######## block 1 ########
Block 1, the metal 3 layer:
(2 px per µm)
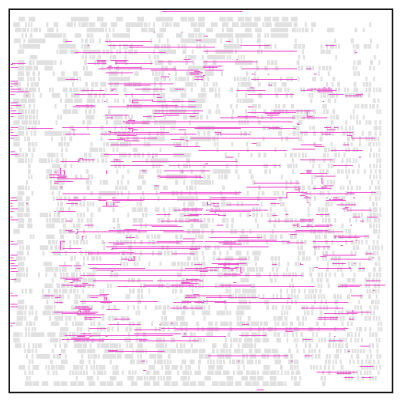

[config.mk]
export PLATFORM = sky130hd
export DESIGN_NAME = alu_arbiter
export DESIGN_NICKNAME = d
export VERILOG_FILES = /design/src/rtl/alu_arbiter.sv
export SDC_FILE = /design/constraint.sdc
export NUM_CORES = 1
export LEC_CHECK = 0
export ABC_AREA = 1
export CAP_MARGIN = 20
export CORE_UTILIZATION = 35
export CTS_BUF_LIST = sky130_fd_sc_hd__clkbuf_8
export DETAILED_ROUTE_END_ITERATION = 12
export SYNTH_ARGS = -nofsm -noshare
export SYNTH_HDL_FRONTEND = slang
export SYNTH_SLANG_ARGS = --single-unit
[constraint.sdc]
create_clock -name clk -period 5.6 [get_ports clk]
set_input_delay 0.56 -clock clk [delete_from_list [all_inputs] [get_ports clk]]
set_output_delay 0.56 -clock clk [all_outputs]
set_load 0.01 [all_outputs]
[src/rtl/alu_arbiter.sv]
// Two requesters share one combinational ALU through a round-robin grant.
// The selected result, flags and requester id sit in a one-entry response register.
module alu_arbiter #(
   parameter int WIDTH = 32
) (
   input  logic             clk,
   input  logic             rst,
   input  logic             req0_valid,
   output logic             req0_ready,
   input  logic [WIDTH-1:0] req0_a,
   input  logic [WIDTH-1:0] req0_b,
   input  logic [2:0]       req0_f,
   input  logic             req1_valid,
   output logic             req1_ready,
   input  logic [WIDTH-1:0] req1_a,
   input  logic [WIDTH-1:0] req1_b,
   input  logic [2:0]       req1_f,
   output logic             rsp_valid,
   input  logic             rsp_ready,
   output logic [WIDTH-1:0] rsp_y,
   output logic [2:0]       rsp_t,
   output logic             rsp_id
);

   // Handshake: a transfer happens on any rising edge where valid && ready are both
   // high; the sender holds payload stable until then, and ready never looks at payload.

   logic             prio;
   logic             accept;
   logic             grant0;
   logic             grant1;
   logic             xfer;
   logic             gnt_id;
   logic [WIDTH-1:0] op_a;
   logic [WIDTH-1:0] op_b;
   logic [2:0]       op_f;
   logic [WIDTH-1:0] alu_y;
   logic [2:0]       alu_t;

   // Grant and ready: depend only on valids, prio and the response slot state.
   always_comb begin
      accept     = !rsp_valid || rsp_ready;
      grant0     = req0_valid && (!req1_valid || !prio);
      grant1     = req1_valid && (!req0_valid || prio);
      req0_ready = grant0 && accept && !rst;
      req1_ready = grant1 && accept && !rst;
      xfer       = req0_ready || req1_ready;
      gnt_id     = grant1;
   end

   always_comb begin
      op_a = grant1 ? req1_a : req0_a;
      op_b = grant1 ? req1_b : req0_b;
      op_f = grant1 ? req1_f : req0_f;
   end

   // Shifts use the full unsigned b; the language semantics already give 0
   // (or all sign bits for >>>) once b reaches WIDTH.
   always_comb begin
      alu_y = '0;
      alu_t = 3'b000;
      case (op_f)
         3'd0: begin
            alu_y = op_a - op_b;
            alu_t = {op_a < op_b, $signed(op_a) < $signed(op_b), op_a == op_b};
         end
         3'd1: alu_y = op_a + op_b;
         3'd2: alu_y = op_a & op_b;
         3'd3: alu_y = op_a | op_b;
         3'd4: alu_y = op_a ^ op_b;
         3'd5: alu_y = op_a >> op_b;
         3'd6: alu_y = op_a << op_b;
         3'd7: alu_y = $unsigned($signed(op_a) >>> op_b);
         default: alu_y = '0;
      endcase
   end

   always_ff @(posedge clk or posedge rst) begin
      if (rst) begin
         rsp_valid <= 1'b0;
         rsp_y     <= '0;
         rsp_t     <= 3'b000;
         rsp_id    <= 1'b0;
         prio      <= 1'b0;
      end else if (xfer) begin
         rsp_valid <= 1'b1;
         rsp_y     <= alu_y;
         rsp_t     <= alu_t;
         rsp_id    <= gnt_id;
         prio      <= ~gnt_id;
      end else if (rsp_ready) begin
         rsp_valid <= 1'b0;
      end
   end

endmodule
######## block 2 ########
File: src/rtl/bnn_pkg.sv
// Shared definitions for the binary-neural-network dot-product feeder:
// feeder FSM states, default vector geometry and accumulator width.
package bnn_pkg;

  localparam int BNN_N_BITS = 64;
  localparam int BNN_WORD_W = 32;
  localparam int BNN_ACC_W  = 32;

  typedef enum logic [2:0] {
    ST_IDLE      = 3'd0,
    ST_START     = 3'd1,
    ST_GAP       = 3'd2,
    ST_STREAM    = 3'd3,
    ST_WAIT_DONE = 3'd4,
    ST_RESULT    = 3'd5
  } state_e;

endpackage

File: src/rtl/bnn_xnor_popcount.sv
// Counts matching bit positions between an activation word and a weight
// word (population count of their XNOR).
module bnn_xnor_popcount #(
  parameter int WORD_W = 32,
  parameter int PC_W   = $clog2(WORD_W) + 1
) (
  input  logic [WORD_W-1:0] a_word,
  input  logic [WORD_W-1:0] w_word,
  output logic [PC_W-1:0]   pop
);

  logic [WORD_W-1:0] xnor_s;

  // Sum the matching-bit flags of the two words.
  always_comb begin
    xnor_s = ~(a_word ^ w_word);
    pop    = {PC_W{1'b0}};
    for (int i = 0; i < WORD_W; i++) begin
      pop = pop + {{(PC_W-1){1'b0}}, xnor_s[i]};
    end
  end

endmodule

File: src/rtl/bnn_dot_feeder.sv
// Feeds two binary vectors word by word into an external XNOR-popcount dot
// engine, waits (bounded) for its result and offers it on a valid/ready port.
// Optional build macro BNN_DOT_FEEDER_CHECK_EN adds an independent running
// expectation of the dot product and flags res_mismatch when the engine differs.
module bnn_dot_feeder
  import bnn_pkg::*;
#(
  parameter int N_BITS      = BNN_N_BITS,
  parameter int WORD_W      = BNN_WORD_W,
  parameter int TIMEOUT_CYC = 256
) (
  input  logic                        clk,
  input  logic                        rst,
  input  logic                        cmd_valid,
  output logic                        cmd_ready,
  input  logic [N_BITS-1:0]           cmd_a_vec,
  input  logic [N_BITS-1:0]           cmd_w_vec,
  output logic                        eng_start,
  output logic [WORD_W-1:0]           eng_a_word,
  output logic [WORD_W-1:0]           eng_w_word,
  output logic                        eng_word_valid,
  output logic                        eng_last_word,
  input  logic                        eng_done,
  input  logic signed [BNN_ACC_W-1:0] eng_acc,
  output logic                        res_valid,
  input  logic                        res_ready,
  output logic signed [BNN_ACC_W-1:0] res_acc,
  output logic                        res_err,
  output logic                        res_mismatch
);

  localparam int NUM_WORDS = N_BITS / WORD_W;
  localparam int IDX_W     = (NUM_WORDS > 1) ? $clog2(NUM_WORDS) : 1;
  localparam int TMO_W     = $clog2(TIMEOUT_CYC + 1);
  localparam logic [IDX_W-1:0] LAST_IDX  = IDX_W'(NUM_WORDS - 1);
  localparam logic [TMO_W-1:0] TMO_LIMIT = TMO_W'(TIMEOUT_CYC);

  state_e                      state_q, state_d;
  logic [N_BITS-1:0]           a_vec_q, a_vec_d, w_vec_q, w_vec_d;
  logic [N_BITS-1:0]           a_sh_s, w_sh_s;
  logic [IDX_W-1:0]            idx_q, idx_d;
  logic [TMO_W-1:0]            tmo_q, tmo_d;
  logic                        tmo_hit_s, accept_s;
  logic                        cmd_ready_q, cmd_ready_d;
  logic                        eng_start_q, eng_start_d;
  logic [WORD_W-1:0]           eng_a_word_q, eng_a_word_d, eng_w_word_q, eng_w_word_d;
  logic                        eng_word_valid_q, eng_word_valid_d;
  logic                        eng_last_word_q, eng_last_word_d;
  logic                        res_valid_q, res_valid_d;
  logic signed [BNN_ACC_W-1:0] res_acc_q, res_acc_d;
  logic                        res_err_q, res_err_d;

  assign accept_s  = cmd_valid && cmd_ready_q;
  assign tmo_hit_s = ((tmo_q + TMO_W'(1)) == TMO_LIMIT);

  // Next-state and next-output logic; every output is computed one cycle ahead.
  always_comb begin
    state_d          = state_q;
    a_vec_d          = a_vec_q;
    w_vec_d          = w_vec_q;
    idx_d            = idx_q;
    tmo_d            = tmo_q;
    cmd_ready_d      = 1'b0;
    eng_start_d      = 1'b0;
    eng_word_valid_d = 1'b0;
    eng_last_word_d  = 1'b0;
    res_valid_d      = res_valid_q;
    res_acc_d        = res_acc_q;
    res_err_d        = res_err_q;
    case (state_q)
      ST_IDLE: begin
        res_valid_d = 1'b0;
        if (accept_s) begin
          a_vec_d     = cmd_a_vec;
          w_vec_d     = cmd_w_vec;
          eng_start_d = 1'b1;
          state_d     = ST_START;
        end else begin
          cmd_ready_d = 1'b1;
        end
      end
      ST_START: begin
        state_d = ST_GAP;
      end
      ST_GAP: begin
        idx_d            = {IDX_W{1'b0}};
        eng_word_valid_d = 1'b1;
        eng_last_word_d  = (LAST_IDX == {IDX_W{1'b0}});
        state_d          = ST_STREAM;
      end
      ST_STREAM: begin
        if (idx_q == LAST_IDX) begin
          tmo_d   = {TMO_W{1'b0}};
          state_d = ST_WAIT_DONE;
        end else begin
          idx_d            = idx_q + IDX_W'(1);
          eng_word_valid_d = 1'b1;
          eng_last_word_d  = ((idx_q + IDX_W'(1)) == LAST_IDX);
        end
      end
      ST_WAIT_DONE: begin
        if (eng_done) begin
          res_acc_d   = eng_acc;
          res_err_d   = 1'b0;
          res_valid_d = 1'b1;
          state_d     = ST_RESULT;
        end else if (tmo_hit_s) begin
          res_acc_d   = {BNN_ACC_W{1'b0}};
          res_err_d   = 1'b1;
          res_valid_d = 1'b1;
          state_d     = ST_RESULT;
        end else begin
          tmo_d = tmo_q + TMO_W'(1);
        end
      end
      ST_RESULT: begin
        res_valid_d = 1'b1;
        if (res_ready) begin
          res_valid_d = 1'b0;
          cmd_ready_d = 1'b1;
          state_d     = ST_IDLE;
        end else begin
          res_valid_d = 1'b1;
        end
      end
      default: begin
        res_valid_d = 1'b0;
        cmd_ready_d = 1'b1;
        state_d     = ST_IDLE;
      end
    endcase
    // Word selection for the index that will be on the outputs next cycle.
    a_sh_s = a_vec_q >> (WORD_W * int'(idx_d));
    w_sh_s = w_vec_q >> (WORD_W * int'(idx_d));
    if (eng_word_valid_d) begin
      eng_a_word_d = a_sh_s[WORD_W-1:0];
      eng_w_word_d = w_sh_s[WORD_W-1:0];
    end else begin
      eng_a_word_d = {WORD_W{1'b0}};
      eng_w_word_d = {WORD_W{1'b0}};
    end
  end

  // State, captured vectors, counters and registered outputs.
  always_ff @(posedge clk) begin
    if (rst) begin
      state_q          <= ST_IDLE;
      a_vec_q          <= {N_BITS{1'b0}};
      w_vec_q          <= {N_BITS{1'b0}};
      idx_q            <= {IDX_W{1'b0}};
      tmo_q            <= {TMO_W{1'b0}};
      cmd_ready_q      <= 1'b1;
      eng_start_q      <= 1'b0;
      eng_a_word_q     <= {WORD_W{1'b0}};
      eng_w_word_q     <= {WORD_W{1'b0}};
      eng_word_valid_q <= 1'b0;
      eng_last_word_q  <= 1'b0;
      res_valid_q      <= 1'b0;
      res_acc_q        <= {BNN_ACC_W{1'b0}};
      res_err_q        <= 1'b0;
    end else begin
      state_q          <= state_d;
      a_vec_q          <= a_vec_d;
      w_vec_q          <= w_vec_d;
      idx_q            <= idx_d;
      tmo_q            <= tmo_d;
      cmd_ready_q      <= cmd_ready_d;
      eng_start_q      <= eng_start_d;
      eng_a_word_q     <= eng_a_word_d;
      eng_w_word_q     <= eng_w_word_d;
      eng_word_valid_q <= eng_word_valid_d;
      eng_last_word_q  <= eng_last_word_d;
      res_valid_q      <= res_valid_d;
      res_acc_q        <= res_acc_d;
      res_err_q        <= res_err_d;
    end
  end

`ifdef BNN_DOT_FEEDER_CHECK_EN
  localparam int PC_W = $clog2(WORD_W) + 1;
  localparam logic [BNN_ACC_W-1:0] WORD_W_ACC = BNN_ACC_W'(WORD_W);

  logic [PC_W-1:0]             pop_s;
  logic [BNN_ACC_W-1:0]        term_s;
  logic signed [BNN_ACC_W-1:0] exp_q, exp_d;
  logic                        res_mismatch_q, res_mismatch_d;

  bnn_xnor_popcount #(.WORD_W(WORD_W), .PC_W(PC_W)) u_pop (
    .a_word (eng_a_word_q),
    .w_word (eng_w_word_q),
    .pop    (pop_s)
  );

  // Running expectation: each emitted word adds 2*matches - WORD_W.
  always_comb begin
    term_s         = {{(BNN_ACC_W-PC_W-1){1'b0}}, pop_s, 1'b0} - WORD_W_ACC;
    exp_d          = exp_q;
    res_mismatch_d = res_mismatch_q;
    if (accept_s) begin
      exp_d = {BNN_ACC_W{1'b0}};
    end else if (eng_word_valid_q) begin
      exp_d = exp_q + $signed(term_s);
    end else begin
      exp_d = exp_q;
    end
    if (state_q == ST_WAIT_DONE && eng_done) begin
      res_mismatch_d = (eng_acc != exp_q);
    end else if (state_q == ST_WAIT_DONE && tmo_hit_s) begin
      res_mismatch_d = 1'b0;
    end else begin
      res_mismatch_d = res_mismatch_q;
    end
  end

  // Expectation accumulator and registered mismatch flag.
  always_ff @(posedge clk) begin
    if (rst) begin
      exp_q          <= {BNN_ACC_W{1'b0}};
      res_mismatch_q <= 1'b0;
    end else begin
      exp_q          <= exp_d;
      res_mismatch_q <= res_mismatch_d;
    end
  end

  assign res_mismatch = res_mismatch_q;
`else
  assign res_mismatch = 1'b0;
`endif

  assign cmd_ready      = cmd_ready_q;
  assign eng_start      = eng_start_q;
  assign eng_a_word     = eng_a_word_q;
  assign eng_w_word     = eng_w_word_q;
  assign eng_word_valid = eng_word_valid_q;
  assign eng_last_word  = eng_last_word_q;
  assign res_valid      = res_valid_q;
  assign res_acc        = res_acc_q;
  assign res_err        = res_err_q;

endmodule

File: config.mk
export PLATFORM = sky130hd
export DESIGN_NAME = bnn_dot_feeder
export DESIGN_NICKNAME = d
export VERILOG_FILES = /design/src/rtl/bnn_pkg.sv /design/src/rtl/bnn_xnor_popcount.sv /design/src/rtl/bnn_dot_feeder.sv
export SDC_FILE = /design/constraint.sdc
export NUM_CORES = 1
export LEC_CHECK = 0
export CORE_ASPECT_RATIO = 0.7
export CORE_MARGIN = 10
export CORE_UTILIZATION = 46
export DETAILED_ROUTE_END_ITERATION = 10
export GPL_TIMING_DRIVEN = 0
export PLACE_DENSITY_LB_ADDON = 0.12
export RECOVER_POWER = 50
export SKIP_CTS_REPAIR_TIMING = 1
export SYNTH_ARGS = -nofsm -noshare
export SYNTH_HDL_FRONTEND = slang
export SYNTH_SLANG_ARGS = --single-unit
File: constraint.sdc
create_clock -name clk -period 2.48 [get_ports clk]
set_input_delay 0.496 -clock clk [delete_from_list [all_inputs] [get_ports clk]]
set_output_delay 0.496 -clock clk [all_outputs]
set_load 0.05 [all_outputs]
######## block 3 ########
`src/rtl/mem_port_arbiter.sv`:
```
// Arbitrates an instruction-fetch port and a load/store port onto one RAM port with
// a single transaction outstanding; load/store has priority but fetch cannot starve.
module mem_port_arbiter #(
  parameter int ADDR_W     = 32,
  parameter int DATA_W     = 32,
  parameter int MAX_STREAK = 4,
  parameter int TIMEOUT    = 16
) (
  input  logic              clk,
  input  logic              reset,
  input  logic              if_req_valid,
  input  logic [ADDR_W-1:0] if_req_addr,
  output logic              if_req_ready,
  output logic              if_rsp_valid,
  output logic [DATA_W-1:0] if_rsp_data,
  output logic              if_rsp_err,
  input  logic              ls_req_valid,
  input  logic              ls_req_we,
  input  logic [ADDR_W-1:0] ls_req_addr,
  input  logic [DATA_W-1:0] ls_req_wdata,
  output logic              ls_req_ready,
  output logic              ls_rsp_valid,
  output logic [DATA_W-1:0] ls_rsp_data,
  output logic              ls_rsp_err,
  output logic              mem_req_valid,
  output logic              mem_req_we,
  output logic [ADDR_W-1:0] mem_req_addr,
  output logic [DATA_W-1:0] mem_req_wdata,
  input  logic              mem_req_ready,
  input  logic              mem_rsp_valid,
  input  logic [DATA_W-1:0] mem_rsp_data,
  output logic              busy
);

  typedef enum logic [1:0] {IDLE, ISSUE, WAIT_RSP} state_t;

  localparam int SW = $clog2(MAX_STREAK + 1);
  localparam int TW = $clog2(TIMEOUT + 1);
  localparam logic [SW-1:0] STREAK_SAT = SW'(MAX_STREAK);
  localparam logic [TW-1:0] TCNT_LAST  = TW'(TIMEOUT - 1);

  state_t            state_q, state_d;
  logic [SW-1:0]     streak_q, streak_d;
  logic [TW-1:0]     tcnt_q, tcnt_d;
  logic              owner_ls_q, owner_ls_d;
  logic              fetch_win, if_acc, ls_acc, acc_misaligned, load_req;
  logic              rsp_fire, rsp_to_ls, rsp_err;
  logic [DATA_W-1:0] rsp_data;

  // Readies are gated by reset so every output is low while reset is held.
  always_comb begin
    fetch_win    = if_req_valid && (!ls_req_valid || streak_q == STREAK_SAT);
    if_req_ready = !reset && (state_q == IDLE) && fetch_win;
    ls_req_ready = !reset && (state_q == IDLE) && ls_req_valid && !fetch_win;
  end

  assign if_acc         = if_req_valid && if_req_ready;
  assign ls_acc         = ls_req_valid && ls_req_ready;
  assign acc_misaligned = if_acc ? (if_req_addr[1:0] != 2'b00) : (ls_req_addr[1:0] != 2'b00);
  assign mem_req_valid  = (state_q == ISSUE);
  assign busy           = (state_q != IDLE);

  // NOTE: every signal written here gets a default first so no latch is inferred.
  always_comb begin
    state_d    = state_q;
    streak_d   = streak_q;
    tcnt_d     = tcnt_q;
    owner_ls_d = owner_ls_q;
    load_req   = 1'b0;
    rsp_fire   = 1'b0;
    rsp_to_ls  = owner_ls_q;
    rsp_err    = 1'b0;
    rsp_data   = '0;
    case (state_q)
      IDLE: begin
        if (if_acc || !if_req_valid) streak_d = '0;
        else if (ls_acc && streak_q != STREAK_SAT) streak_d = streak_q + 1'b1;
        if (if_acc || ls_acc) begin
          rsp_to_ls = ls_acc;
          // Misaligned requests are answered with an error without touching RAM.
          if (acc_misaligned) begin
            rsp_fire = 1'b1;
            rsp_err  = 1'b1;
          end else begin
            owner_ls_d = ls_acc;
            load_req   = 1'b1;
            state_d    = ISSUE;
          end
        end
      end
      ISSUE: begin
        if (mem_req_ready) begin
          state_d = WAIT_RSP;
          tcnt_d  = '0;
        end
      end
      WAIT_RSP: begin
        if (mem_rsp_valid) begin
          rsp_fire = 1'b1;
          rsp_data = mem_req_we ? '0 : mem_rsp_data;
          state_d  = IDLE;
        end else if (tcnt_q == TCNT_LAST) begin
          rsp_fire = 1'b1;
          rsp_err  = 1'b1;
          state_d  = IDLE;
        end else begin
          tcnt_d = tcnt_q + 1'b1;
        end
      end
      default: state_d = IDLE;
    endcase
  end

  // NOTE: non-blocking assignments so every register samples pre-edge values.
  always_ff @(posedge clk or posedge reset) begin
    if (reset) begin
      state_q       <= IDLE;
      streak_q      <= '0;
      tcnt_q        <= '0;
      owner_ls_q    <= 1'b0;
      mem_req_we    <= 1'b0;
      mem_req_addr  <= '0;
      mem_req_wdata <= '0;
      if_rsp_valid  <= 1'b0;
      if_rsp_err    <= 1'b0;
      if_rsp_data   <= '0;
      ls_rsp_valid  <= 1'b0;
      ls_rsp_err    <= 1'b0;
      ls_rsp_data   <= '0;
    end else begin
      state_q    <= state_d;
      streak_q   <= streak_d;
      tcnt_q     <= tcnt_d;
      owner_ls_q <= owner_ls_d;
      if (load_req) begin
        mem_req_we    <= ls_acc && ls_req_we;
        mem_req_addr  <= if_acc ? if_req_addr : ls_req_addr;
        mem_req_wdata <= ls_acc ? ls_req_wdata : '0;
      end
      if_rsp_valid <= rsp_fire && !rsp_to_ls;
      if_rsp_err   <= rsp_fire && !rsp_to_ls && rsp_err;
      if_rsp_data  <= (rsp_fire && !rsp_to_ls) ? rsp_data : '0;
      ls_rsp_valid <= rsp_fire && rsp_to_ls;
      ls_rsp_err   <= rsp_fire && rsp_to_ls && rsp_err;
      ls_rsp_data  <= (rsp_fire && rsp_to_ls) ? rsp_data : '0;
    end
  end

endmodule

```
`config.mk`:
```
export PLATFORM = sky130hd
export DESIGN_NAME = mem_port_arbiter
export DESIGN_NICKNAME = d
export VERILOG_FILES = /design/src/rtl/mem_port_arbiter.sv
export SDC_FILE = /design/constraint.sdc
export NUM_CORES = 1
export LEC_CHECK = 0
export ABC_AREA = 1
export CAP_MARGIN = 20
export CORE_MARGIN = 2
export CORE_UTILIZATION = 30
export DETAILED_ROUTE_END_ITERATION = 8
export HOLD_SLACK_MARGIN = 0.12
export PLACE_DENSITY = 0.75
export SYNTH_ARGS = -nofsm -noshare
export SYNTH_HDL_FRONTEND = slang
export SYNTH_SLANG_ARGS = --single-unit
```
`constraint.sdc`:
```
create_clock -name clk -period 8.6 [get_ports clk]
set_clock_uncertainty 0.1 [all_clocks]
set_input_delay 2.15 -clock clk [delete_from_list [all_inputs] [get_ports clk]]
set_output_delay 2.15 -clock clk [all_outputs]
set_load 0.01 [all_outputs]
```
Block 3, congestion heat map:
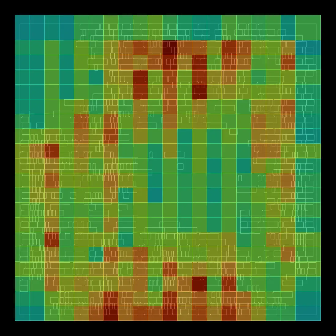
met3 Use GR: 0.0409
met1 Use GR: 0.206

==> GITHUB_STEP_SUMMARY, block 3 <==
## Implementation flow summary

| Metric | Value |
|---|---|
| WHS | `0.361 ns` |
| Setup Fix Bufs, Post-CTS | `0` |
| CTS Sinks | `144` |
| Final core utilization | `0.493` |
| Reg2reg end | `mem_req_wdata[4]` |
| Total Power | `2.10 mW` |
| Worst Hold End | `tcnt_q[3]` |
| CP startpoint kind | `primary input` |
| Post-layout minimum cycle time | `6.85 ns` |
| Initial antenna violation count | `0` |
| CP Cell Sequence | `clkdlybuf4s50_1 > clkinvlp_4 > nand2_1 > inv_1 > nand2_1 > nor2_2 > clkdlybuf4s50_1` |
| GRT overflow | `0` |
| Max VDD drop | `137 µV` |
| Count of unique library cells instantiated by Yosys | `23` |
| OpenROAD warnings | `27` |
| Outcome | `completed` |
| Simple share | `0.303` |
| Largest net degree at the start of global routing | `66` |
| Placed Cells | `1148` |
| Post-synth EDFFs | `0` |
| Worst Tran Pin Value | `0.933 ns` |
| Worst Setup EP | `ls_req_ready` |
[block 3: layout make-up]
type,instances,area [µm²],share of cell area
multi-input combinational,444,1900,0.204
inverter,20,78.8,0.00849
clock buffer,17,425,0.0458
clock inverter,15,173,0.0186
tap,260,325,0.0350
sequential,144,3600,0.388
timing repair buffer,280,2780,0.300
[block 3: worst max-delay path, delay by kind of cell]
family / cells / cell delay (ns)
buf+inv: 4 / 1.78
simple gates: 3 / 0.66
[block 3: metal layers]
metal	up-vias	wire, µm
met3	23	910
li1	2556	-
met4	0	354
met1	2463	7080
met2	160	8710
met5	-	0
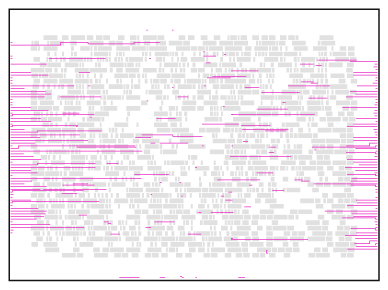
Block 2: the metal 3 layer
(2 px per µm)
nets with wire on the layer	186
longest straight run	65.6 µm
share of all routed wire	9.1%
main direction	horizontal
met3 Use GR: 0.0670
Via Count: 8059
Routed WL: 27100 µm

==> GITHUB_STEP_SUMMARY, block 2 <==
## Implementation flow summary

| Metric | Value |
|---|---|
| R2R Path Start | `tmo_q[0]` |
| Slowest stage delay, CP | `0.92 ns` |
| CTS tree | `done` |
| Outcome | `completed` |
| Row count | `41` |
| GRT overflow | `0` |
| Final slew viol count | `0` |
| Worst slew margin | `0.516` |
| XOR Share, Synth | `0` |
| Wire per inst | `17.1 µm` |
| CTS Buf Count | `24` |
| Die width | `184 µm` |
| Synth top cell by count | `nand2_1` |
| Via density | `5.09` |
| Met1 Use GR | `0.275` |
| RSZ-0062 raised after global routing | `no` |
| Met3 WL post-DR | `2450 µm` |
| Count of unique library cells instantiated by Yosys | `48` |
| Core area | `18300 µm²` |
| Leakage | `4.77 nW` |
| Share of post-route cells with drive strength above 1 | `0.0580` |
| Setup violators final | `0` |
| Routability Congestion | `0.866` |
| Combinational share of cell area | `0.273` |
| Chip Area, Yosys | `8670 µm²` |
| Max-area cell share | `0.561` |
| NonClk Buf Share | `0.247` |
| Clk pin slew, worst setup/hold paths | `0.06 ns` |
==> block 2: power groups by stage <==
stage,clock network (mW),registers [mW],logic (mW)
2_1_floorplan,0,4.35,0.588
3_5_place_dp,0,4.29,1.21
4_1_cts,3.53,4.21,1.21
6_report,3.46,4.21,1.20
5_1_grt,3.69,4.23,1.32
3_3_place_gp,0,4.29,1.19
==> block 2: stage by stage <==
stage / hold slack, ns / power [mW]
2_1_floorplan: 0.432 / 4.94
3_3_place_gp: 0.440 / 5.47
3_5_place_dp: 0.444 / 5.50
4_1_cts: 0.452 / 8.95
5_1_grt: 0.467 / 9.24
6_report: 0.448 / 8.86
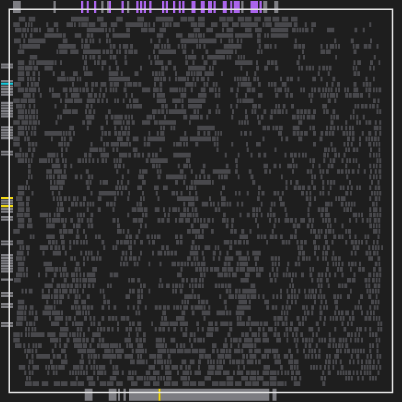
Block 1: pin map
(2 px per µm) Pins as bars across the die edge, other pins in gray.
color	port	pins	direction	edge
yellow	req0_f	3	input	2 left, 1 bottom
purple	rsp_y	32	output	top
cyan	req0_valid	1	input	left
all pins by edge	88 bottom, 45 top, 45 left
die width: 191 µm
port bufs: 177

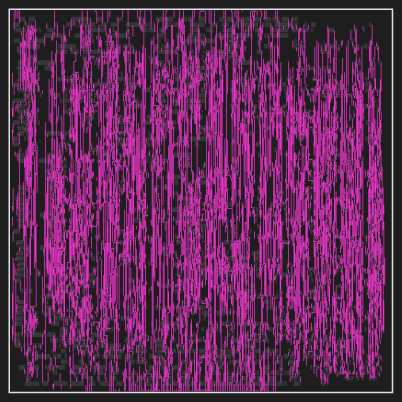
Block 1: the metal 2 layer
(2 px per µm)
wire length on this layer	31.8 mm
main direction	vertical

About 'the metal 3 layer' of block 1:
longest straight run	111 µm
wire length on this layer	5450 µm
share of all routed wire	7.8%
main direction	horizontal
met3 Use GR: 0.0556
Routed WL: 70400 µm
Via Count: 16900

==> GITHUB_STEP_SUMMARY, block 1 <==
## Implementation flow summary

| Metric | Value |
|---|---|
| Outcome | `completed` |
| Number of I/O pins | `178` |
| Setup violators final | `0` |
| First-pass GRT wire length | `103000 µm` |
| Remaining antenna violation count | `0` |
| Total iterations of the first detailed-routing run | `6` |
| OpenROAD warnings | `90` |
| Ant. Diodes | `0` |
| Cell mode on critical path | `nand2_1` |
| Drt initial violations | `1821` |
| Post-layout minimum cycle time | `5.15 ns` |
| Reg2reg setup slack | `0.86 ns` |
| XOR Share, Synth | `0.0112` |
| P_int | `1.75 mW` |
| GR Layer Usage met2 | `0.632` |
| Reg2reg end | `rsp_y[20]` |
| Layout Skew | `0.0184 ns` |
| Fin. Hold Viols | `0` |
-- block 1: area by class of cell --
class / count / share of cell area
Clock buffer: 5 / 0.00459
Clock inverter: 3 / 0.00459
Inverter: 311 / 0.0779
Multi-Input combinational cell: 1955 / 0.654
Sequential cell: 38 / 0.0635
Tap cell: 455 / 0.0380
Timing Repair Buffer: 251 / 0.157
-- block 1: worst reg2reg max path: cells and delay by family, from the launching register on --
family / cells / cell delay [ns]
DFF: 1 / 0.44
adders and majority gates: 2 / 0.71
AOI/OAI and AO/OA: 5 / 1.55
buffers and inverters: 4 / 0.55
and+or+nand+nor: 12 / 1.41

######## block 4 ########
## src/rtl/mem_arbiter.sv

```systemverilog
// Two-port (fetch/data) arbiter onto a single memory-cache port: IDLE -> ISSUE -> WAIT -> RESP.
// Optional round-robin tie-breaking via `define MEM_ARB_RR_EN; default build gives data fixed priority.
module mem_arbiter #(
  parameter int TIMEOUT = 64
) (
  input  logic        clk,
  input  logic        reset,
  input  logic        i_req,
  input  logic [31:0] i_addr,
  output logic        i_ack,
  output logic [15:0] i_rdata,
  output logic        i_err,
  input  logic        d_req,
  input  logic        d_rw,
  input  logic [31:0] d_addr,
  input  logic [1:0]  d_be,
  input  logic [15:0] d_wdata,
  output logic        d_ack,
  output logic [15:0] d_rdata,
  output logic        d_err,
  output logic        mc_ce,
  output logic        mc_rw_req,
  output logic        mc_rw,
  output logic [31:0] mc_address,
  output logic [1:0]  mc_be,
  output logic [15:0] mc_write_data,
  input  logic [15:0] mc_read_data,
  input  logic        mc_data_valid
);

  typedef enum logic [1:0] {IDLE, ISSUE, WAIT, RESP} state_t;

  state_t      state;
  logic [7:0]  timer;
  logic        grant_d;
  logic [31:0] lat_addr;
  logic [1:0]  lat_be;
  logic        lat_rw;
  logic [15:0] lat_wdata;
  logic        win_d;

`ifdef MEM_ARB_RR_EN
  logic last_d;

  // On a tie the port that did not win last time gets the grant.
  always_comb begin
    win_d = d_req && (!i_req || !last_d);
  end

  always_ff @(posedge clk) begin
    if (reset) begin
      last_d <= 1'b1;
    end else if (state == IDLE && (i_req || d_req)) begin
      last_d <= win_d;
    end
  end
`else
  always_comb begin
    win_d = d_req;
  end
`endif

  assign mc_address    = lat_addr;
  assign mc_be         = lat_be;
  assign mc_rw         = lat_rw;
  assign mc_write_data = lat_wdata;

  always_ff @(posedge clk) begin
    if (reset) begin
      state     <= IDLE;
      timer     <= 8'd0;
      grant_d   <= 1'b0;
      lat_addr  <= 32'd0;
      lat_be    <= 2'b00;
      lat_rw    <= 1'b0;
      lat_wdata <= 16'd0;
      mc_ce     <= 1'b0;
      mc_rw_req <= 1'b0;
      i_ack     <= 1'b0;
      i_err     <= 1'b0;
      i_rdata   <= 16'd0;
      d_ack     <= 1'b0;
      d_err     <= 1'b0;
      d_rdata   <= 16'd0;
    end else begin
      i_ack     <= 1'b0;
      i_err     <= 1'b0;
      d_ack     <= 1'b0;
      d_err     <= 1'b0;
      mc_rw_req <= 1'b0;
      case (state)
        IDLE: begin
          if (i_req || d_req) begin
            grant_d <= win_d;
            if (win_d) begin
              lat_addr  <= d_addr;
              lat_be    <= d_be;
              lat_rw    <= d_rw;
              lat_wdata <= d_wdata;
            end else begin
              lat_addr  <= i_addr;
              lat_be    <= 2'b11;
              lat_rw    <= 1'b0;
              lat_wdata <= 16'd0;
            end
            mc_ce     <= 1'b1;
            mc_rw_req <= 1'b1;
            state     <= ISSUE;
          end
        end
        ISSUE: begin
          timer <= 8'd0;
          state <= WAIT;
        end
        WAIT: begin
          // Valid takes precedence over a timeout landing in the same cycle.
          if (mc_data_valid) begin
            if (grant_d) begin
              d_rdata <= mc_read_data;
              d_ack   <= 1'b1;
            end else begin
              i_rdata <= mc_read_data;
              i_ack   <= 1'b1;
            end
            mc_ce <= 1'b0;
            state <= RESP;
          end else if (timer == 8'(TIMEOUT - 1)) begin
            if (grant_d) begin
              d_ack <= 1'b1;
              d_err <= 1'b1;
            end else begin
              i_ack <= 1'b1;
              i_err <= 1'b1;
            end
            mc_ce <= 1'b0;
            state <= RESP;
          end else begin
            timer <= timer + 8'd1;
          end
        end
        RESP: begin
          state <= IDLE;
        end
        default: state <= IDLE;
      endcase
    end
  end

endmodule
```

## config.mk

```make
export PLATFORM = sky130hd
export DESIGN_NAME = mem_arbiter
export DESIGN_NICKNAME = d
export VERILOG_FILES = /design/src/rtl/mem_arbiter.sv
export SDC_FILE = /design/constraint.sdc
export NUM_CORES = 1
export LEC_CHECK = 0
export CAP_MARGIN = 25
export CORE_MARGIN = 2
export CORE_UTILIZATION = 40
export DETAILED_ROUTE_END_ITERATION = 10
export GPL_ROUTABILITY_DRIVEN = 0
export PLACE_DENSITY = 0.81
export SLEW_MARGIN = 20
export SYNTH_ARGS = -nofsm -noshare
export SYNTH_HDL_FRONTEND = slang
export SYNTH_SLANG_ARGS = --single-unit
```

## constraint.sdc

```tcl
create_clock -name clk -period 3.75 [get_ports clk]
set_input_delay 0.75 -clock clk [delete_from_list [all_inputs] [get_ports clk]]
set_output_delay 0.75 -clock clk [all_outputs]
set_load 0.01 [all_outputs]
```

######## block 5 ########
$ cat config.mk
export PLATFORM = sky130hd
export DESIGN_NAME = llr_window_sched
export DESIGN_NICKNAME = d
export VERILOG_FILES = /design/src/rtl/llr_window_sched_pkg.sv /design/src/rtl/llr_window_sched_tag.sv /design/src/rtl/llr_window_sched.sv
export SDC_FILE = /design/constraint.sdc
export NUM_CORES = 1
export LEC_CHECK = 0
export CAP_MARGIN = 0
export CORE_MARGIN = 2
export CORE_UTILIZATION = 55
export CTS_CLUSTER_SIZE = 12
export DETAILED_ROUTE_END_ITERATION = 6
export DONT_BUFFER_PORTS = 1
export GPL_TIMING_DRIVEN = 0
export PLACE_DENSITY = 0.72
export RECOVER_POWER = 100
export SLEW_MARGIN = 25
export SYNTH_ARGS = -nofsm -noshare
export SYNTH_HDL_FRONTEND = slang
export SYNTH_SLANG_ARGS = --single-unit
$ cat constraint.sdc
create_clock -name clk -period 5.65 [get_ports clk]
set_input_delay 1.13 -clock clk [delete_from_list [all_inputs] [get_ports clk]]
set_output_delay 1.13 -clock clk [all_outputs]
set_load 0.01 [all_outputs]
$ cat src/rtl/llr_window_sched_pkg.sv
// Shared defaults and state encoding for the sliding-window LLR sequencer.
package llr_window_sched_pkg;

  localparam int unsigned DefaultWin   = 64;
  localparam int unsigned DefaultWinW  = 6;
  localparam int unsigned DefaultKW    = 13;
  localparam int unsigned DefaultLeLat = 5;
  localparam int unsigned DefaultDLat  = 4;

  typedef enum logic [1:0] {
    StIdle,
    StFwd,
    StBwd,
    StDrain
  } state_e;

endpackage

$ cat src/rtl/llr_window_sched_tag.sv
// llr_tag_delay: fixed-depth shift register carrying {valid, index} tags; the valid bit is
// the MSB and pending reports whether any stage still holds a valid tag.
module llr_tag_delay #(
  parameter int unsigned DEPTH = 4,
  parameter int unsigned WIDTH = 14
) (
  input  logic             clk,
  input  logic             rst_n,
  input  logic [WIDTH-1:0] din,
  output logic [WIDTH-1:0] dout,
  output logic             pending
);

  logic [WIDTH-1:0] stage_q [DEPTH];

  always_ff @(posedge clk or negedge rst_n) begin
    if (!rst_n) begin
      for (int i = 0; i < DEPTH; i++) stage_q[i] <= '0;
    end else begin
      stage_q[0] <= din;
      for (int i = 1; i < DEPTH; i++) stage_q[i] <= stage_q[i-1];
    end
  end

  assign dout = stage_q[DEPTH-1];

  always_comb begin
    pending = 1'b0;
    for (int i = 0; i < DEPTH; i++) pending = pending | stage_q[i][WIDTH-1];
  end

endmodule

$ cat src/rtl/llr_window_sched.sv
// llr_window_sched: per-frame forward/backward window sequencer with delayed Le/D index tags.
// Define LLR_SCHED_STALL_EN to add a stall input that freezes FWD/BWD sequencing.
module llr_window_sched
  import llr_window_sched_pkg::*;
#(
  parameter int unsigned WIN    = DefaultWin,
  parameter int unsigned WIN_W  = DefaultWinW,
  parameter int unsigned K_W    = DefaultKW,
  parameter int unsigned LE_LAT = DefaultLeLat,
  parameter int unsigned D_LAT  = DefaultDLat
) (
  input  logic             clk,
  input  logic             rst_n,
  input  logic             start,
  input  logic [K_W-1:0]   frame_len,
  output logic             busy,
  output logic             done,
  output logic             alpha_init,
  output logic             alpha_en,
  output logic [WIN_W-1:0] alpha_waddr,
  output logic             beta_init,
  output logic             beta_term,
  output logic             beta_en,
  output logic [WIN_W-1:0] alpha_raddr,
  output logic             llr_in_vld,
  output logic             le_vld,
  output logic [K_W-1:0]   le_idx,
  output logic             d_vld,
  output logic [K_W-1:0]   d_idx
`ifdef LLR_SCHED_STALL_EN
  ,
  input  logic             stall
`endif
);

  state_e           state_q, state_d;
  logic [WIN_W-1:0] cnt_q, cnt_d;
  logic [K_W-1:0]   base_q, base_d;
  logic [K_W-1:0]   len_q, len_d;
  logic             llr_vld_q;
  logic [K_W-1:0]   llr_idx_q;

  logic             advance;
  logic [K_W-1:0]   rem;
  logic             last_win;
  logic [WIN_W-1:0] n_m1;
  logic [K_W-1:0]   base_nxt;
  logic             le_pending, d_pending, drained;
  logic [K_W:0]     le_tag, d_tag;

`ifdef LLR_SCHED_STALL_EN
  assign advance = ~stall;
`else
  assign advance = 1'b1;
`endif

  // Window size n = min(WIN, remaining); n_m1 wraps correctly when remaining == WIN.
  assign rem      = len_q - base_q;
  assign last_win = (rem <= K_W'(WIN));
  assign n_m1     = last_win ? (rem[WIN_W-1:0] - WIN_W'(1)) : WIN_W'(WIN - 1);
  assign base_nxt = base_q + K_W'(n_m1) + K_W'(1);
  assign drained  = ~llr_vld_q & ~le_pending & ~d_pending;

  always_comb begin
    state_d = state_q;
    cnt_d   = cnt_q;
    base_d  = base_q;
    len_d   = len_q;
    case (state_q)
      StIdle: begin
        if (start && (frame_len != '0)) begin
          len_d   = frame_len;
          base_d  = '0;
          cnt_d   = '0;
          state_d = StFwd;
        end
      end
      StFwd: begin
        // cnt stays at n-1 so the backward pass starts from the top of the window.
        if (advance) begin
          if (cnt_q == n_m1) state_d = StBwd;
          else               cnt_d   = cnt_q + WIN_W'(1);
        end
      end
      StBwd: begin
        if (advance) begin
          if (cnt_q == '0) begin
            base_d  = base_nxt;
            state_d = last_win ? StDrain : StFwd;
          end else begin
            cnt_d = cnt_q - WIN_W'(1);
          end
        end
      end
      StDrain: begin
        if (drained) state_d = StIdle;
      end
      default: state_d = StIdle;
    endcase
  end

  always_comb begin
    alpha_en    = 1'b0;
    alpha_init  = 1'b0;
    alpha_waddr = '0;
    beta_en     = 1'b0;
    beta_init   = 1'b0;
    beta_term   = 1'b0;
    alpha_raddr = '0;
    if (state_q == StFwd) begin
      alpha_en    = advance;
      alpha_init  = advance && (base_q == '0) && (cnt_q == '0);
      alpha_waddr = cnt_q;
    end
    if (state_q == StBwd) begin
      beta_en     = advance;
      beta_init   = advance && (cnt_q == n_m1);
      beta_term   = advance && (cnt_q == n_m1) && last_win;
      alpha_raddr = cnt_q;
    end
  end

  assign done = (state_q == StDrain) && drained;
  assign busy = (state_q != StIdle) && !done;

  always_ff @(posedge clk or negedge rst_n) begin
    if (!rst_n) begin
      state_q   <= StIdle;
      cnt_q     <= '0;
      base_q    <= '0;
      len_q     <= '0;
      llr_vld_q <= 1'b0;
      llr_idx_q <= '0;
    end else begin
      state_q   <= state_d;
      cnt_q     <= cnt_d;
      base_q    <= base_d;
      len_q     <= len_d;
      llr_vld_q <= beta_en;
      llr_idx_q <= beta_en ? (base_q + K_W'(cnt_q)) : '0;
    end
  end

  assign llr_in_vld = llr_vld_q;

  llr_tag_delay #(
    .DEPTH (LE_LAT),
    .WIDTH (K_W + 1)
  ) u_le_delay (
    .clk     (clk),
    .rst_n   (rst_n),
    .din     ({llr_vld_q, llr_idx_q}),
    .dout    (le_tag),
    .pending (le_pending)
  );

  llr_tag_delay #(
    .DEPTH (D_LAT),
    .WIDTH (K_W + 1)
  ) u_d_delay (
    .clk     (clk),
    .rst_n   (rst_n),
    .din     ({llr_vld_q, llr_idx_q}),
    .dout    (d_tag),
    .pending (d_pending)
  );

  assign le_vld = le_tag[K_W];
  assign le_idx = le_tag[K_W-1:0];
  assign d_vld  = d_tag[K_W];
  assign d_idx  = d_tag[K_W-1:0];

endmodule

Block 5, the metal 3 layer:
(4 px per µm)
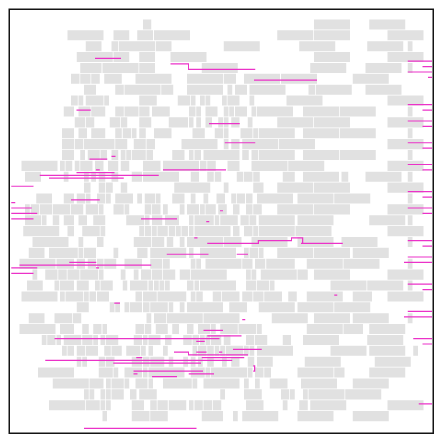
nets with wire on the layer	61
main direction	horizontal
wire length on this layer	614 µm
longest straight run	46.5 µm
share of all routed wire	5.5%

==> GITHUB_STEP_SUMMARY, block 5 <==
## Implementation flow summary

| Metric | Value |
|---|---|
| Outcome | `completed` |
| ClkCell Share | `0.0866` |
| Row count | `37` |
| Setup Fix Bufs, Post-CTS | `0` |
| Max-cap viol count | `0` |
| Via Count | `3792` |
| Pwr/cell area | `606 nW/µm²` |
| Slowest library cell on the worst path | `nor4_4` |
| CTS Buf Count | `17` |
| PnR worst setup slack | `0.319 ns` |
| Chip Area, Yosys | `5680 µm²` |
| Mux cell area share | `0.0445` |
| Worst Tran Pin Value | `0.789 ns` |
| Initial antenna violation count | `0` |
| Crit end category | `output port` |
| Fin. Hold Viols | `0` |
[block 5: state kept, by name (all words and copies together) (netlist names)]
| signal | flops |
|---|---|
| state_q | 2 |
| u_d_delay.dout | 14 |
| cnt_q | 6 |
| llr_in_vld | 1 |
| u_le_delay.dout | 14 |
| llr_idx_q | 13 |
| u_d_delay.stage_q | 42 |
| base_q | 13 |
| len_q | 13 |
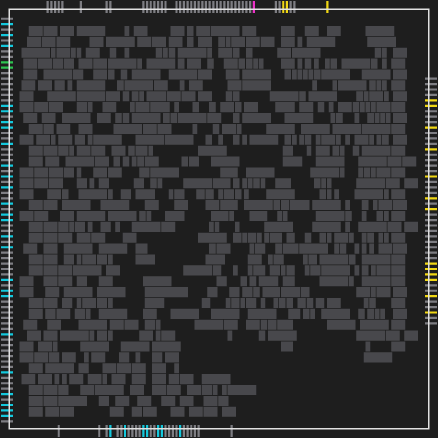
Block 4: pin map
(4 px per µm) Pins as bars across the die edge, other pins in gray.
color	port	pins	direction	edge
green	d_be	2	input	left
cyan	d_addr	32	input	25 left, 7 bottom
yellow	i_rdata	16	output	13 right, 3 top
magenta	mc_rw	1	output	top
all pins by edge	75 left, 46 right, 44 top, 28 bottom

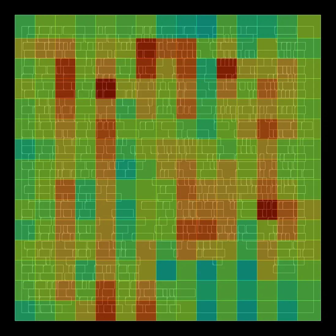
Block 4: congestion heat map
final core utilization: 0.637
met1 Use GR: 0.222
GR Layer Usage met2: 0.354
GRT Util Overall: 0.201

==> GITHUB_STEP_SUMMARY, block 4 <==
## Implementation flow summary

| Metric | Value |
|---|---|
| Invs w/o clock | `5` |
| Slowest stage delay, CP | `0.72 ns` |
| Setup WS pre-CTS | `1.23 ns` |
| Placed Cells | `766` |
| Outcome | `completed` |
| FFs w/ async S/R, synth | `0` |
| Count of unique library cells instantiated by Yosys | `35` |
| Total Power | `3.39 mW` |
| CP arrival | `2.64 ns` |
| P_sw | `1.15 mW` |
| Cell family with most CP delay | `adder cells` |
| Worst Tran Pin Value | `1.05 ns` |
| Sequential fraction of design power | `0.406` |
| Top power group | `registers` |
| NonClk Buf Share | `0.312` |
| HP Start | `mc_write_data[2]` |
| CP Cell Sequence | `inv_1 > ha_1 > nor2b_4 > buf_4 > nor2_1 > a211oi_1` |
| Critical Path Start | `state[0]` |
-- block 4: logic make-up (layout without fill, tap and decap cells) --
family,Yosys count,count (layout),synth area share
buffers and inverters,41,217,0.0405
adder cells (fa/ha/maj),5,5,0.0155
AND-OR/OR-AND,104,104,0.156
flip-flops,100,100,0.495
AND/OR/NAND/NOR,188,188,0.206
multiplexers,35,35,0.0870
-- block 4: layer usage --
layer	routed length [µm]	up-vias	global-route usage
met4	228	0	0.0840
met5	0	-	0
met3	939	18	0.0655
met1	4410	1790	0.222
met2	5440	155	0.354
li1	-	1970	-

==> layout pictures side by side <==
Wire density map.
(4 px per µm) The die is cut into 21 by 21 equal tiles; dark blue is low, red is high, scaled to the fullest tile. Values are wire area over tile area, all layers added.
shot_01.png
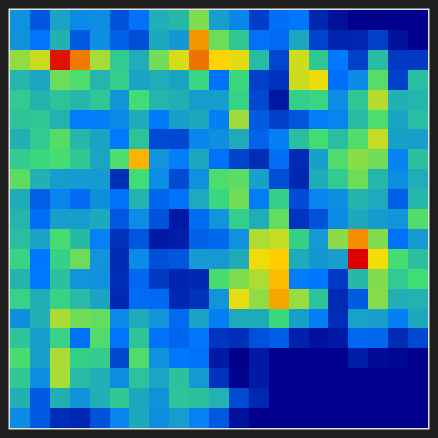
shot_02.png
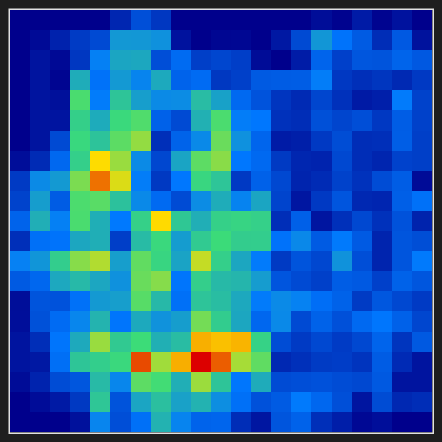
| from | picture |
|---|---|
| block 4 | shot_01.png |
| block 5 | shot_02.png |


######## block 6 ########
Block 6, congestion heat map:
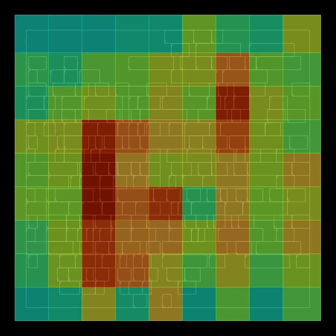

**src/rtl/multicycle_control_if.sv**
```systemverilog
// Control bus between the multi-cycle controller and its datapath: IR/flag
// inputs toward the controller, all datapath strobes and selects back out.
interface multicycle_control_if;
  logic [31:0] Instr;
  logic        Zero;
  logic        MEM_Ready;
  logic        PC_sel;
  logic        PC_LdEn;
  logic        IR_LdEn;
  logic        RF_WrEn;
  logic        RF_WrData_sel;
  logic        RF_B_sel;
  logic        ALU_Bin_sel;
  logic [3:0]  ALU_func;
  logic [1:0]  ImmExt;
  logic        MEM_RdEn;
  logic        MEM_WrEn;
  logic        Illegal;

  // Datapath / stimulus side
  modport master (
    output Instr, Zero, MEM_Ready,
    input  PC_sel, PC_LdEn, IR_LdEn, RF_WrEn, RF_WrData_sel, RF_B_sel,
    input  ALU_Bin_sel, ALU_func, ImmExt, MEM_RdEn, MEM_WrEn, Illegal
  );

  // Controller side
  modport slave (
    input  Instr, Zero, MEM_Ready,
    output PC_sel, PC_LdEn, IR_LdEn, RF_WrEn, RF_WrData_sel, RF_B_sel,
    output ALU_Bin_sel, ALU_func, ImmExt, MEM_RdEn, MEM_WrEn, Illegal
  );
endinterface

```
**src/rtl/multicycle_control.sv**
```systemverilog
// Multi-cycle control FSM: sequences one instruction at a time through
// fetch, decode, execute, memory and write-back, and counts retired
// instructions. Outputs are decoded from state and the IR opcode, so the
// asynchronous reset clears them immediately by forcing IDLE.
module multicycle_control #(
  parameter int unsigned RETIRED_W = 16
) (
  input  logic                 Clk,
  input  logic                 Reset,
  multicycle_control_if.slave  bus,
  output logic [RETIRED_W-1:0] Retired
);

  localparam logic [5:0] OP_R    = 6'b100000;
  localparam logic [5:0] OP_ADDI = 6'b110000;
  localparam logic [5:0] OP_ANDI = 6'b110010;
  localparam logic [5:0] OP_ORI  = 6'b110011;
  localparam logic [5:0] OP_LUI  = 6'b111001;
  localparam logic [5:0] OP_LW   = 6'b001111;
  localparam logic [5:0] OP_SW   = 6'b011111;
  localparam logic [5:0] OP_BEQ  = 6'b010000;
  localparam logic [5:0] OP_BNE  = 6'b010001;
  localparam logic [5:0] OP_B    = 6'b111111;

  typedef enum logic [2:0] {
    IDLE   = 3'd0,
    FETCH  = 3'd1,
    DECODE = 3'd2,
    EXEC   = 3'd3,
    MEM    = 3'd4,
    WB     = 3'd5,
    BRANCH = 3'd6
  } state_t;

  state_t               r_state;
  state_t               w_next;
  logic [RETIRED_W-1:0] r_retired;

  logic [5:0] w_op;
  logic       w_is_lw;
  logic       w_is_sw;
  logic       w_is_alu;
  logic       w_is_branch;
  logic [3:0] w_ex_func;
  logic       w_ex_bin;
  logic [1:0] w_ex_imm;

  assign w_op        = bus.Instr[31:26];
  assign w_is_lw     = (w_op == OP_LW);
  assign w_is_sw     = (w_op == OP_SW);
  assign w_is_alu    = (w_op == OP_R)    || (w_op == OP_ADDI) || (w_op == OP_ANDI) ||
                       (w_op == OP_ORI)  || (w_op == OP_LUI);
  assign w_is_branch = (w_op == OP_BEQ)  || (w_op == OP_BNE)  || (w_op == OP_B);

  // ALU operation, B-operand source and immediate extension for the opcode
  always_comb begin
    w_ex_func = 4'b0000;
    w_ex_bin  = 1'b1;
    w_ex_imm  = 2'b00;
    case (w_op)
      OP_R:    begin w_ex_func = bus.Instr[3:0]; w_ex_bin = 1'b0; end
      OP_ANDI: begin w_ex_func = 4'b0010; w_ex_imm = 2'b01; end
      OP_ORI:  begin w_ex_func = 4'b0011; w_ex_imm = 2'b01; end
      OP_LUI:  w_ex_imm = 2'b10;
      default: ;
    endcase
  end

  // State register
  always_ff @(posedge Clk or negedge Reset) begin
    if (!Reset) r_state <= IDLE;
    else        r_state <= w_next;
  end

  // Next-state and per-state control outputs
  always_comb begin
    w_next            = r_state;
    bus.PC_sel        = 1'b0;
    bus.PC_LdEn       = 1'b0;
    bus.IR_LdEn       = 1'b0;
    bus.RF_WrEn       = 1'b0;
    bus.RF_WrData_sel = 1'b0;
    bus.RF_B_sel      = 1'b0;
    bus.ALU_Bin_sel   = 1'b0;
    bus.ALU_func      = 4'b0000;
    bus.ImmExt        = 2'b00;
    bus.MEM_RdEn      = 1'b0;
    bus.MEM_WrEn      = 1'b0;
    bus.Illegal       = 1'b0;
    case (r_state)
      IDLE:   w_next = FETCH;
      FETCH: begin
        bus.IR_LdEn = 1'b1;
        w_next      = DECODE;
      end
      DECODE: begin
        if (w_is_branch) begin
          w_next = BRANCH;
        end else if (w_is_alu || w_is_lw || w_is_sw) begin
          w_next = EXEC;
        end else begin
          // Undefined opcode: skip it and move on to the next instruction
          bus.Illegal = 1'b1;
          bus.PC_LdEn = 1'b1;
          w_next      = FETCH;
        end
      end
      EXEC: begin
        bus.ALU_func    = w_ex_func;
        bus.ALU_Bin_sel = w_ex_bin;
        bus.ImmExt      = w_ex_imm;
        w_next          = (w_is_lw || w_is_sw) ? MEM : WB;
      end
      MEM: begin
        if (w_is_lw) begin
          bus.MEM_RdEn = 1'b1;
        end else begin
          bus.MEM_WrEn = 1'b1;
          bus.RF_B_sel = 1'b1;
        end
        if (bus.MEM_Ready) begin
          // A store retires in its last memory cycle; a load still needs WB
          bus.PC_LdEn = w_is_sw;
          w_next      = w_is_lw ? WB : FETCH;
        end
      end
      WB: begin
        bus.RF_WrEn       = 1'b1;
        bus.RF_WrData_sel = w_is_lw;
        bus.PC_LdEn       = 1'b1;
        bus.ALU_func      = w_ex_func;
        bus.ALU_Bin_sel   = w_ex_bin;
        bus.ImmExt        = w_ex_imm;
        w_next            = FETCH;
      end
      BRANCH: begin
        bus.RF_B_sel = 1'b1;
        bus.ALU_func = 4'b0001;
        bus.PC_LdEn  = 1'b1;
        if (w_op == OP_BEQ)      bus.PC_sel = bus.Zero;
        else if (w_op == OP_BNE) bus.PC_sel = ~bus.Zero;
        else                     bus.PC_sel = 1'b1;
        w_next = FETCH;
      end
      default: w_next = IDLE;
    endcase
  end

  // Retired-instruction counter; illegal opcodes load the PC but do not retire
  always_ff @(posedge Clk or negedge Reset) begin
    if (!Reset)                             r_retired <= '0;
    else if (bus.PC_LdEn && !bus.Illegal)   r_retired <= r_retired + RETIRED_W'(1);
  end

  assign Retired = r_retired;

endmodule

```
**src/flat_wrapper.sv**
```systemverilog
// flat-port wrapper written by rule: the top's interface ports become plain ports
module multicycle_control_flat 
#(
  parameter int unsigned RETIRED_W = 16
)
  (Clk, Reset, Retired, bus_Instr, bus_Zero, bus_MEM_Ready, bus_PC_sel, bus_PC_LdEn, bus_IR_LdEn, bus_RF_WrEn, bus_RF_WrData_sel, bus_RF_B_sel, bus_ALU_Bin_sel, bus_ALU_func, bus_ImmExt, bus_MEM_RdEn, bus_MEM_WrEn, bus_Illegal);
  multicycle_control_if bus_i ();
  input  logic Clk;
  input  logic Reset;
  output logic [RETIRED_W-1:0] Retired;
  input wire logic [$bits(bus_i.Instr)-1:0] bus_Instr;
  input wire logic [$bits(bus_i.Zero)-1:0] bus_Zero;
  input wire logic [$bits(bus_i.MEM_Ready)-1:0] bus_MEM_Ready;
  output wire logic [$bits(bus_i.PC_sel)-1:0] bus_PC_sel;
  output wire logic [$bits(bus_i.PC_LdEn)-1:0] bus_PC_LdEn;
  output wire logic [$bits(bus_i.IR_LdEn)-1:0] bus_IR_LdEn;
  output wire logic [$bits(bus_i.RF_WrEn)-1:0] bus_RF_WrEn;
  output wire logic [$bits(bus_i.RF_WrData_sel)-1:0] bus_RF_WrData_sel;
  output wire logic [$bits(bus_i.RF_B_sel)-1:0] bus_RF_B_sel;
  output wire logic [$bits(bus_i.ALU_Bin_sel)-1:0] bus_ALU_Bin_sel;
  output wire logic [$bits(bus_i.ALU_func)-1:0] bus_ALU_func;
  output wire logic [$bits(bus_i.ImmExt)-1:0] bus_ImmExt;
  output wire logic [$bits(bus_i.MEM_RdEn)-1:0] bus_MEM_RdEn;
  output wire logic [$bits(bus_i.MEM_WrEn)-1:0] bus_MEM_WrEn;
  output wire logic [$bits(bus_i.Illegal)-1:0] bus_Illegal;
  assign bus_i.Instr = bus_Instr;
  assign bus_i.Zero = bus_Zero;
  assign bus_i.MEM_Ready = bus_MEM_Ready;
  assign bus_PC_sel = bus_i.PC_sel;
  assign bus_PC_LdEn = bus_i.PC_LdEn;
  assign bus_IR_LdEn = bus_i.IR_LdEn;
  assign bus_RF_WrEn = bus_i.RF_WrEn;
  assign bus_RF_WrData_sel = bus_i.RF_WrData_sel;
  assign bus_RF_B_sel = bus_i.RF_B_sel;
  assign bus_ALU_Bin_sel = bus_i.ALU_Bin_sel;
  assign bus_ALU_func = bus_i.ALU_func;
  assign bus_ImmExt = bus_i.ImmExt;
  assign bus_MEM_RdEn = bus_i.MEM_RdEn;
  assign bus_MEM_WrEn = bus_i.MEM_WrEn;
  assign bus_Illegal = bus_i.Illegal;
  multicycle_control #(.RETIRED_W(RETIRED_W)) u_core (.Clk(Clk), .Reset(Reset), .bus(bus_i), .Retired(Retired));
endmodule
```
**config.mk**
```make
export PLATFORM = sky130hd
export DESIGN_NAME = multicycle_control_flat
export DESIGN_NICKNAME = d
export VERILOG_FILES = /design/src/rtl/multicycle_control_if.sv /design/src/rtl/multicycle_control.sv /design/src/flat_wrapper.sv
export SDC_FILE = /design/constraint.sdc
export NUM_CORES = 1
export LEC_CHECK = 0
export ABC_CLOCK_PERIOD_IN_PS = 1800
export CAP_MARGIN = 20
export CORE_MARGIN = 2
export CORE_UTILIZATION = 34
export CTS_CLUSTER_DIAMETER = 100
export DETAILED_ROUTE_END_ITERATION = 16
export PLACE_DENSITY = 0.87
export SYNTH_ARGS = -nofsm -noshare
export SYNTH_HDL_FRONTEND = slang
export SYNTH_SLANG_ARGS = --single-unit
```
**constraint.sdc**
```tcl
create_clock -name Clk -period 1.8 [get_ports Clk]
set_input_delay 0.36 -clock Clk [delete_from_list [all_inputs] [get_ports Clk]]
set_output_delay 0.36 -clock Clk [all_outputs]
set_load 0.005 [all_outputs]
```
######## block 7 ########
--- config.mk ---
export PLATFORM = sky130hd
export DESIGN_NAME = pri_enc_arb
export DESIGN_NICKNAME = d
export VERILOG_FILES = /design/src/rtl/pri_enc_arb.sv
export SDC_FILE = /design/constraint.sdc
export NUM_CORES = 1
export LEC_CHECK = 0
export CAP_MARGIN = 20
export CORE_ASPECT_RATIO = 1.25
export CORE_UTILIZATION = 44
export CTS_CLUSTER_DIAMETER = 120
export DETAILED_ROUTE_END_ITERATION = 10
export PLACE_DENSITY = 0.74
export SETUP_SLACK_MARGIN = 0.02
export SLEW_MARGIN = 20
export SYNTH_ARGS = -nofsm -noshare
export SYNTH_HDL_FRONTEND = slang
export SYNTH_SLANG_ARGS = --single-unit
--- constraint.sdc ---
create_clock -name clk -period 2.9 [get_ports clk]
set_input_delay 0.58 -clock clk [delete_from_list [all_inputs] [get_ports clk]]
set_output_delay 0.58 -clock clk [all_outputs]
set_load 0.005 [all_outputs]
--- src/rtl/pri_enc_arb.sv ---
// Registered N-way priority encoder / arbiter with fixed and round-robin modes.
// A grant is held until ack; back-to-back grants are loaded on the ack edge.
//
//   state | meaning
//   IDLE  | no grant outstanding, waiting for any request
//   BUSY  | grant frozen on out/grant, waiting for ack
module pri_enc_arb #(
  parameter int N = 8,
  parameter int CNT_W = 16,
  localparam int W = $clog2(N)
) (
  input  logic             clk,
  input  logic             rst,
  input  logic [N-1:0]     in,
  input  logic             mode,
  input  logic             ack,
  output logic [W-1:0]     out,
  output logic [N-1:0]     grant,
  output logic             valid,
  output logic [CNT_W-1:0] gcnt
);

  typedef enum logic {IDLE, BUSY} state_t;

  state_t           state_q, state_d;
  logic [W-1:0]     out_q, out_d;
  logic [N-1:0]     grant_q, grant_d;
  logic [W-1:0]     ptr_q, ptr_d;
  logic [CNT_W-1:0] gcnt_q, gcnt_d;
  logic             load;

  // Requests at or below p are searched first (downwards); if none, the
  // highest request overall wins, which is the wrap-around part of the order.
  function automatic logic [W-1:0] arb(input logic [N-1:0] req,
                                       input logic [W-1:0] p,
                                       input logic rr);
    logic [N-1:0] lo;
    logic [W-1:0] idx;
    lo = '0;
    for (int i = 0; i < N; i++) lo[i] = !rr || (W'(i) <= p);
    lo = req & lo;
    if (lo == '0) lo = req;
    idx = '0;
    for (int i = 0; i < N; i++) if (lo[i]) idx = W'(i);
    return idx;
  endfunction

  always_comb begin
    state_d = state_q;
    out_d   = out_q;
    grant_d = grant_q;
    ptr_d   = ptr_q;
    gcnt_d  = gcnt_q;
    load    = 1'b0;
    case (state_q)
      IDLE: if (|in) load = 1'b1;
      BUSY: begin
        if (ack) begin
          if (mode) ptr_d = (out_q == '0) ? W'(N - 1) : out_q - 1'b1;
          if (|in) begin
            load = 1'b1;
          end else begin
            state_d = IDLE;
            grant_d = '0;
          end
        end
      end
      default: state_d = IDLE;
    endcase
    if (load) begin
      out_d   = arb(in, ptr_d, mode);
      grant_d = N'(1) << out_d;
      state_d = BUSY;
      gcnt_d  = (gcnt_q == '1) ? gcnt_q : gcnt_q + 1'b1;
    end
  end

  always_ff @(posedge clk) begin
    if (rst) begin
      state_q <= IDLE;
      out_q   <= '0;
      grant_q <= '0;
      ptr_q   <= W'(N - 1);
      gcnt_q  <= '0;
    end else begin
      state_q <= state_d;
      out_q   <= out_d;
      grant_q <= grant_d;
      ptr_q   <= ptr_d;
      gcnt_q  <= gcnt_d;
    end
  end

  assign out   = out_q;
  assign grant = grant_q;
  assign valid = (state_q == BUSY);
  assign gcnt  = gcnt_q;

endmodule

Block 6, wire density map:
(6 px per µm) The die is cut into 13 by 13 equal tiles; dark blue is low, red is high, scaled to the fullest tile. Values are wire area over tile area, all layers added.
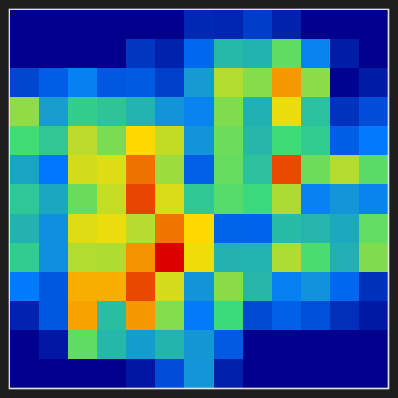
emptiest ninth of the die	bottom right
mean over tiles	0.14
tiles over half the peak	31%
nearly empty tiles	18%

## Picture notes: 'congestion heat map' of block 6
wire per inst: 13.8 µm
met3 Use GR: 0.0198
final core utilization: 0.665
Most Crowded Layer GR: met2

==> GITHUB_STEP_SUMMARY, block 6 <==
## Implementation flow summary

| Metric | Value |
|---|---|
| Failing checks | `negative setup slack` |
| Routability Congestion | `0.767` |
| Setup violators final | `19` |
| Seq share, synth | `0.402` |
| Total Power | `1.98 mW` |
| Post-layout minimum cycle time | `2.10 ns` |
| Via Count | `1303` |
| Total iterations of the first detailed-routing run | `4` |
| P_int | `1.28 mW` |
| CTS Sinks | `19` |
| Max VDD drop | `339 µV` |
| Post-synth EDFFs | `0` |
| Cell family with most CP delay | `simple AND/OR/NAND/NOR gates` |
| Outcome | `complete, but fails checks` |
| Fin Setup TNS | `-2.07 ns` |
| Max FFs per register | `16` |
| DR DRC count | `0` |
| Leakage | `1.04 nW` |
| Largest class | `combinational gates` |
| PnR worst setup slack | `-0.300 ns` |
| Setup WS pre-CTS | `-0.908 ns` |
| Nets at Floorplan | `159` |
| Flop count | `19` |
-- block 6: how the worst max path moves through the flow --
stage	start	endpoint	slack [ns]	cells past startpoint
3_3_place_gp	bus_Instr[27]	bus_ALU_func[0]	-0.85	7
6_report	u_core.r_state[1]	bus_ALU_func[0]	-0.30	7
2_1_floorplan	u_core.r_state[2]	bus_ALU_func[0]	0.05	5
3_5_place_dp	bus_Instr[27]	bus_ALU_func[0]	-0.91	7
4_1_cts	u_core.r_state[1]	bus_ALU_func[0]	-0.34	7
5_1_grt	u_core.r_state[1]	bus_ALU_func[0]	-0.37	7
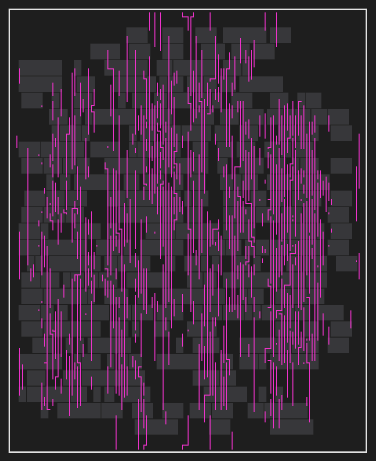
Block 7: the metal 2 layer
(6 px per µm)
wire length on this layer	2650 µm
main direction	vertical
longest straight run	28.2 µm
share of all routed wire	51%
nets with wire on the layer	276

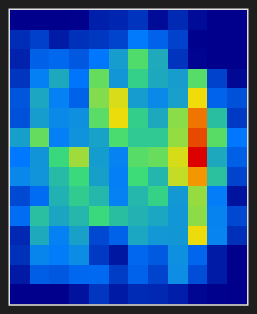
Block 7: wire density map
(4 px per µm) The die is cut into 12 by 15 equal tiles; dark blue is low, red is high, scaled to the fullest tile. Values are wire area over tile area, all layers added.
fullest tile	0.70
nearly empty tiles	12%
densest ninth of the die	right middle
wire per inst: 15.5 µm
Via Count: 1946
GRT Util Overall: 0.259

==> GITHUB_STEP_SUMMARY, block 7 <==
## Implementation flow summary

| Metric | Value |
|---|---|
| Seq share, synth | `0.344` |
| Most numerous logic cell after layout | `clkdlybuf4s50_1` |
| Clk pin slew, worst setup/hold paths | `0.07 ns` |
| Worst Setup EP | `grant[1]` |
| H-tree depth | `2` |
| Core area | `3850 µm²` |
| Syn. warnings | `0` |
| NonClk Buf Share | `0.247` |
| Syn Inst Count | `208` |
| P_seq | `460 µW` |
| Outcome | `completed` |
| Fp_density | `0.469` |
| # Cells Yosys | `208` |
| CP startpoint kind | `primary input` |
| Mux cell area share | `0.00555` |
| Post-synth EDFFs | `0` |
| Worst Path Required | `3.12 ns` |
| XOR Share, Synth | `0.0632` |
block 7: what timing repair did:
action | in CTS | in global routing
endpoints found under the setup margin | 0 | 8
gates resized | 0 | 5
buffers inserted | 0 | 0
block 7: routing by layer:
metal,GRT usage,part of all wire,up-vias
li1,-,-,939
met1,0.281,0.40,911
met2,0.464,0.51,79
met3,0.0546,0.058,17
met4,0.127,0.033,0
met5,0,0,-
block 7: critical path: stages:
cell and delay, ns:
clkdlybuf4s50_1 0.52, nand2b_1 0.12, nand2b_1 0.21, a32oi_1 0.27, buf_4 0.17, o21bai_1 0.13
o211ai_1 0.21, or4_4 0.59, o21ai_2 0.11

==> layout pictures side by side <==
The metal 3 layer.
picture 1
(6 px per µm)
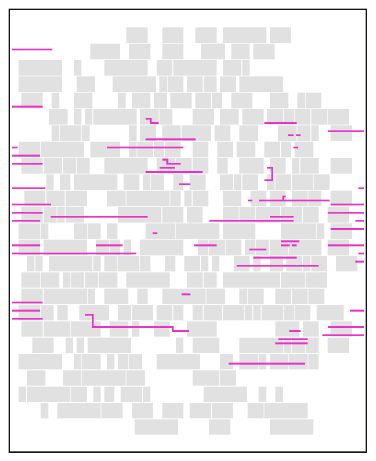
picture 2
(8 px per µm)
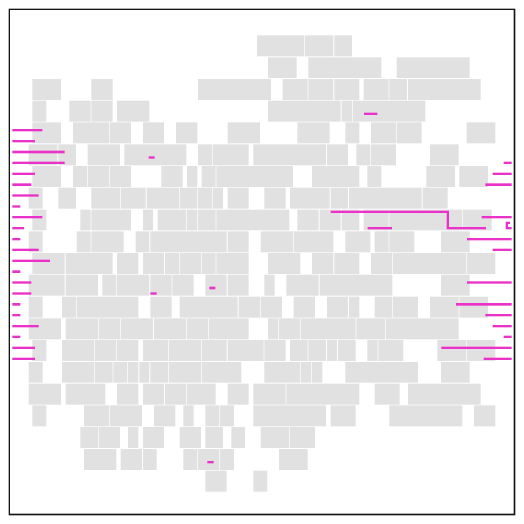
block 6 -> picture 2
block 7 -> picture 1

Key to picture 2:
longest straight run	14.5 µm
wire length on this layer	128 µm
nets with wire on the layer	40


######## block 8 ########
Block 8, wire density map:
(3 px per µm) The die is cut into 26 by 26 equal tiles; dark blue is low, red is high, scaled to the fullest tile. Values are wire area over tile area, all layers added.
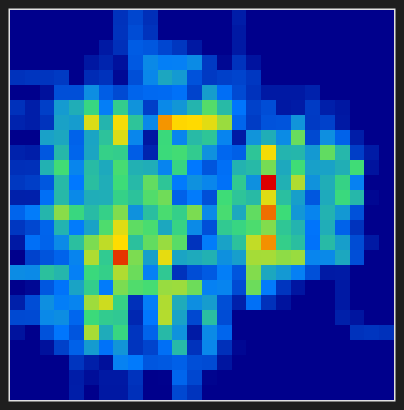

==> src/rtl/ssd_scan_decoder_pkg.sv <==
// Shared constants and types for the multiplexed seven-segment scan decoder.
// Segment patterns are seg[7:1] (a..g, active-low) with the dp bit dropped.
package ssd_scan_decoder_pkg;

    localparam int unsigned SEG_W = 7;
    localparam int unsigned VAL_W = 4;
    localparam int unsigned DIG_N = 4;

    localparam logic [SEG_W-1:0] SEG_0     = 7'b0000001;
    localparam logic [SEG_W-1:0] SEG_1     = 7'b1001111;
    localparam logic [SEG_W-1:0] SEG_2     = 7'b0010010;
    localparam logic [SEG_W-1:0] SEG_3     = 7'b0000110;
    localparam logic [SEG_W-1:0] SEG_4     = 7'b1001100;
    localparam logic [SEG_W-1:0] SEG_5     = 7'b0100100;
    localparam logic [SEG_W-1:0] SEG_6     = 7'b0100000;
    localparam logic [SEG_W-1:0] SEG_7     = 7'b0001111;
    localparam logic [SEG_W-1:0] SEG_8     = 7'b0000000;
    localparam logic [SEG_W-1:0] SEG_9     = 7'b0000100;
    localparam logic [SEG_W-1:0] SEG_BLANK = 7'b1111111;

    localparam logic [VAL_W-1:0] VAL_BLANK = 4'hF;
    localparam logic [VAL_W-1:0] VAL_ERR   = 4'hE;

    typedef enum logic [1:0] {
        ST_IDLE   = 2'd0,
        ST_SETTLE = 2'd1,
        ST_HELD   = 2'd2
    } state_e;

    typedef struct packed {
        logic [VAL_W-1:0] val;
        logic             dp;
        logic             err;
    } slot_t;

    // A ctrl sample is usable only when exactly one digit enable is low.
    function automatic logic ctrl_is_valid(input logic [DIG_N-1:0] c);
        case (c)
            4'b1110, 4'b1101, 4'b1011, 4'b0111: return 1'b1;
            default:                            return 1'b0;
        endcase
    endfunction

    function automatic logic [1:0] ctrl_slot(input logic [DIG_N-1:0] c);
        case (c)
            4'b1110: return 2'd0;
            4'b1101: return 2'd1;
            4'b1011: return 2'd2;
            default: return 2'd3;
        endcase
    endfunction

endpackage

==> src/rtl/ssd_scan_decoder_pattern_decode.sv <==
// Combinational seven-segment pattern to digit value decoder.
module ssd_pattern_decode
    import ssd_scan_decoder_pkg::*;
(
    input  logic [SEG_W-1:0] seg_i,
    output logic [VAL_W-1:0] value_o,
    output logic             err_o
);

    always_comb begin
        value_o = VAL_ERR;
        err_o   = 1'b1;
        case (seg_i)
            SEG_0:     begin value_o = 4'd0;      err_o = 1'b0; end
            SEG_1:     begin value_o = 4'd1;      err_o = 1'b0; end
            SEG_2:     begin value_o = 4'd2;      err_o = 1'b0; end
            SEG_3:     begin value_o = 4'd3;      err_o = 1'b0; end
            SEG_4:     begin value_o = 4'd4;      err_o = 1'b0; end
            SEG_5:     begin value_o = 4'd5;      err_o = 1'b0; end
            SEG_6:     begin value_o = 4'd6;      err_o = 1'b0; end
            SEG_7:     begin value_o = 4'd7;      err_o = 1'b0; end
            SEG_8:     begin value_o = 4'd8;      err_o = 1'b0; end
            SEG_9:     begin value_o = 4'd9;      err_o = 1'b0; end
            SEG_BLANK: begin value_o = VAL_BLANK; err_o = 1'b0; end
            default:   begin value_o = VAL_ERR;   err_o = 1'b1; end
        endcase
    end

endmodule

==> src/rtl/ssd_scan_decoder.sv <==
// Recovers the four digits shown on a scanned, active-low seven-segment display
// by debouncing each digit enable, collecting a full frame, and flagging timeouts.
module ssd_scan_decoder
    import ssd_scan_decoder_pkg::*;
#(
    parameter int unsigned STABLE_CYCLES  = 4,
    parameter int unsigned TIMEOUT_CYCLES = 1_000_000
) (
    input  logic             clk,
    input  logic             reset,
    input  logic [DIG_N-1:0] ssd_ctrl,
    input  logic [7:0]       ssd_out,
    output logic [VAL_W-1:0] dig_0,
    output logic [VAL_W-1:0] dig_1,
    output logic [VAL_W-1:0] dig_2,
    output logic [VAL_W-1:0] dig_3,
    output logic [DIG_N-1:0] dp,
    output logic             frame_valid,
    output logic             seg_err,
    output logic             stale
);

    localparam int unsigned CNT_W = 4;
    localparam int unsigned TO_W  = 24;
    localparam logic [CNT_W-1:0] STABLE_C = CNT_W'(STABLE_CYCLES);
    localparam logic [TO_W-1:0]  TO_MAX   = TO_W'(TIMEOUT_CYCLES);

    logic [DIG_N-1:0]            ctrl_q, ctrl_prev_q;
    logic [7:0]                  seg_q, seg_prev_q;
    state_e                      state_q, state_d;
    logic [CNT_W-1:0]            cnt_q, cnt_d;
    logic [TO_W-1:0]             tcnt_q, tcnt_d, tcnt_inc;
    logic [DIG_N-1:0]            seen_q, seen_d, seen_new;
    slot_t [DIG_N-1:0]           shadow_q, shadow_d;
    logic [DIG_N-1:0][VAL_W-1:0] dig_q, dig_d;
    logic [DIG_N-1:0]            dp_q, dp_d;
    logic                        fv_q, fv_d;
    logic                        err_q, err_d;
    logic                        stale_q, stale_d;

    logic                        accept_c;
    logic                        start_c;
    logic                        changed_c;
    logic                        valid_c;
    logic                        to_hit_c;
    logic [1:0]                  slot_c;
    logic [VAL_W-1:0]            dec_val;
    logic                        dec_err;

    ssd_pattern_decode u_decode (
        .seg_i   (seg_q[7:1]),
        .value_o (dec_val),
        .err_o   (dec_err)
    );

    assign valid_c   = ctrl_is_valid(ctrl_q);
    assign slot_c    = ctrl_slot(ctrl_q);
    assign changed_c = (ctrl_q != ctrl_prev_q) || (seg_q != seg_prev_q);

    // Stability FSM: a digit is accepted after STABLE_CYCLES identical samples.
    always_comb begin
        state_d  = state_q;
        cnt_d    = cnt_q;
        accept_c = 1'b0;
        start_c  = 1'b0;
        case (state_q)
            ST_IDLE: begin
                if (valid_c) start_c = 1'b1;
            end
            ST_SETTLE: begin
                if (!changed_c) begin
                    cnt_d = cnt_q + CNT_W'(1);
                    if (cnt_d == STABLE_C) begin
                        accept_c = 1'b1;
                        state_d  = ST_HELD;
                    end
                end else if (valid_c) begin
                    start_c = 1'b1;
                end else begin
                    state_d = ST_IDLE;
                    cnt_d   = '0;
                end
            end
            ST_HELD: begin
                if (changed_c) begin
                    if (valid_c) begin
                        start_c = 1'b1;
                    end else begin
                        state_d = ST_IDLE;
                        cnt_d   = '0;
                    end
                end
            end
            default: begin
                state_d = ST_IDLE;
                cnt_d   = '0;
            end
        endcase
        // First sample of a new digit counts as one; a threshold of one accepts at once.
        if (start_c) begin
            cnt_d = CNT_W'(1);
            if (STABLE_C == CNT_W'(1)) begin
                accept_c = 1'b1;
                state_d  = ST_HELD;
            end else begin
                state_d = ST_SETTLE;
            end
        end
    end

    // Shadow slots, frame assembly and frame timeout.
    always_comb begin
        shadow_d = shadow_q;
        seen_d   = seen_q;
        dig_d    = dig_q;
        dp_d     = dp_q;
        err_d    = err_q;
        fv_d     = 1'b0;
        stale_d  = stale_q;
        tcnt_inc = (tcnt_q == TO_MAX) ? TO_MAX : tcnt_q + TO_W'(1);
        to_hit_c = (tcnt_inc == TO_MAX);
        tcnt_d   = tcnt_inc;
        seen_new = seen_q | (DIG_N'(1) << slot_c);
        if (accept_c) begin
            shadow_d[slot_c] = '{val: dec_val, dp: ~seg_q[0], err: dec_err};
            if (seen_new == {DIG_N{1'b1}}) begin
                err_d = 1'b0;
                for (int i = 0; i < int'(DIG_N); i++) begin
                    dig_d[i] = shadow_d[i].val;
                    dp_d[i]  = shadow_d[i].dp;
                    err_d    = err_d | shadow_d[i].err;
                end
                fv_d    = 1'b1;
                seen_d  = '0;
                tcnt_d  = '0;
                stale_d = 1'b0;
            end else begin
                seen_d = seen_new;
                // An accept landing on the timeout keeps its slot and restarts the timer.
                if (to_hit_c) tcnt_d = '0;
            end
        end else if (to_hit_c) begin
            stale_d = 1'b1;
            seen_d  = '0;
        end
    end

    always_ff @(posedge clk or negedge reset) begin
        if (!reset) begin
            ctrl_q      <= '0;
            seg_q       <= '0;
            ctrl_prev_q <= '0;
            seg_prev_q  <= '0;
            state_q     <= ST_IDLE;
            cnt_q       <= '0;
            tcnt_q      <= '0;
            seen_q      <= '0;
            shadow_q    <= '0;
            dig_q       <= '0;
            dp_q        <= '0;
            fv_q        <= 1'b0;
            err_q       <= 1'b0;
            stale_q     <= 1'b1;
        end else begin
            ctrl_q      <= ssd_ctrl;
            seg_q       <= ssd_out;
            ctrl_prev_q <= ctrl_q;
            seg_prev_q  <= seg_q;
            state_q     <= state_d;
            cnt_q       <= cnt_d;
            tcnt_q      <= tcnt_d;
            seen_q      <= seen_d;
            shadow_q    <= shadow_d;
            dig_q       <= dig_d;
            dp_q        <= dp_d;
            fv_q        <= fv_d;
            err_q       <= err_d;
            stale_q     <= stale_d;
        end
    end

    assign dig_0       = dig_q[0];
    assign dig_1       = dig_q[1];
    assign dig_2       = dig_q[2];
    assign dig_3       = dig_q[3];
    assign dp          = dp_q;
    assign frame_valid = fv_q;
    assign seg_err     = err_q;
    assign stale       = stale_q;

endmodule

==> config.mk <==
export PLATFORM = sky130hd
export DESIGN_NAME = ssd_scan_decoder
export DESIGN_NICKNAME = d
export VERILOG_FILES = /design/src/rtl/ssd_scan_decoder_pkg.sv /design/src/rtl/ssd_scan_decoder_pattern_decode.sv /design/src/rtl/ssd_scan_decoder.sv
export SDC_FILE = /design/constraint.sdc
export NUM_CORES = 1
export LEC_CHECK = 0
export ABC_AREA = 1
export CORE_AREA = 8 8 120 122
export DETAILED_ROUTE_END_ITERATION = 16
export DIE_AREA = 0 0 128 130
export PLACE_DENSITY = 0.73
export SYNTH_ARGS = -nofsm -noshare
export SYNTH_HDL_FRONTEND = slang
export SYNTH_SLANG_ARGS = --single-unit
==> constraint.sdc <==
create_clock -name clk -period 4.8 [get_ports clk]
set_clock_uncertainty 0.05 [all_clocks]
set_input_delay 1.2 -clock clk [delete_from_list [all_inputs] [get_ports clk]]
set_output_delay 1.2 -clock clk [all_outputs]
set_load 0.05 [all_outputs]
######## block 9 ########
## config.mk

```make
export PLATFORM = sky130hd
export DESIGN_NAME = fop_mac_flat
export DESIGN_NICKNAME = d
export VERILOG_FILES = /design/src/rtl/fop_mac_if.sv /design/src/rtl/fop_mac.sv /design/src/flat_wrapper.sv
export SDC_FILE = /design/constraint.sdc
export NUM_CORES = 2
export LEC_CHECK = 0
export CORE_MARGIN = 5
export CORE_UTILIZATION = 60
export DETAILED_ROUTE_END_ITERATION = 12
export MAX_ROUTING_LAYER = met4
export PLACE_DENSITY = 0.83
export SLEW_MARGIN = 10
export SYNTH_ARGS = -nofsm -noshare
export SYNTH_HDL_FRONTEND = slang
export SYNTH_SLANG_ARGS = --single-unit
```

## constraint.sdc

```tcl
create_clock -name clk -period 6.35 [get_ports clk]
set_input_delay 1.5875 -clock clk [delete_from_list [all_inputs] [get_ports clk]]
set_output_delay 1.5875 -clock clk [all_outputs]
set_load 0.02 [all_outputs]
```

## src/rtl/fop_mac_if.sv

```systemverilog
// fop_mac_if: streaming bus for fop_mac.
//   in_valid/in_ready/in_a/in_b        : sample-pair input handshake, lanes packed LSB-first
//   out_valid/out_ready/out_data/out_ovf: result output handshake with per-lane overflow flags
// master = producer of samples / consumer of results; slave = the MAC block.
interface fop_mac_if #(
    parameter int unsigned WIDTH    = 16,
    parameter int unsigned CHANNELS = 4
);
    logic                        in_valid;
    logic                        in_ready;
    logic [CHANNELS*WIDTH-1:0]   in_a;
    logic [CHANNELS*WIDTH-1:0]   in_b;
    logic                        out_valid;
    logic                        out_ready;
    logic [CHANNELS*WIDTH-1:0]   out_data;
    logic [CHANNELS-1:0]         out_ovf;

    modport master (
        output in_valid, in_a, in_b, out_ready,
        input  in_ready, out_valid, out_data, out_ovf
    );

    modport slave (
        input  in_valid, in_a, in_b, out_ready,
        output in_ready, out_valid, out_data, out_ovf
    );
endinterface

```

## src/rtl/fop_mac.sv

```systemverilog
// fop_mac: multi-lane fixed-point multiply-accumulate.
// Each lane sums ACC_LEN products a*b, rescales by FRAC bits, optionally saturates,
// and presents the result on a valid/ready port.
//   clk    : rising-edge clock
//   reset  : asynchronous active-low reset
//   enable : global advance, 0 freezes all state
//   clear  : synchronous flush of accumulation and output (ignores enable)
//   busy   : state is not ACCUM or a partial accumulation is in progress
//   bus    : sample input and result output handshakes (fop_mac_if.slave)
module fop_mac #(
    parameter int unsigned WIDTH    = 16,
    parameter int unsigned FRAC     = 8,
    parameter int unsigned CHANNELS = 4,
    parameter int unsigned ACC_LEN  = 8,
    parameter int unsigned SATURATE = 1
) (
    input  logic        clk,
    input  logic        reset,
    input  logic        enable,
    input  logic        clear,
    output logic        busy,
    fop_mac_if.slave    bus
);
    localparam int unsigned PW = 2 * WIDTH;
    localparam int unsigned CW = (ACC_LEN > 1) ? $clog2(ACC_LEN) : 1;
    localparam int unsigned AW = PW + CW;
    localparam int unsigned HW = AW - WIDTH + 1;

    localparam logic [WIDTH-1:0] SAT_MAX = {1'b0, {(WIDTH-1){1'b1}}};
    localparam logic [WIDTH-1:0] SAT_MIN = {1'b1, {(WIDTH-1){1'b0}}};

    localparam logic [1:0] ACCUM  = 2'd0;
    localparam logic [1:0] FINISH = 2'd1;
    localparam logic [1:0] HOLD   = 2'd2;

    logic [1:0]                 state_q, state_d;
    logic [CW-1:0]              count_q, count_d;
    logic signed [AW-1:0]       acc_q [CHANNELS];
    logic signed [AW-1:0]       acc_d [CHANNELS];
    logic                       out_valid_q, out_valid_d;
    logic [CHANNELS*WIDTH-1:0]  out_data_q, out_data_d;
    logic [CHANNELS-1:0]        out_ovf_q, out_ovf_d;

    logic                       in_ready_c;
    logic                       accept_c;
    logic signed [PW-1:0]       prod_c    [CHANNELS];
    logic [WIDTH-1:0]           lane_res_c [CHANNELS];
    logic [CHANNELS-1:0]        lane_ovf_c;

    // Reset gating keeps in_ready low while reset is held.
    assign in_ready_c = reset & enable & (state_q == ACCUM) & ~clear;
    assign accept_c   = bus.in_valid & in_ready_c;

    assign bus.in_ready  = in_ready_c;
    assign bus.out_valid = out_valid_q;
    assign bus.out_data  = out_data_q;
    assign bus.out_ovf   = out_ovf_q;
    assign busy          = (state_q != ACCUM) || (count_q != '0);

    // Per-lane product and rescale; overflow when the bits above the result sign disagree.
    for (genvar g = 0; g < CHANNELS; g++) begin : g_lane
        logic signed [AW-1:0] shifted;
        logic [HW-1:0]        hi;

        assign prod_c[g] = PW'($signed(bus.in_a[g*WIDTH +: WIDTH]))
                         * PW'($signed(bus.in_b[g*WIDTH +: WIDTH]));
        assign shifted       = acc_q[g] >>> FRAC;
        assign hi            = shifted[AW-1:WIDTH-1];
        assign lane_ovf_c[g] = ~((&hi) | ~(|hi));
        assign lane_res_c[g] = (lane_ovf_c[g] && (SATURATE != 0))
                             ? (shifted[AW-1] ? SAT_MIN : SAT_MAX)
                             : shifted[WIDTH-1:0];
    end

    // Next-state and datapath update.
    always_comb begin
        state_d     = state_q;
        count_d     = count_q;
        acc_d       = acc_q;
        out_valid_d = out_valid_q;
        out_data_d  = out_data_q;
        out_ovf_d   = out_ovf_q;

        if (clear) begin
            for (int i = 0; i < CHANNELS; i++) acc_d[i] = '0;
            count_d     = '0;
            out_valid_d = 1'b0;
            out_ovf_d   = '0;
            state_d     = ACCUM;
        end else if (enable) begin
            case (state_q)
                ACCUM: begin
                    if (accept_c) begin
                        for (int i = 0; i < CHANNELS; i++)
                            acc_d[i] = acc_q[i] + AW'(prod_c[i]);
                        if (count_q == CW'(ACC_LEN - 1)) begin
                            count_d = '0;
                            state_d = FINISH;
                        end else begin
                            count_d = count_q + CW'(1);
                        end
                    end
                end
                FINISH: begin
                    for (int i = 0; i < CHANNELS; i++)
                        out_data_d[i*WIDTH +: WIDTH] = lane_res_c[i];
                    out_ovf_d   = lane_ovf_c;
                    out_valid_d = 1'b1;
                    state_d     = HOLD;
                end
                HOLD: begin
                    if (out_valid_q && bus.out_ready) begin
                        out_valid_d = 1'b0;
                        for (int i = 0; i < CHANNELS; i++) acc_d[i] = '0;
                        state_d = ACCUM;
                    end
                end
                default: state_d = ACCUM;
            endcase
        end
    end

    // State register.
    always_ff @(posedge clk or negedge reset) begin
        if (!reset) begin
            state_q     <= ACCUM;
            count_q     <= '0;
            for (int i = 0; i < CHANNELS; i++) acc_q[i] <= '0;
            out_valid_q <= 1'b0;
            out_data_q  <= '0;
            out_ovf_q   <= '0;
        end else begin
            state_q     <= state_d;
            count_q     <= count_d;
            acc_q       <= acc_d;
            out_valid_q <= out_valid_d;
            out_data_q  <= out_data_d;
            out_ovf_q   <= out_ovf_d;
        end
    end
endmodule

```

## src/flat_wrapper.sv

```systemverilog
// flat-port wrapper written by rule: the top's interface ports become plain ports
module fop_mac_flat 
#(
    parameter int unsigned WIDTH    = 16,
    parameter int unsigned FRAC     = 8,
    parameter int unsigned CHANNELS = 4,
    parameter int unsigned ACC_LEN  = 8,
    parameter int unsigned SATURATE = 1
)
  (clk, reset, enable, clear, busy, bus_in_valid, bus_in_a, bus_in_b, bus_out_ready, bus_in_ready, bus_out_valid, bus_out_data, bus_out_ovf);
  fop_mac_if #(.WIDTH(WIDTH), .CHANNELS(CHANNELS)) bus_i ();
  input  logic clk;
  input  logic reset;
  input  logic enable;
  input  logic clear;
  output logic busy;
  input wire logic [$bits(bus_i.in_valid)-1:0] bus_in_valid;
  input wire logic [$bits(bus_i.in_a)-1:0] bus_in_a;
  input wire logic [$bits(bus_i.in_b)-1:0] bus_in_b;
  input wire logic [$bits(bus_i.out_ready)-1:0] bus_out_ready;
  output wire logic [$bits(bus_i.in_ready)-1:0] bus_in_ready;
  output wire logic [$bits(bus_i.out_valid)-1:0] bus_out_valid;
  output wire logic [$bits(bus_i.out_data)-1:0] bus_out_data;
  output wire logic [$bits(bus_i.out_ovf)-1:0] bus_out_ovf;
  assign bus_i.in_valid = bus_in_valid;
  assign bus_i.in_a = bus_in_a;
  assign bus_i.in_b = bus_in_b;
  assign bus_i.out_ready = bus_out_ready;
  assign bus_in_ready = bus_i.in_ready;
  assign bus_out_valid = bus_i.out_valid;
  assign bus_out_data = bus_i.out_data;
  assign bus_out_ovf = bus_i.out_ovf;
  fop_mac #(.WIDTH(WIDTH), .FRAC(FRAC), .CHANNELS(CHANNELS), .ACC_LEN(ACC_LEN), .SATURATE(SATURATE)) u_core (.clk(clk), .reset(reset), .enable(enable), .clear(clear), .busy(busy), .bus(bus_i));
endmodule
```

Block 8, pin map:
(4 px per µm) Pins as bars across the die edge, other pins in gray.
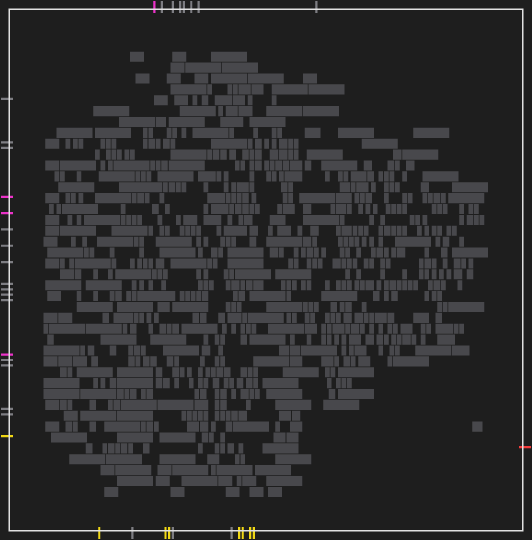
color	port	pins	direction	edge
yellow	ssd_out	8	input	7 bottom, 1 left
magenta	dig_0	4	output	3 left, 1 top
red	reset	1	input	right
port bufs: 36
die width: 128 µm
die extent in y: 130 µm

## Picture notes: 'wire density map' of block 8
nearly empty tiles	33%
tiles over half the peak	11%
densest ninth of the die	middle
mean over tiles	0.11
emptiest ninth of the die	bottom right
Routed WL: 11700 µm
Via Count: 4478
wire per inst: 12.4 µm
GRT Util Overall: 0.154

==> GITHUB_STEP_SUMMARY, block 8 <==
## Implementation flow summary

| Metric | Value |
|---|---|
| Worst Tran Pin Value | `0.648 ns` |
| Via density | `4.78` |
| Outcome | `completed` |
| OpenROAD warnings | `31` |
| GR Layer Usage met2 | `0.249` |
| Fin Setup TNS | `0 ns` |
| Count of unique library cells instantiated by Yosys | `33` |
| R2R depth | `10` |
| Metal2 WL | `5420 µm` |
| Largest net degree at the start of global routing | `39` |
| Root buf cell | `clkbuf_16` |
| CTS tree | `done` |
[block 8: area by class of cell]
type	instances	area, µm²	area share
flip-flops and latches	105	2630	0.418
multi-input cells	530	2480	0.394
inverters	76	285	0.0453
clock buffers	10	239	0.0380
well taps	172	215	0.0342
clock inverters	6	75.1	0.0119
repair buffers	38	373	0.0592
[block 8: kinds of logic after synthesis]
family / Yosys count / share of synthesized area
xor+xnor: 19 / 0.0303
simple gates: 446 / 0.348
flops: 105 / 0.479
buf+inv: 87 / 0.0693
compound gates: 57 / 0.0552
fa+ha+maj: 8 / 0.0182
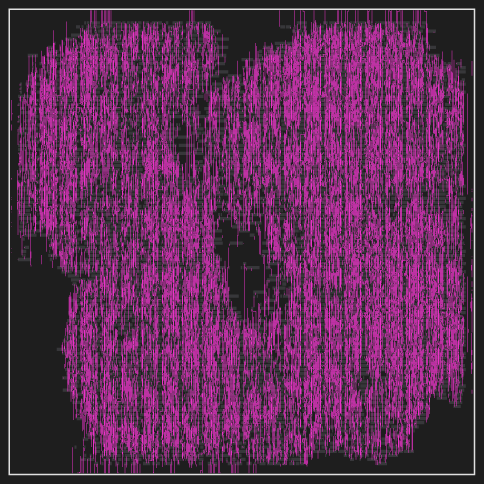
Block 9: the metal 2 layer
(1.5 px per µm)
nets with wire on the layer	7831
wire length on this layer	85.6 mm
share of all routed wire	49%
longest straight run	76.4 µm
main direction	vertical
Via Count: 46800
Routed WL: 176000 µm

==> GITHUB_STEP_SUMMARY, block 9 <==
## Implementation flow summary

| Metric | Value |
|---|---|
| Failing checks | `negative setup slack` |
| Outcome | `complete, but fails checks` |
| CTS Buf Count | `29` |
| WHS Path Cells | `2` |
| Setup Fix Bufs, Post-CTS | `195` |
| First-pass GRT wire length | `261000 µm` |
| Count of unique library cells instantiated by Yosys | `67` |
| Final period utilization | `1.10` |
| Seq share, synth | `0.0997` |
| Setup violators final | `71` |
| Post-layout minimum cycle time | `6.97 ns` |
| Syn. warnings | `0` |
| PnR worst setup slack | `-0.618 ns` |
| Slowest stage delay, CP | `0.72 ns` |
| R2R depth | `19` |
| Clk pin slew, worst setup/hold paths | `0.06 ns` |
## block 9: worst max path at each step
| stage | startpoint | endpoint | slack [ns] | cells past startpoint |
|---|---|---|---|---|
| final | bus_in_b[38] | u_core.acc_q[67] | -0.62 | 24 |
| after global routing | bus_in_b[38] | u_core.acc_q[67] | -0.72 | 24 |
| after detailed placement | bus_in_a[55] | u_core.acc_q[34] | -1.63 | 22 |
| after global placement | bus_in_a[55] | u_core.acc_q[34] | -1.52 | 22 |
| after CTS | bus_in_a[15] | u_core.acc_q[138] | -0.43 | 21 |
| after floorplan | bus_in_b[4] | u_core.acc_q[138] | -0.69 | 22 |

######## block 10 ########
Block 10, congestion heat map:
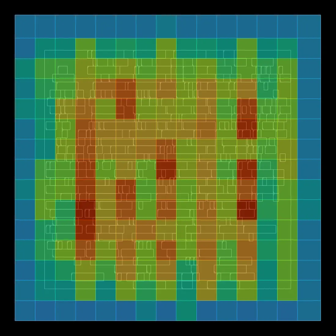

--- src/rtl/array_scan_pkg.sv ---
// array_scan_pkg: shared state/mode types and index-width helper for the array scan controller
package array_scan_pkg;

    typedef enum logic [1:0] {
        IDLE = 2'd0,
        SCAN = 2'd1,
        DONE = 2'd2
    } scan_state_e;

    typedef enum logic {
        ELEM = 1'b0,
        LANE = 1'b1
    } scan_mode_e;

    function automatic int idx_w(input int n);
        return (n > 1) ? $clog2(n) : 1;
    endfunction

endpackage

--- src/rtl/array_index_walker.sv ---
// array_index_walker: nested descending row/column/lane counter, lane step first when enabled
module array_index_walker #(
    parameter int ROWS  = 3,
    parameter int COLS  = 2,
    parameter int LANES = 2,
    parameter int RW    = 2,
    parameter int CW    = 1,
    parameter int LNW   = 1
) (
    input  logic           clk,
    input  logic           rst,
    input  logic           load,
    input  logic           adv,
    input  logic           lane_en,
    output logic [RW-1:0]  row,
    output logic [CW-1:0]  col,
    output logic [LNW-1:0] lane,
    output logic           last
);

    logic [LNW-1:0] lane_top;

    assign lane_top = lane_en ? LNW'(LANES - 1) : '0;
    assign last     = (row == '0) && (col == '0) && (!lane_en || lane == '0);

    always_ff @(posedge clk) begin
        if (rst) begin
            row  <= '0;
            col  <= '0;
            lane <= '0;
        end else if (load) begin
            row  <= RW'(ROWS - 1);
            col  <= CW'(COLS - 1);
            lane <= lane_top;
        end else if (adv) begin
            if (lane_en && lane != '0) begin
                lane <= lane - LNW'(1);
            end else begin
                lane <= lane_top;
                col  <= (col == '0) ? CW'(COLS - 1) : col - CW'(1);
                if (col == '0)
                    row <= (row == '0) ? RW'(ROWS - 1) : row - RW'(1);
            end
        end
    end

endmodule

--- src/rtl/array_scan_ctrl.sv ---
// array_scan_ctrl: loads a 2-D array of multi-lane words and streams it out in descending index order
module array_scan_ctrl
    import array_scan_pkg::*;
#(
    parameter int ROWS  = 3,
    parameter int COLS  = 2,
    parameter int LANES = 2,
    parameter int LW    = 4,
    localparam int EW   = LANES * LW,
    localparam int RW   = idx_w(ROWS),
    localparam int CW   = idx_w(COLS),
    localparam int LNW  = idx_w(LANES)
) (
    input  logic           clk,
    input  logic           rst,
    input  logic           wr_en,
    input  logic [RW-1:0]  wr_row,
    input  logic [CW-1:0]  wr_col,
    input  logic [EW-1:0]  wr_data,
    input  logic           start,
    input  logic           mode,
    output logic           busy,
    output logic           out_valid,
    input  logic           out_ready,
    output logic [RW-1:0]  out_row,
    output logic [CW-1:0]  out_col,
    output logic [LNW-1:0] out_lane,
    output logic [EW-1:0]  out_data,
    output logic           out_last,
    output logic           done
);

    logic [LANES-1:0][LW-1:0] mem [ROWS-1:0][COLS-1:0];
    logic [LANES-1:0][LW-1:0] sel;
    scan_state_e              state_q, state_d;
    scan_mode_e               mode_q;
    logic                     load, adv, lane_en, last, wr_ok;

    assign wr_ok = (state_q == IDLE) && wr_en && (int'(wr_row) < ROWS) && (int'(wr_col) < COLS);

    always_ff @(posedge clk) begin
        if (rst) begin
            for (int r = 0; r < ROWS; r++)
                for (int c = 0; c < COLS; c++)
                    mem[r][c] <= '0;
        end else if (wr_ok) begin
            mem[wr_row][wr_col] <= wr_data;
        end
    end

    always_ff @(posedge clk) begin
        if (rst) begin
            state_q <= IDLE;
            mode_q  <= ELEM;
        end else begin
            state_q <= state_d;
            if (load)
                mode_q <= scan_mode_e'(mode);
        end
    end

    always_comb begin
        state_d = state_q;
        load    = 1'b0;
        adv     = 1'b0;
        if (state_q == IDLE && start) begin
            load    = 1'b1;
            state_d = SCAN;
        end
        if (state_q == SCAN && out_ready) begin
            adv     = !last;
            state_d = last ? DONE : SCAN;
        end
        if (state_q == DONE)
            state_d = IDLE;
    end

    // The load uses the incoming mode; during the scan the latched mode rules.
    assign lane_en = (state_q == IDLE) ? mode : (mode_q == LANE);

    array_index_walker #(
        .ROWS (ROWS),
        .COLS (COLS),
        .LANES(LANES),
        .RW   (RW),
        .CW   (CW),
        .LNW  (LNW)
    ) u_walker (
        .clk    (clk),
        .rst    (rst),
        .load   (load),
        .adv    (adv),
        .lane_en(lane_en),
        .row    (out_row),
        .col    (out_col),
        .lane   (out_lane),
        .last   (last)
    );

    assign sel       = mem[out_row][out_col];
    assign out_data  = (mode_q == LANE) ? EW'(sel[out_lane]) : sel;
    assign busy      = (state_q != IDLE);
    assign out_valid = (state_q == SCAN);
    assign out_last  = out_valid && last;
    assign done      = (state_q == DONE);

endmodule

--- config.mk ---
export PLATFORM = sky130hd
export DESIGN_NAME = array_scan_ctrl
export DESIGN_NICKNAME = d
export VERILOG_FILES = /design/src/rtl/array_scan_pkg.sv /design/src/rtl/array_index_walker.sv /design/src/rtl/array_scan_ctrl.sv
export SDC_FILE = /design/constraint.sdc
export NUM_CORES = 1
export LEC_CHECK = 0
export CORE_MARGIN = 10
export CORE_UTILIZATION = 45
export CTS_BUF_LIST = sky130_fd_sc_hd__clkbuf_4 sky130_fd_sc_hd__clkbuf_8 sky130_fd_sc_hd__clkbuf_16
export DETAILED_ROUTE_END_ITERATION = 8
export PLACE_DENSITY = 0.63
export SLEW_MARGIN = 20
export SYNTH_ARGS = -nofsm -noshare
export SYNTH_HDL_FRONTEND = slang
export SYNTH_SLANG_ARGS = --single-unit
--- constraint.sdc ---
create_clock -name clk -period 2.4 [get_ports clk]
set_input_delay 0.6 -clock clk [delete_from_list [all_inputs] [get_ports clk]]
set_output_delay 0.6 -clock clk [all_outputs]
set_load 0.01 [all_outputs]
######## block 11 ########
## config.mk

```make
export PLATFORM = sky130hd
export DESIGN_NAME = uart_rx_buf_ctrl_flat
export DESIGN_NICKNAME = d
export VERILOG_FILES = /design/src/rtl/uart_rx_buf_ctrl_if.sv /design/src/rtl/uart_rx_buf_ctrl.sv /design/src/flat_wrapper.sv
export SDC_FILE = /design/constraint.sdc
export NUM_CORES = 1
export LEC_CHECK = 0
export ABC_AREA = 1
export CORE_UTILIZATION = 61
export CTS_CLUSTER_SIZE = 14
export DETAILED_ROUTE_END_ITERATION = 12
export PLACE_DENSITY = 0.94
export SLEW_MARGIN = 20
export SYNTH_ARGS = -nofsm -noshare
export SYNTH_HDL_FRONTEND = slang
export SYNTH_SLANG_ARGS = --single-unit
```

## constraint.sdc

```tcl
create_clock -name clk_i -period 4.59 [get_ports clk_i]
set_clock_uncertainty 0.15 [all_clocks]
set_input_delay 0.918 -clock clk_i [delete_from_list [all_inputs] [get_ports clk_i]]
set_output_delay 0.918 -clock clk_i [all_outputs]
set_load 0.05 [all_outputs]
```

## src/rtl/uart_rx_buf_ctrl_if.sv

```systemverilog
// Receive-buffer bus: receiver/consumer-facing signals of uart_rx_buf_ctrl.
// The master side drives the receiver byte stream and consumer controls,
// the slave side (the buffer controller) returns FIFO status and interrupts.
interface uart_rx_buf_ctrl_if #(
    parameter int Depth = 8
) ();
    localparam int CW = $clog2(Depth + 1);

    logic [7:0]    rx_data_i;
    logic          rx_valid_i;
    logic          en_i;
    logic          flush_i;
    logic [CW-1:0] thresh_i;
    logic          pop_i;
    logic          clr_ovr_i;

    logic [7:0]    data_o;
    logic          valid_o;
    logic [CW-1:0] count_o;
    logic          overrun_o;
    logic          irq_thresh_o;
    logic          irq_timeout_o;

    modport master (
        output rx_data_i, rx_valid_i, en_i, flush_i, thresh_i, pop_i, clr_ovr_i,
        input  data_o, valid_o, count_o, overrun_o, irq_thresh_o, irq_timeout_o
    );

    modport slave (
        input  rx_data_i, rx_valid_i, en_i, flush_i, thresh_i, pop_i, clr_ovr_i,
        output data_o, valid_o, count_o, overrun_o, irq_thresh_o, irq_timeout_o
    );
endinterface

```

## src/rtl/uart_rx_buf_ctrl.sv

```systemverilog
// UART receive buffer controller: show-ahead byte FIFO with sticky overrun,
// fill-level threshold interrupt and idle character-timeout interrupt.
module uart_rx_buf_ctrl #(
    parameter int Depth       = 8,
    parameter int BitTicks    = 16,
    parameter int TimeoutBits = 40
) (
    input  logic            clk_i,
    input  logic            arst_ni,
    uart_rx_buf_ctrl_if.slave bus
);
    localparam int AW     = $clog2(Depth);
    localparam int CW     = $clog2(Depth + 1);
    localparam int TLimit = TimeoutBits * BitTicks;
    localparam int TW     = $clog2(TLimit + 1);

    localparam logic [CW-1:0] CountFull = CW'(Depth);
    localparam logic [TW-1:0] TmoLimit  = TW'(TLimit);

    logic [7:0]    mem [Depth];
    logic [AW-1:0] wr_ptr;
    logic [AW-1:0] rd_ptr;
    logic [CW-1:0] count;
    logic [TW-1:0] tmo_cnt;
    logic          overrun;

    logic empty;
    logic full;
    logic push_req;
    logic pop_acc;
    logic push_acc;

    // Handshake qualification: a pop frees a slot, so a full FIFO still takes a push
    always_comb begin
        empty    = (count == '0);
        full     = (count == CountFull);
        push_req = bus.rx_valid_i & bus.en_i & ~bus.flush_i;
        pop_acc  = bus.pop_i & ~empty & ~bus.flush_i;
        push_acc = push_req & (~full | pop_acc);
    end

    // Byte storage, written on accepted push; no reset needed since valid_o gates it
    always_ff @(posedge clk_i) begin
        if (push_acc) begin
            mem[wr_ptr] <= bus.rx_data_i;
        end
    end

    // Pointers and fill level; flush discards any concurrent push/pop
    always_ff @(posedge clk_i or negedge arst_ni) begin
        if (!arst_ni) begin
            wr_ptr <= '0;
            rd_ptr <= '0;
            count  <= '0;
        end else if (bus.flush_i) begin
            wr_ptr <= '0;
            rd_ptr <= '0;
            count  <= '0;
        end else begin
            if (push_acc) begin
                wr_ptr <= wr_ptr + 1'b1;
            end
            if (pop_acc) begin
                rd_ptr <= rd_ptr + 1'b1;
            end
            unique case ({push_acc, pop_acc})
                2'b10:   count <= count + 1'b1;
                2'b01:   count <= count - 1'b1;
                default: count <= count;
            endcase
        end
    end

    // Character timeout: counts idle cycles while data sits unread, saturating
    always_ff @(posedge clk_i or negedge arst_ni) begin
        if (!arst_ni) begin
            tmo_cnt <= '0;
        end else if (bus.flush_i || push_acc || pop_acc || empty) begin
            tmo_cnt <= '0;
        end else if (tmo_cnt != TmoLimit) begin
            tmo_cnt <= tmo_cnt + 1'b1;
        end
    end

    // Sticky overrun: a dropped byte wins over a same-cycle clear
    always_ff @(posedge clk_i or negedge arst_ni) begin
        if (!arst_ni) begin
            overrun <= 1'b0;
        end else if (push_req && !push_acc) begin
            overrun <= 1'b1;
        end else if (bus.clr_ovr_i) begin
            overrun <= 1'b0;
        end
    end

    assign bus.data_o        = mem[rd_ptr];
    assign bus.valid_o       = ~empty;
    assign bus.count_o       = count;
    assign bus.overrun_o     = overrun;
    assign bus.irq_thresh_o  = (bus.thresh_i != '0) && (count >= bus.thresh_i);
    assign bus.irq_timeout_o = (tmo_cnt == TmoLimit);
endmodule

```

## src/flat_wrapper.sv

```systemverilog
// flat-port wrapper written by rule: the top's interface ports become plain ports
module uart_rx_buf_ctrl_flat 
#(
    parameter int Depth       = 8,
    parameter int BitTicks    = 16,
    parameter int TimeoutBits = 40
)
  (clk_i, arst_ni, bus_rx_data_i, bus_rx_valid_i, bus_en_i, bus_flush_i, bus_thresh_i, bus_pop_i, bus_clr_ovr_i, bus_data_o, bus_valid_o, bus_count_o, bus_overrun_o, bus_irq_thresh_o, bus_irq_timeout_o);
  uart_rx_buf_ctrl_if #(.Depth(Depth)) bus_i ();
  input  logic clk_i;
  input  logic arst_ni;
  input wire logic [$bits(bus_i.rx_data_i)-1:0] bus_rx_data_i;
  input wire logic [$bits(bus_i.rx_valid_i)-1:0] bus_rx_valid_i;
  input wire logic [$bits(bus_i.en_i)-1:0] bus_en_i;
  input wire logic [$bits(bus_i.flush_i)-1:0] bus_flush_i;
  input wire logic [$bits(bus_i.thresh_i)-1:0] bus_thresh_i;
  input wire logic [$bits(bus_i.pop_i)-1:0] bus_pop_i;
  input wire logic [$bits(bus_i.clr_ovr_i)-1:0] bus_clr_ovr_i;
  output wire logic [$bits(bus_i.data_o)-1:0] bus_data_o;
  output wire logic [$bits(bus_i.valid_o)-1:0] bus_valid_o;
  output wire logic [$bits(bus_i.count_o)-1:0] bus_count_o;
  output wire logic [$bits(bus_i.overrun_o)-1:0] bus_overrun_o;
  output wire logic [$bits(bus_i.irq_thresh_o)-1:0] bus_irq_thresh_o;
  output wire logic [$bits(bus_i.irq_timeout_o)-1:0] bus_irq_timeout_o;
  assign bus_i.rx_data_i = bus_rx_data_i;
  assign bus_i.rx_valid_i = bus_rx_valid_i;
  assign bus_i.en_i = bus_en_i;
  assign bus_i.flush_i = bus_flush_i;
  assign bus_i.thresh_i = bus_thresh_i;
  assign bus_i.pop_i = bus_pop_i;
  assign bus_i.clr_ovr_i = bus_clr_ovr_i;
  assign bus_data_o = bus_i.data_o;
  assign bus_valid_o = bus_i.valid_o;
  assign bus_count_o = bus_i.count_o;
  assign bus_overrun_o = bus_i.overrun_o;
  assign bus_irq_thresh_o = bus_i.irq_thresh_o;
  assign bus_irq_timeout_o = bus_i.irq_timeout_o;
  uart_rx_buf_ctrl #(.Depth(Depth), .BitTicks(BitTicks), .TimeoutBits(TimeoutBits)) u_core (.clk_i(clk_i), .arst_ni(arst_ni), .bus(bus_i));
endmodule
```

Block 10, wire density map:
(4 px per µm) The die is cut into 21 by 21 equal tiles; dark blue is low, red is high, scaled to the fullest tile. Values are wire area over tile area, all layers added.
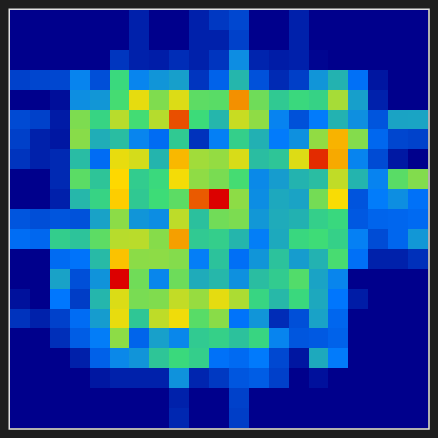
tiles over half the peak	18%
fullest tile	0.42
emptiest ninth of the die	bottom right

## Picture notes: 'congestion heat map' of block 10
final core utilization: 0.625
met1 Use GR: 0.163
GR Layer Usage met2: 0.229
Most Crowded Layer GR: met2
wire per inst: 17.1 µm

==> GITHUB_STEP_SUMMARY, block 10 <==
## Implementation flow summary

| Metric | Value |
|---|---|
| Peak Freq | `387 MHz` |
| Synth cell count leaders | `edfxtp_1, nor2_1, nand2_1` |
| Largest net degree at the start of global routing | `14` |
| Placement Cell Area | `3960 µm²` |
| Comb_multi_in | `152` |
| Longest Clk Path Bufs | `2` |
| FFs w/ async S/R, synth | `0` |
| Setup violators final | `8` |
| P_int | `2.13 mW` |
| Post-CTS sizing | `55` |
| Outcome | `complete, but fails checks` |
| Slowest stage delay, CP | `0.49 ns` |
| Top cells, area | `edfxtp_1, mux4_2, nor2_1` |
| CP startpoint kind | `flip-flop` |
| Number of I/O pins | `33` |
| Placed Cells | `398` |
| PnR worst setup slack | `-0.186 ns` |
| Failing checks | `negative setup slack` |
## block 10: cells by family after synthesis
family / after synthesis / share of synthesized area
buf+inv: 24 / 0.0327
simple gates: 92 / 0.136
flops: 71 / 0.641
other cells: 1 / 0.00117
mux: 26 / 0.145
fa+ha+maj: 2 / 0.00778
compound gates: 16 / 0.0362
## block 10: worst paths after layout
path / end / cells past startpoint / slack [ns] / startpoint
max reg2reg: mem[2][4] / 4 / 0.50 / state_q[0]
min reg2reg: state_q[1] / 2 / 0.60 / state_q[0]
max: out_data[2] / 7 / -0.19 / u_walker.row[0]
min: state_q[1] / 2 / 0.60 / state_q[0]
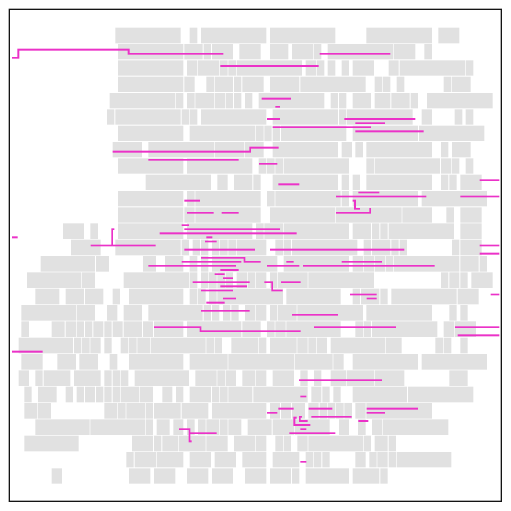
Block 11: the metal 3 layer
(6 px per µm)
longest straight run	22.8 µm
main direction	horizontal
Via Count: 2792
Routed WL: 7920 µm

==> GITHUB_STEP_SUMMARY, block 11 <==
## Implementation flow summary

| Metric | Value |
|---|---|
| Simple share | `0.194` |
| Worst Hold Class | `in2async` |
| Final period utilization | `0.869` |
| Commonest flop | `edfxtp_1` |
| Area Overhead vs Synth | `14.4%` |
| Fp_density | `0.644` |
| Largest net degree at the start of global routing | `36` |
| Core area | `6030 µm²` |
| Comb_multi_in | `232` |
| WL met1 | `3230 µm` |
| Die extent in y | `81.8 µm` |
| Outcome | `completed` |
| Chip Area, Yosys | `3880 µm²` |
| Post-Layout Cell Count | `470` |
| Final slew viol count | `0` |
| Fin area | `4440 µm²` |
| CTS Sinks | `85` |
| Top power group | `combinational cells` |
| Row count | `28` |
[block 11: path summary, 6_finish.rpt]
check                                      start                    end  slack, ns  cells after the start
min in group clk_i             u_core.tmo_cnt[9]      u_core.tmo_cnt[9]       0.42                      2
max in group asynchronous                arst_ni  u_core.bus.count_o[2]       3.59                      1
min reg2reg                    u_core.tmo_cnt[9]      u_core.tmo_cnt[9]       0.42                      2
max reg2reg                u_core.bus.count_o[1]       u_core.mem[5][6]       1.93                      8
min                                      arst_ni      u_core.tmo_cnt[2]       0.36                      1
max                              bus_thresh_i[1]       bus_irq_thresh_o       0.60                     10

######## block 12 ########
==> src/rtl/serial_tx_arbiter.sv <==
// serial_tx_arbiter
// Shares one serial transmitter between two byte producers: requester A
// (keyboard ASCII) and requester B (receiver echo). Each requester owns a
// small FIFO. A round-robin scheduler pops one byte at a time, strobes the
// transmitter and follows its busy handshake. A short idle gap follows every
// frame.
//
// Ports
//   clk, rst_n        module clock (posedge), async active-low reset
//   wr_a/din_a        push strobe and byte, requester A
//   wr_b/din_b        push strobe and byte, requester B
//   clr_ovf           synchronous clear of ovf_a, ovf_b, ack_err
//   tx_busy           transmitter busy, high for the length of a frame
//   tx_start          one-cycle start strobe to the transmitter
//   tx_data, tx_src   byte being sent and its source (0=A, 1=B)
//   cnt_a, cnt_b      FIFO occupancy
//   ovf_a, ovf_b      sticky: a push to a full FIFO was dropped
//   ack_err           sticky: tx_busy did not rise within ACK_TIMEOUT
//   idle              scheduler idle and both FIFOs empty
//
// State table
//   state       | meaning
//   S_IDLE      | waiting for a byte; grants and pops on the cycle it leaves
//   S_START     | tx_start high for this cycle; loads the ack timer
//   S_WAIT_ACK  | waiting for tx_busy to rise; abandons the byte on timeout
//   S_WAIT_DONE | frame in progress; leaves when tx_busy falls
//   S_GAP       | inter-frame idle gap

module serial_tx_arbiter_fifo #(
   parameter int unsigned DEPTH = 4
) (
   input  logic                       clk,
   input  logic                       rst_n,
   input  logic                       push_i,
   input  logic [7:0]                 din_i,
   input  logic                       pop_i,
   output logic [7:0]                 head_o,
   output logic [$clog2(DEPTH):0]     cnt_o,
   output logic [$clog2(DEPTH):0]     cnt_nxt_o,
   output logic                       drop_o
);
   localparam int AW = $clog2(DEPTH);
   localparam int CW = AW + 1;
   localparam logic [AW-1:0] PTR_ONE  = AW'(1);
   localparam logic [CW-1:0] CNT_ONE  = CW'(1);
   localparam logic [CW-1:0] CNT_FULL = CW'(DEPTH);

   logic [7:0]    mem_q [DEPTH];
   logic [AW-1:0] wr_ptr_q, rd_ptr_q;
   logic [CW-1:0] cnt_q, cnt_d;
   logic          pop_ok, push_ok;

   assign pop_ok  = pop_i && (cnt_q != '0);
   // a pop in the same cycle frees the slot, so a full FIFO still accepts
   assign push_ok = push_i && ((cnt_q != CNT_FULL) || pop_ok);
   assign drop_o  = push_i && !push_ok;

   always_comb begin
      cnt_d = cnt_q;
      if (push_ok && !pop_ok)
         cnt_d = cnt_q + CNT_ONE;
      else if (!push_ok && pop_ok)
         cnt_d = cnt_q - CNT_ONE;
   end

   always_ff @(posedge clk or negedge rst_n) begin
      if (!rst_n) begin
         wr_ptr_q <= '0;
         rd_ptr_q <= '0;
         cnt_q    <= '0;
      end else begin
         if (push_ok) wr_ptr_q <= wr_ptr_q + PTR_ONE;
         if (pop_ok)  rd_ptr_q <= rd_ptr_q + PTR_ONE;
         cnt_q <= cnt_d;
      end
   end

   // storage is not reset: occupancy and pointers define what is valid
   always_ff @(posedge clk) begin
      if (push_ok) mem_q[wr_ptr_q] <= din_i;
   end

   assign head_o    = mem_q[rd_ptr_q];
   assign cnt_o     = cnt_q;
   assign cnt_nxt_o = cnt_d;
endmodule

module serial_tx_arbiter #(
   parameter int unsigned DEPTH       = 4,
   parameter int unsigned GAP_CYCLES  = 2,
   parameter int unsigned ACK_TIMEOUT = 4
) (
   input  logic                   clk,
   input  logic                   rst_n,
   input  logic                   wr_a,
   input  logic [7:0]             din_a,
   input  logic                   wr_b,
   input  logic [7:0]             din_b,
   input  logic                   clr_ovf,
   input  logic                   tx_busy,
   output logic                   tx_start,
   output logic [7:0]             tx_data,
   output logic                   tx_src,
   output logic [$clog2(DEPTH):0] cnt_a,
   output logic [$clog2(DEPTH):0] cnt_b,
   output logic                   ovf_a,
   output logic                   ovf_b,
   output logic                   ack_err,
   output logic                   idle
);
   localparam int CW = $clog2(DEPTH) + 1;
   localparam int unsigned TMAX = (ACK_TIMEOUT > GAP_CYCLES) ?
                                  ((ACK_TIMEOUT > 1) ? ACK_TIMEOUT : 1) :
                                  ((GAP_CYCLES > 1) ? GAP_CYCLES : 1);
   localparam int TW = $clog2(TMAX + 1);
   localparam logic [TW-1:0] TMR_ONE  = TW'(1);
   localparam logic [TW-1:0] ACK_LOAD = TW'((ACK_TIMEOUT > 0) ? ACK_TIMEOUT - 1 : 0);
   // GAP_CYCLES=0 still spends the single cycle of the GAP state
   localparam logic [TW-1:0] GAP_LOAD = TW'((GAP_CYCLES > 0) ? GAP_CYCLES - 1 : 0);

   typedef enum logic [2:0] {
      S_IDLE, S_START, S_WAIT_ACK, S_WAIT_DONE, S_GAP
   } state_t;

   state_t        state_q, state_d;
   logic [TW-1:0] tmr_q, tmr_d;
   logic          last_b_q, last_b_d;
   logic          tx_start_q, tx_start_d;
   logic [7:0]    tx_data_q, tx_data_d;
   logic          tx_src_q, tx_src_d;
   logic          ovf_a_q, ovf_b_q, ack_err_q, idle_q;
   logic          ack_set, grant, pick_b;

   logic [7:0]    head_a, head_b;
   logic [CW-1:0] cnt_a_q, cnt_b_q, cnt_a_nxt, cnt_b_nxt;
   logic          drop_a, drop_b;

   serial_tx_arbiter_fifo #(.DEPTH(DEPTH)) u_fifo_a (
      .clk       (clk),
      .rst_n     (rst_n),
      .push_i    (wr_a),
      .din_i     (din_a),
      .pop_i     (grant && !pick_b),
      .head_o    (head_a),
      .cnt_o     (cnt_a_q),
      .cnt_nxt_o (cnt_a_nxt),
      .drop_o    (drop_a)
   );

   serial_tx_arbiter_fifo #(.DEPTH(DEPTH)) u_fifo_b (
      .clk       (clk),
      .rst_n     (rst_n),
      .push_i    (wr_b),
      .din_i     (din_b),
      .pop_i     (grant && pick_b),
      .head_o    (head_b),
      .cnt_o     (cnt_b_q),
      .cnt_nxt_o (cnt_b_nxt),
      .drop_o    (drop_b)
   );

   always_comb begin
      state_d    = state_q;
      tmr_d      = tmr_q;
      last_b_d   = last_b_q;
      tx_start_d = 1'b0;
      tx_data_d  = tx_data_q;
      tx_src_d   = tx_src_q;
      ack_set    = 1'b0;
      grant      = 1'b0;
      pick_b     = 1'b0;
      unique case (state_q)
         S_IDLE: begin
            if ((cnt_a_q != '0) || (cnt_b_q != '0)) begin
               grant      = 1'b1;
               // B wins only when A is empty or A had the last grant
               pick_b     = (cnt_b_q != '0) && ((cnt_a_q == '0) || !last_b_q);
               tx_data_d  = pick_b ? head_b : head_a;
               tx_src_d   = pick_b;
               last_b_d   = pick_b;
               tx_start_d = 1'b1;
               state_d    = S_START;
            end
         end
         S_START: begin
            tmr_d   = ACK_LOAD;
            state_d = S_WAIT_ACK;
         end
         S_WAIT_ACK: begin
            if (tx_busy) begin
               state_d = S_WAIT_DONE;
            end else if (tmr_q == '0) begin
               ack_set = 1'b1;
               tmr_d   = GAP_LOAD;
               state_d = S_GAP;
            end else begin
               tmr_d = tmr_q - TMR_ONE;
            end
         end
         S_WAIT_DONE: begin
            if (!tx_busy) begin
               tmr_d   = GAP_LOAD;
               state_d = S_GAP;
            end
         end
         S_GAP: begin
            if (tmr_q == '0) state_d = S_IDLE;
            else             tmr_d   = tmr_q - TMR_ONE;
         end
         default: state_d = S_IDLE;
      endcase
   end

   always_ff @(posedge clk or negedge rst_n) begin
      if (!rst_n) begin
         state_q    <= S_IDLE;
         tmr_q      <= '0;
         last_b_q   <= 1'b1;
         tx_start_q <= 1'b0;
         tx_data_q  <= '0;
         tx_src_q   <= 1'b0;
         ovf_a_q    <= 1'b0;
         ovf_b_q    <= 1'b0;
         ack_err_q  <= 1'b0;
         idle_q     <= 1'b1;
      end else begin
         state_q    <= state_d;
         tmr_q      <= tmr_d;
         last_b_q   <= last_b_d;
         tx_start_q <= tx_start_d;
         tx_data_q  <= tx_data_d;
         tx_src_q   <= tx_src_d;
         // a set in the same cycle as the clear wins
         ovf_a_q    <= (ovf_a_q   && !clr_ovf) || drop_a;
         ovf_b_q    <= (ovf_b_q   && !clr_ovf) || drop_b;
         ack_err_q  <= (ack_err_q && !clr_ovf) || ack_set;
         idle_q     <= (state_d == S_IDLE) && (cnt_a_nxt == '0) && (cnt_b_nxt == '0);
      end
   end

   assign tx_start = tx_start_q;
   assign tx_data  = tx_data_q;
   assign tx_src   = tx_src_q;
   assign cnt_a    = cnt_a_q;
   assign cnt_b    = cnt_b_q;
   assign ovf_a    = ovf_a_q;
   assign ovf_b    = ovf_b_q;
   assign ack_err  = ack_err_q;
   assign idle     = idle_q;
endmodule

==> config.mk <==
export PLATFORM = sky130hd
export DESIGN_NAME = serial_tx_arbiter
export DESIGN_NICKNAME = d
export VERILOG_FILES = /design/src/rtl/serial_tx_arbiter.sv
export SDC_FILE = /design/constraint.sdc
export NUM_CORES = 1
export LEC_CHECK = 0
export CAP_MARGIN = 20
export CORE_UTILIZATION = 51
export DETAILED_ROUTE_END_ITERATION = 16
export HOLD_SLACK_MARGIN = 0.12
export PLACE_DENSITY = 0.75
export SYNTH_ARGS = -nofsm -noshare
export SYNTH_HDL_FRONTEND = slang
export SYNTH_SLANG_ARGS = --single-unit
==> constraint.sdc <==
create_clock -name clk -period 2.1 [get_ports clk]
set_input_delay 0.42 -clock clk [delete_from_list [all_inputs] [get_ports clk]]
set_output_delay 0.42 -clock clk [all_outputs]
set_load 0.03 [all_outputs]
==> GITHUB_STEP_SUMMARY <==
## Implementation flow summary

| Metric | Value |
|---|---|
| Outcome | `completed` |
| Wire per inst | `17.1 µm` |
| RSZ-0062 raised after global routing | `yes` |
| Cell family with most CP delay | `AND-OR/OR-AND gates` |
| Remaining antenna violation count | `0` |
| Count of unique library cells instantiated by Yosys | `52` |
| Max Used Layer | `met4` |
| Layout Skew | `0.0103 ns` |
| Ant. Diodes | `0` |
| # clk buffers | `10` |
| Fin area | `5440 µm²` |
| Peak Freq | `487 MHz` |
| CP startpoint kind | `flip-flop` |
| ClkCell Share | `0.0345` |
| Longest Clk Path Bufs | `2` |
| Clk. pwr | `1.14 mW` |
| Via density | `5.64` |
| Reg2reg end | `idle` |
| WHS | `0.494 ns` |
| GRT Util Overall | `0.204` |
| Clk pwr share | `0.139` |
| Post-synth EDFFs | `64` |
| Most numerous logic cells after layout | `edfxtp_1, clkdlybuf4s50_1, inv_1, buf_4, dfrtp_1` |
| Non-CTS buffers | `72` |
| Leakage | `2.09 nW` |
| GRT overflow | `0` |
==> synthesized netlist by cell type, drive strengths merged, types with 2 or more instances <==
cell type  number
mux2i           2
nor2           11
a31oi           2
o22ai           8
and2           10
ha             16
clkbuf          5
a211oi          5
nand3           3
edfxtp         64
a22o            8
dfrtp          33
dfstp           2
nor2b           2
a21oi          13
mux4           16
buf             6
nand4           2
o21ai          15
o211ai          5
or2b            2
o2111ai         2
xnor2           8
nand2          18
o221ai          2
nor4            2
inv            35
nand2b          2
==> worst min-delay path: cells and delay by family, from the launching register on <==
kind | cells | cell delay (ns)
simple gates | 2 | 0.11
flops | 1 | 0.36
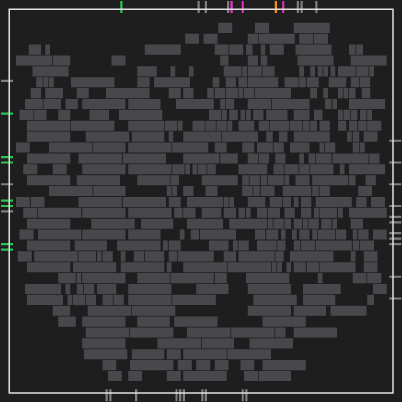
Block 12: pin map
(4 px per µm) Pins as bars across the die edge, other pins in gray.
color	port	pins	direction	edge
orange	ovf_b	1	output	top
magenta	cnt_b	3	output	top
green	din_b	8	input	7 left, 1 top
all pins by edge	11 top, 11 right, 10 left, 10 bottom
die width: 95.6 µm
port bufs: 41
die extent in y: 95.6 µm



==> layout pictures side by side <==
Wire density map.
(a)
(4 px per µm) The die is cut into 19 by 19 equal tiles; dark blue is low, red is high, scaled to the fullest tile. Values are wire area over tile area, all layers added.
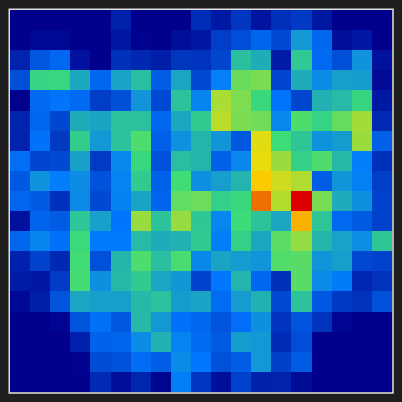
(b)
(4 px per µm) The die is cut into 16 by 16 equal tiles; dark blue is low, red is high, scaled to the fullest tile. Values are wire area over tile area, all layers added.
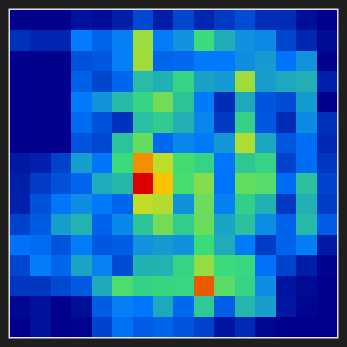
(c)
(1 px per µm) The die is cut into 31 by 31 equal tiles; dark blue is low, red is high, scaled to the fullest tile. Values are wire area over tile area, all layers added.
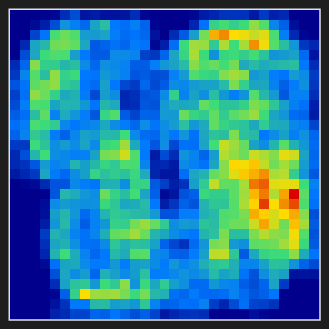
(d)
(2 px per µm) The die is cut into 38 by 38 equal tiles; dark blue is low, red is high, scaled to the fullest tile. Values are wire area over tile area, all layers added.
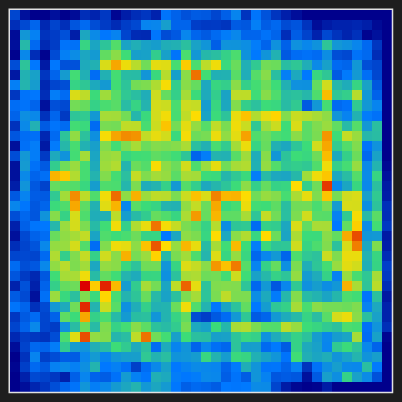
(e)
(2 px per µm) The die is cut into 37 by 27 equal tiles; dark blue is low, red is high, scaled to the fullest tile. Values are wire area over tile area, all layers added.
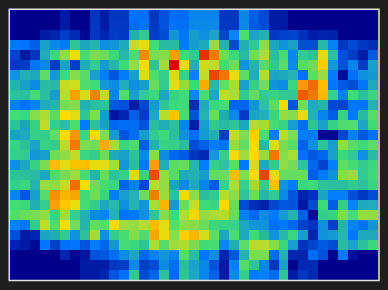
(f)
(2 px per µm) The die is cut into 29 by 29 equal tiles; dark blue is low, red is high, scaled to the fullest tile. Values are wire area over tile area, all layers added.
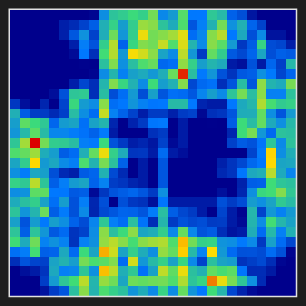
The one with the largest die is (c).
The one with the smallest die is (b).
Block 9 is (c).
Block 3 is (f).
Block 2 is (e).
Block 1 is (d).
Block 12 is (a).
Block 11 is (b).

Key to (a):
nearly empty tiles	14%
tiles over half the peak	11%
fullest tile	0.57
mean over tiles	0.14


## Gallery

The metal 2 layer.
Plate I
(4 px per µm)
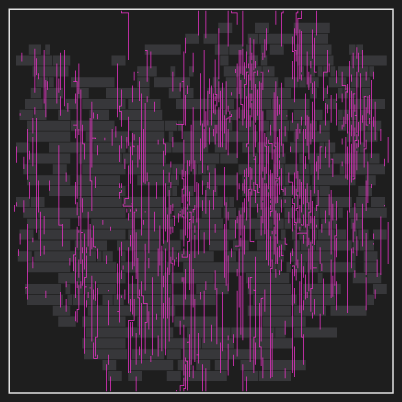
Plate II
(3 px per µm)
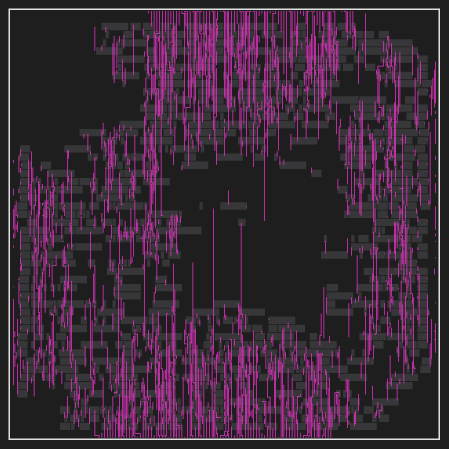
Plate III
(4 px per µm)
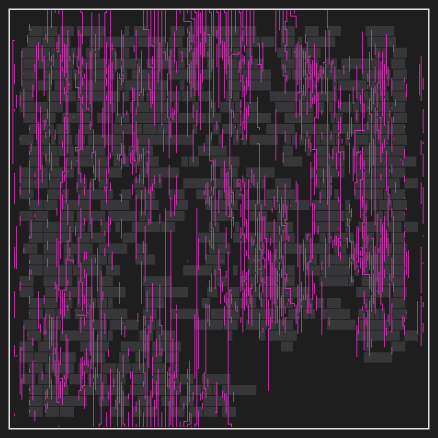
Plate IV
(6 px per µm)
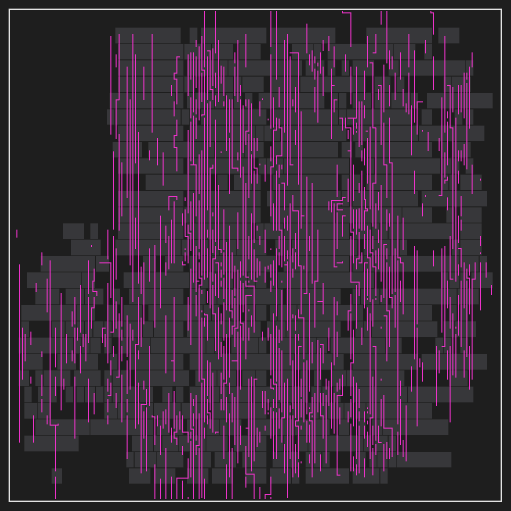
Plate V
(2 px per µm)
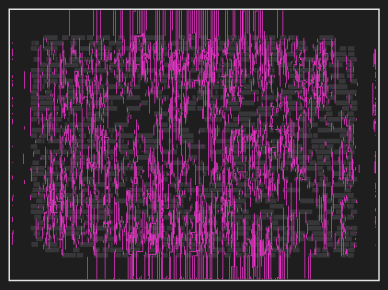
Plate VI
(4 px per µm)
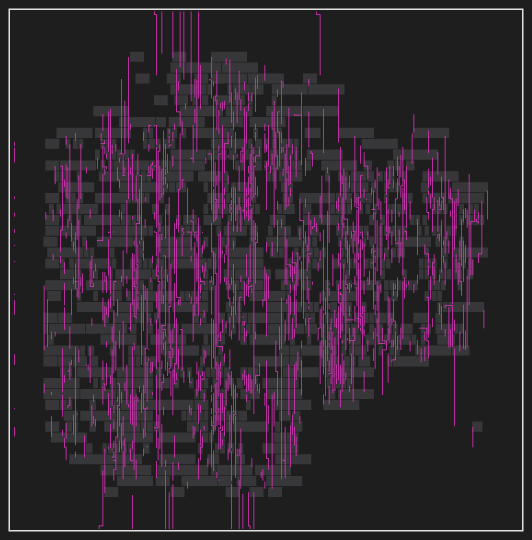
Of these, smallest die: Plate IV
Of these, largest die: Plate V
| picture | from |
|---|---|
| Plate I | block 12 |
| Plate III | block 4 |
| Plate VI | block 8 |
| Plate IV | block 11 |
| Plate II | block 3 |
| Plate V | block 2 |

Key to Plate I:
wire length on this layer	4170 µm
nets with wire on the layer	367

Power and IR drop assume default switching activity.
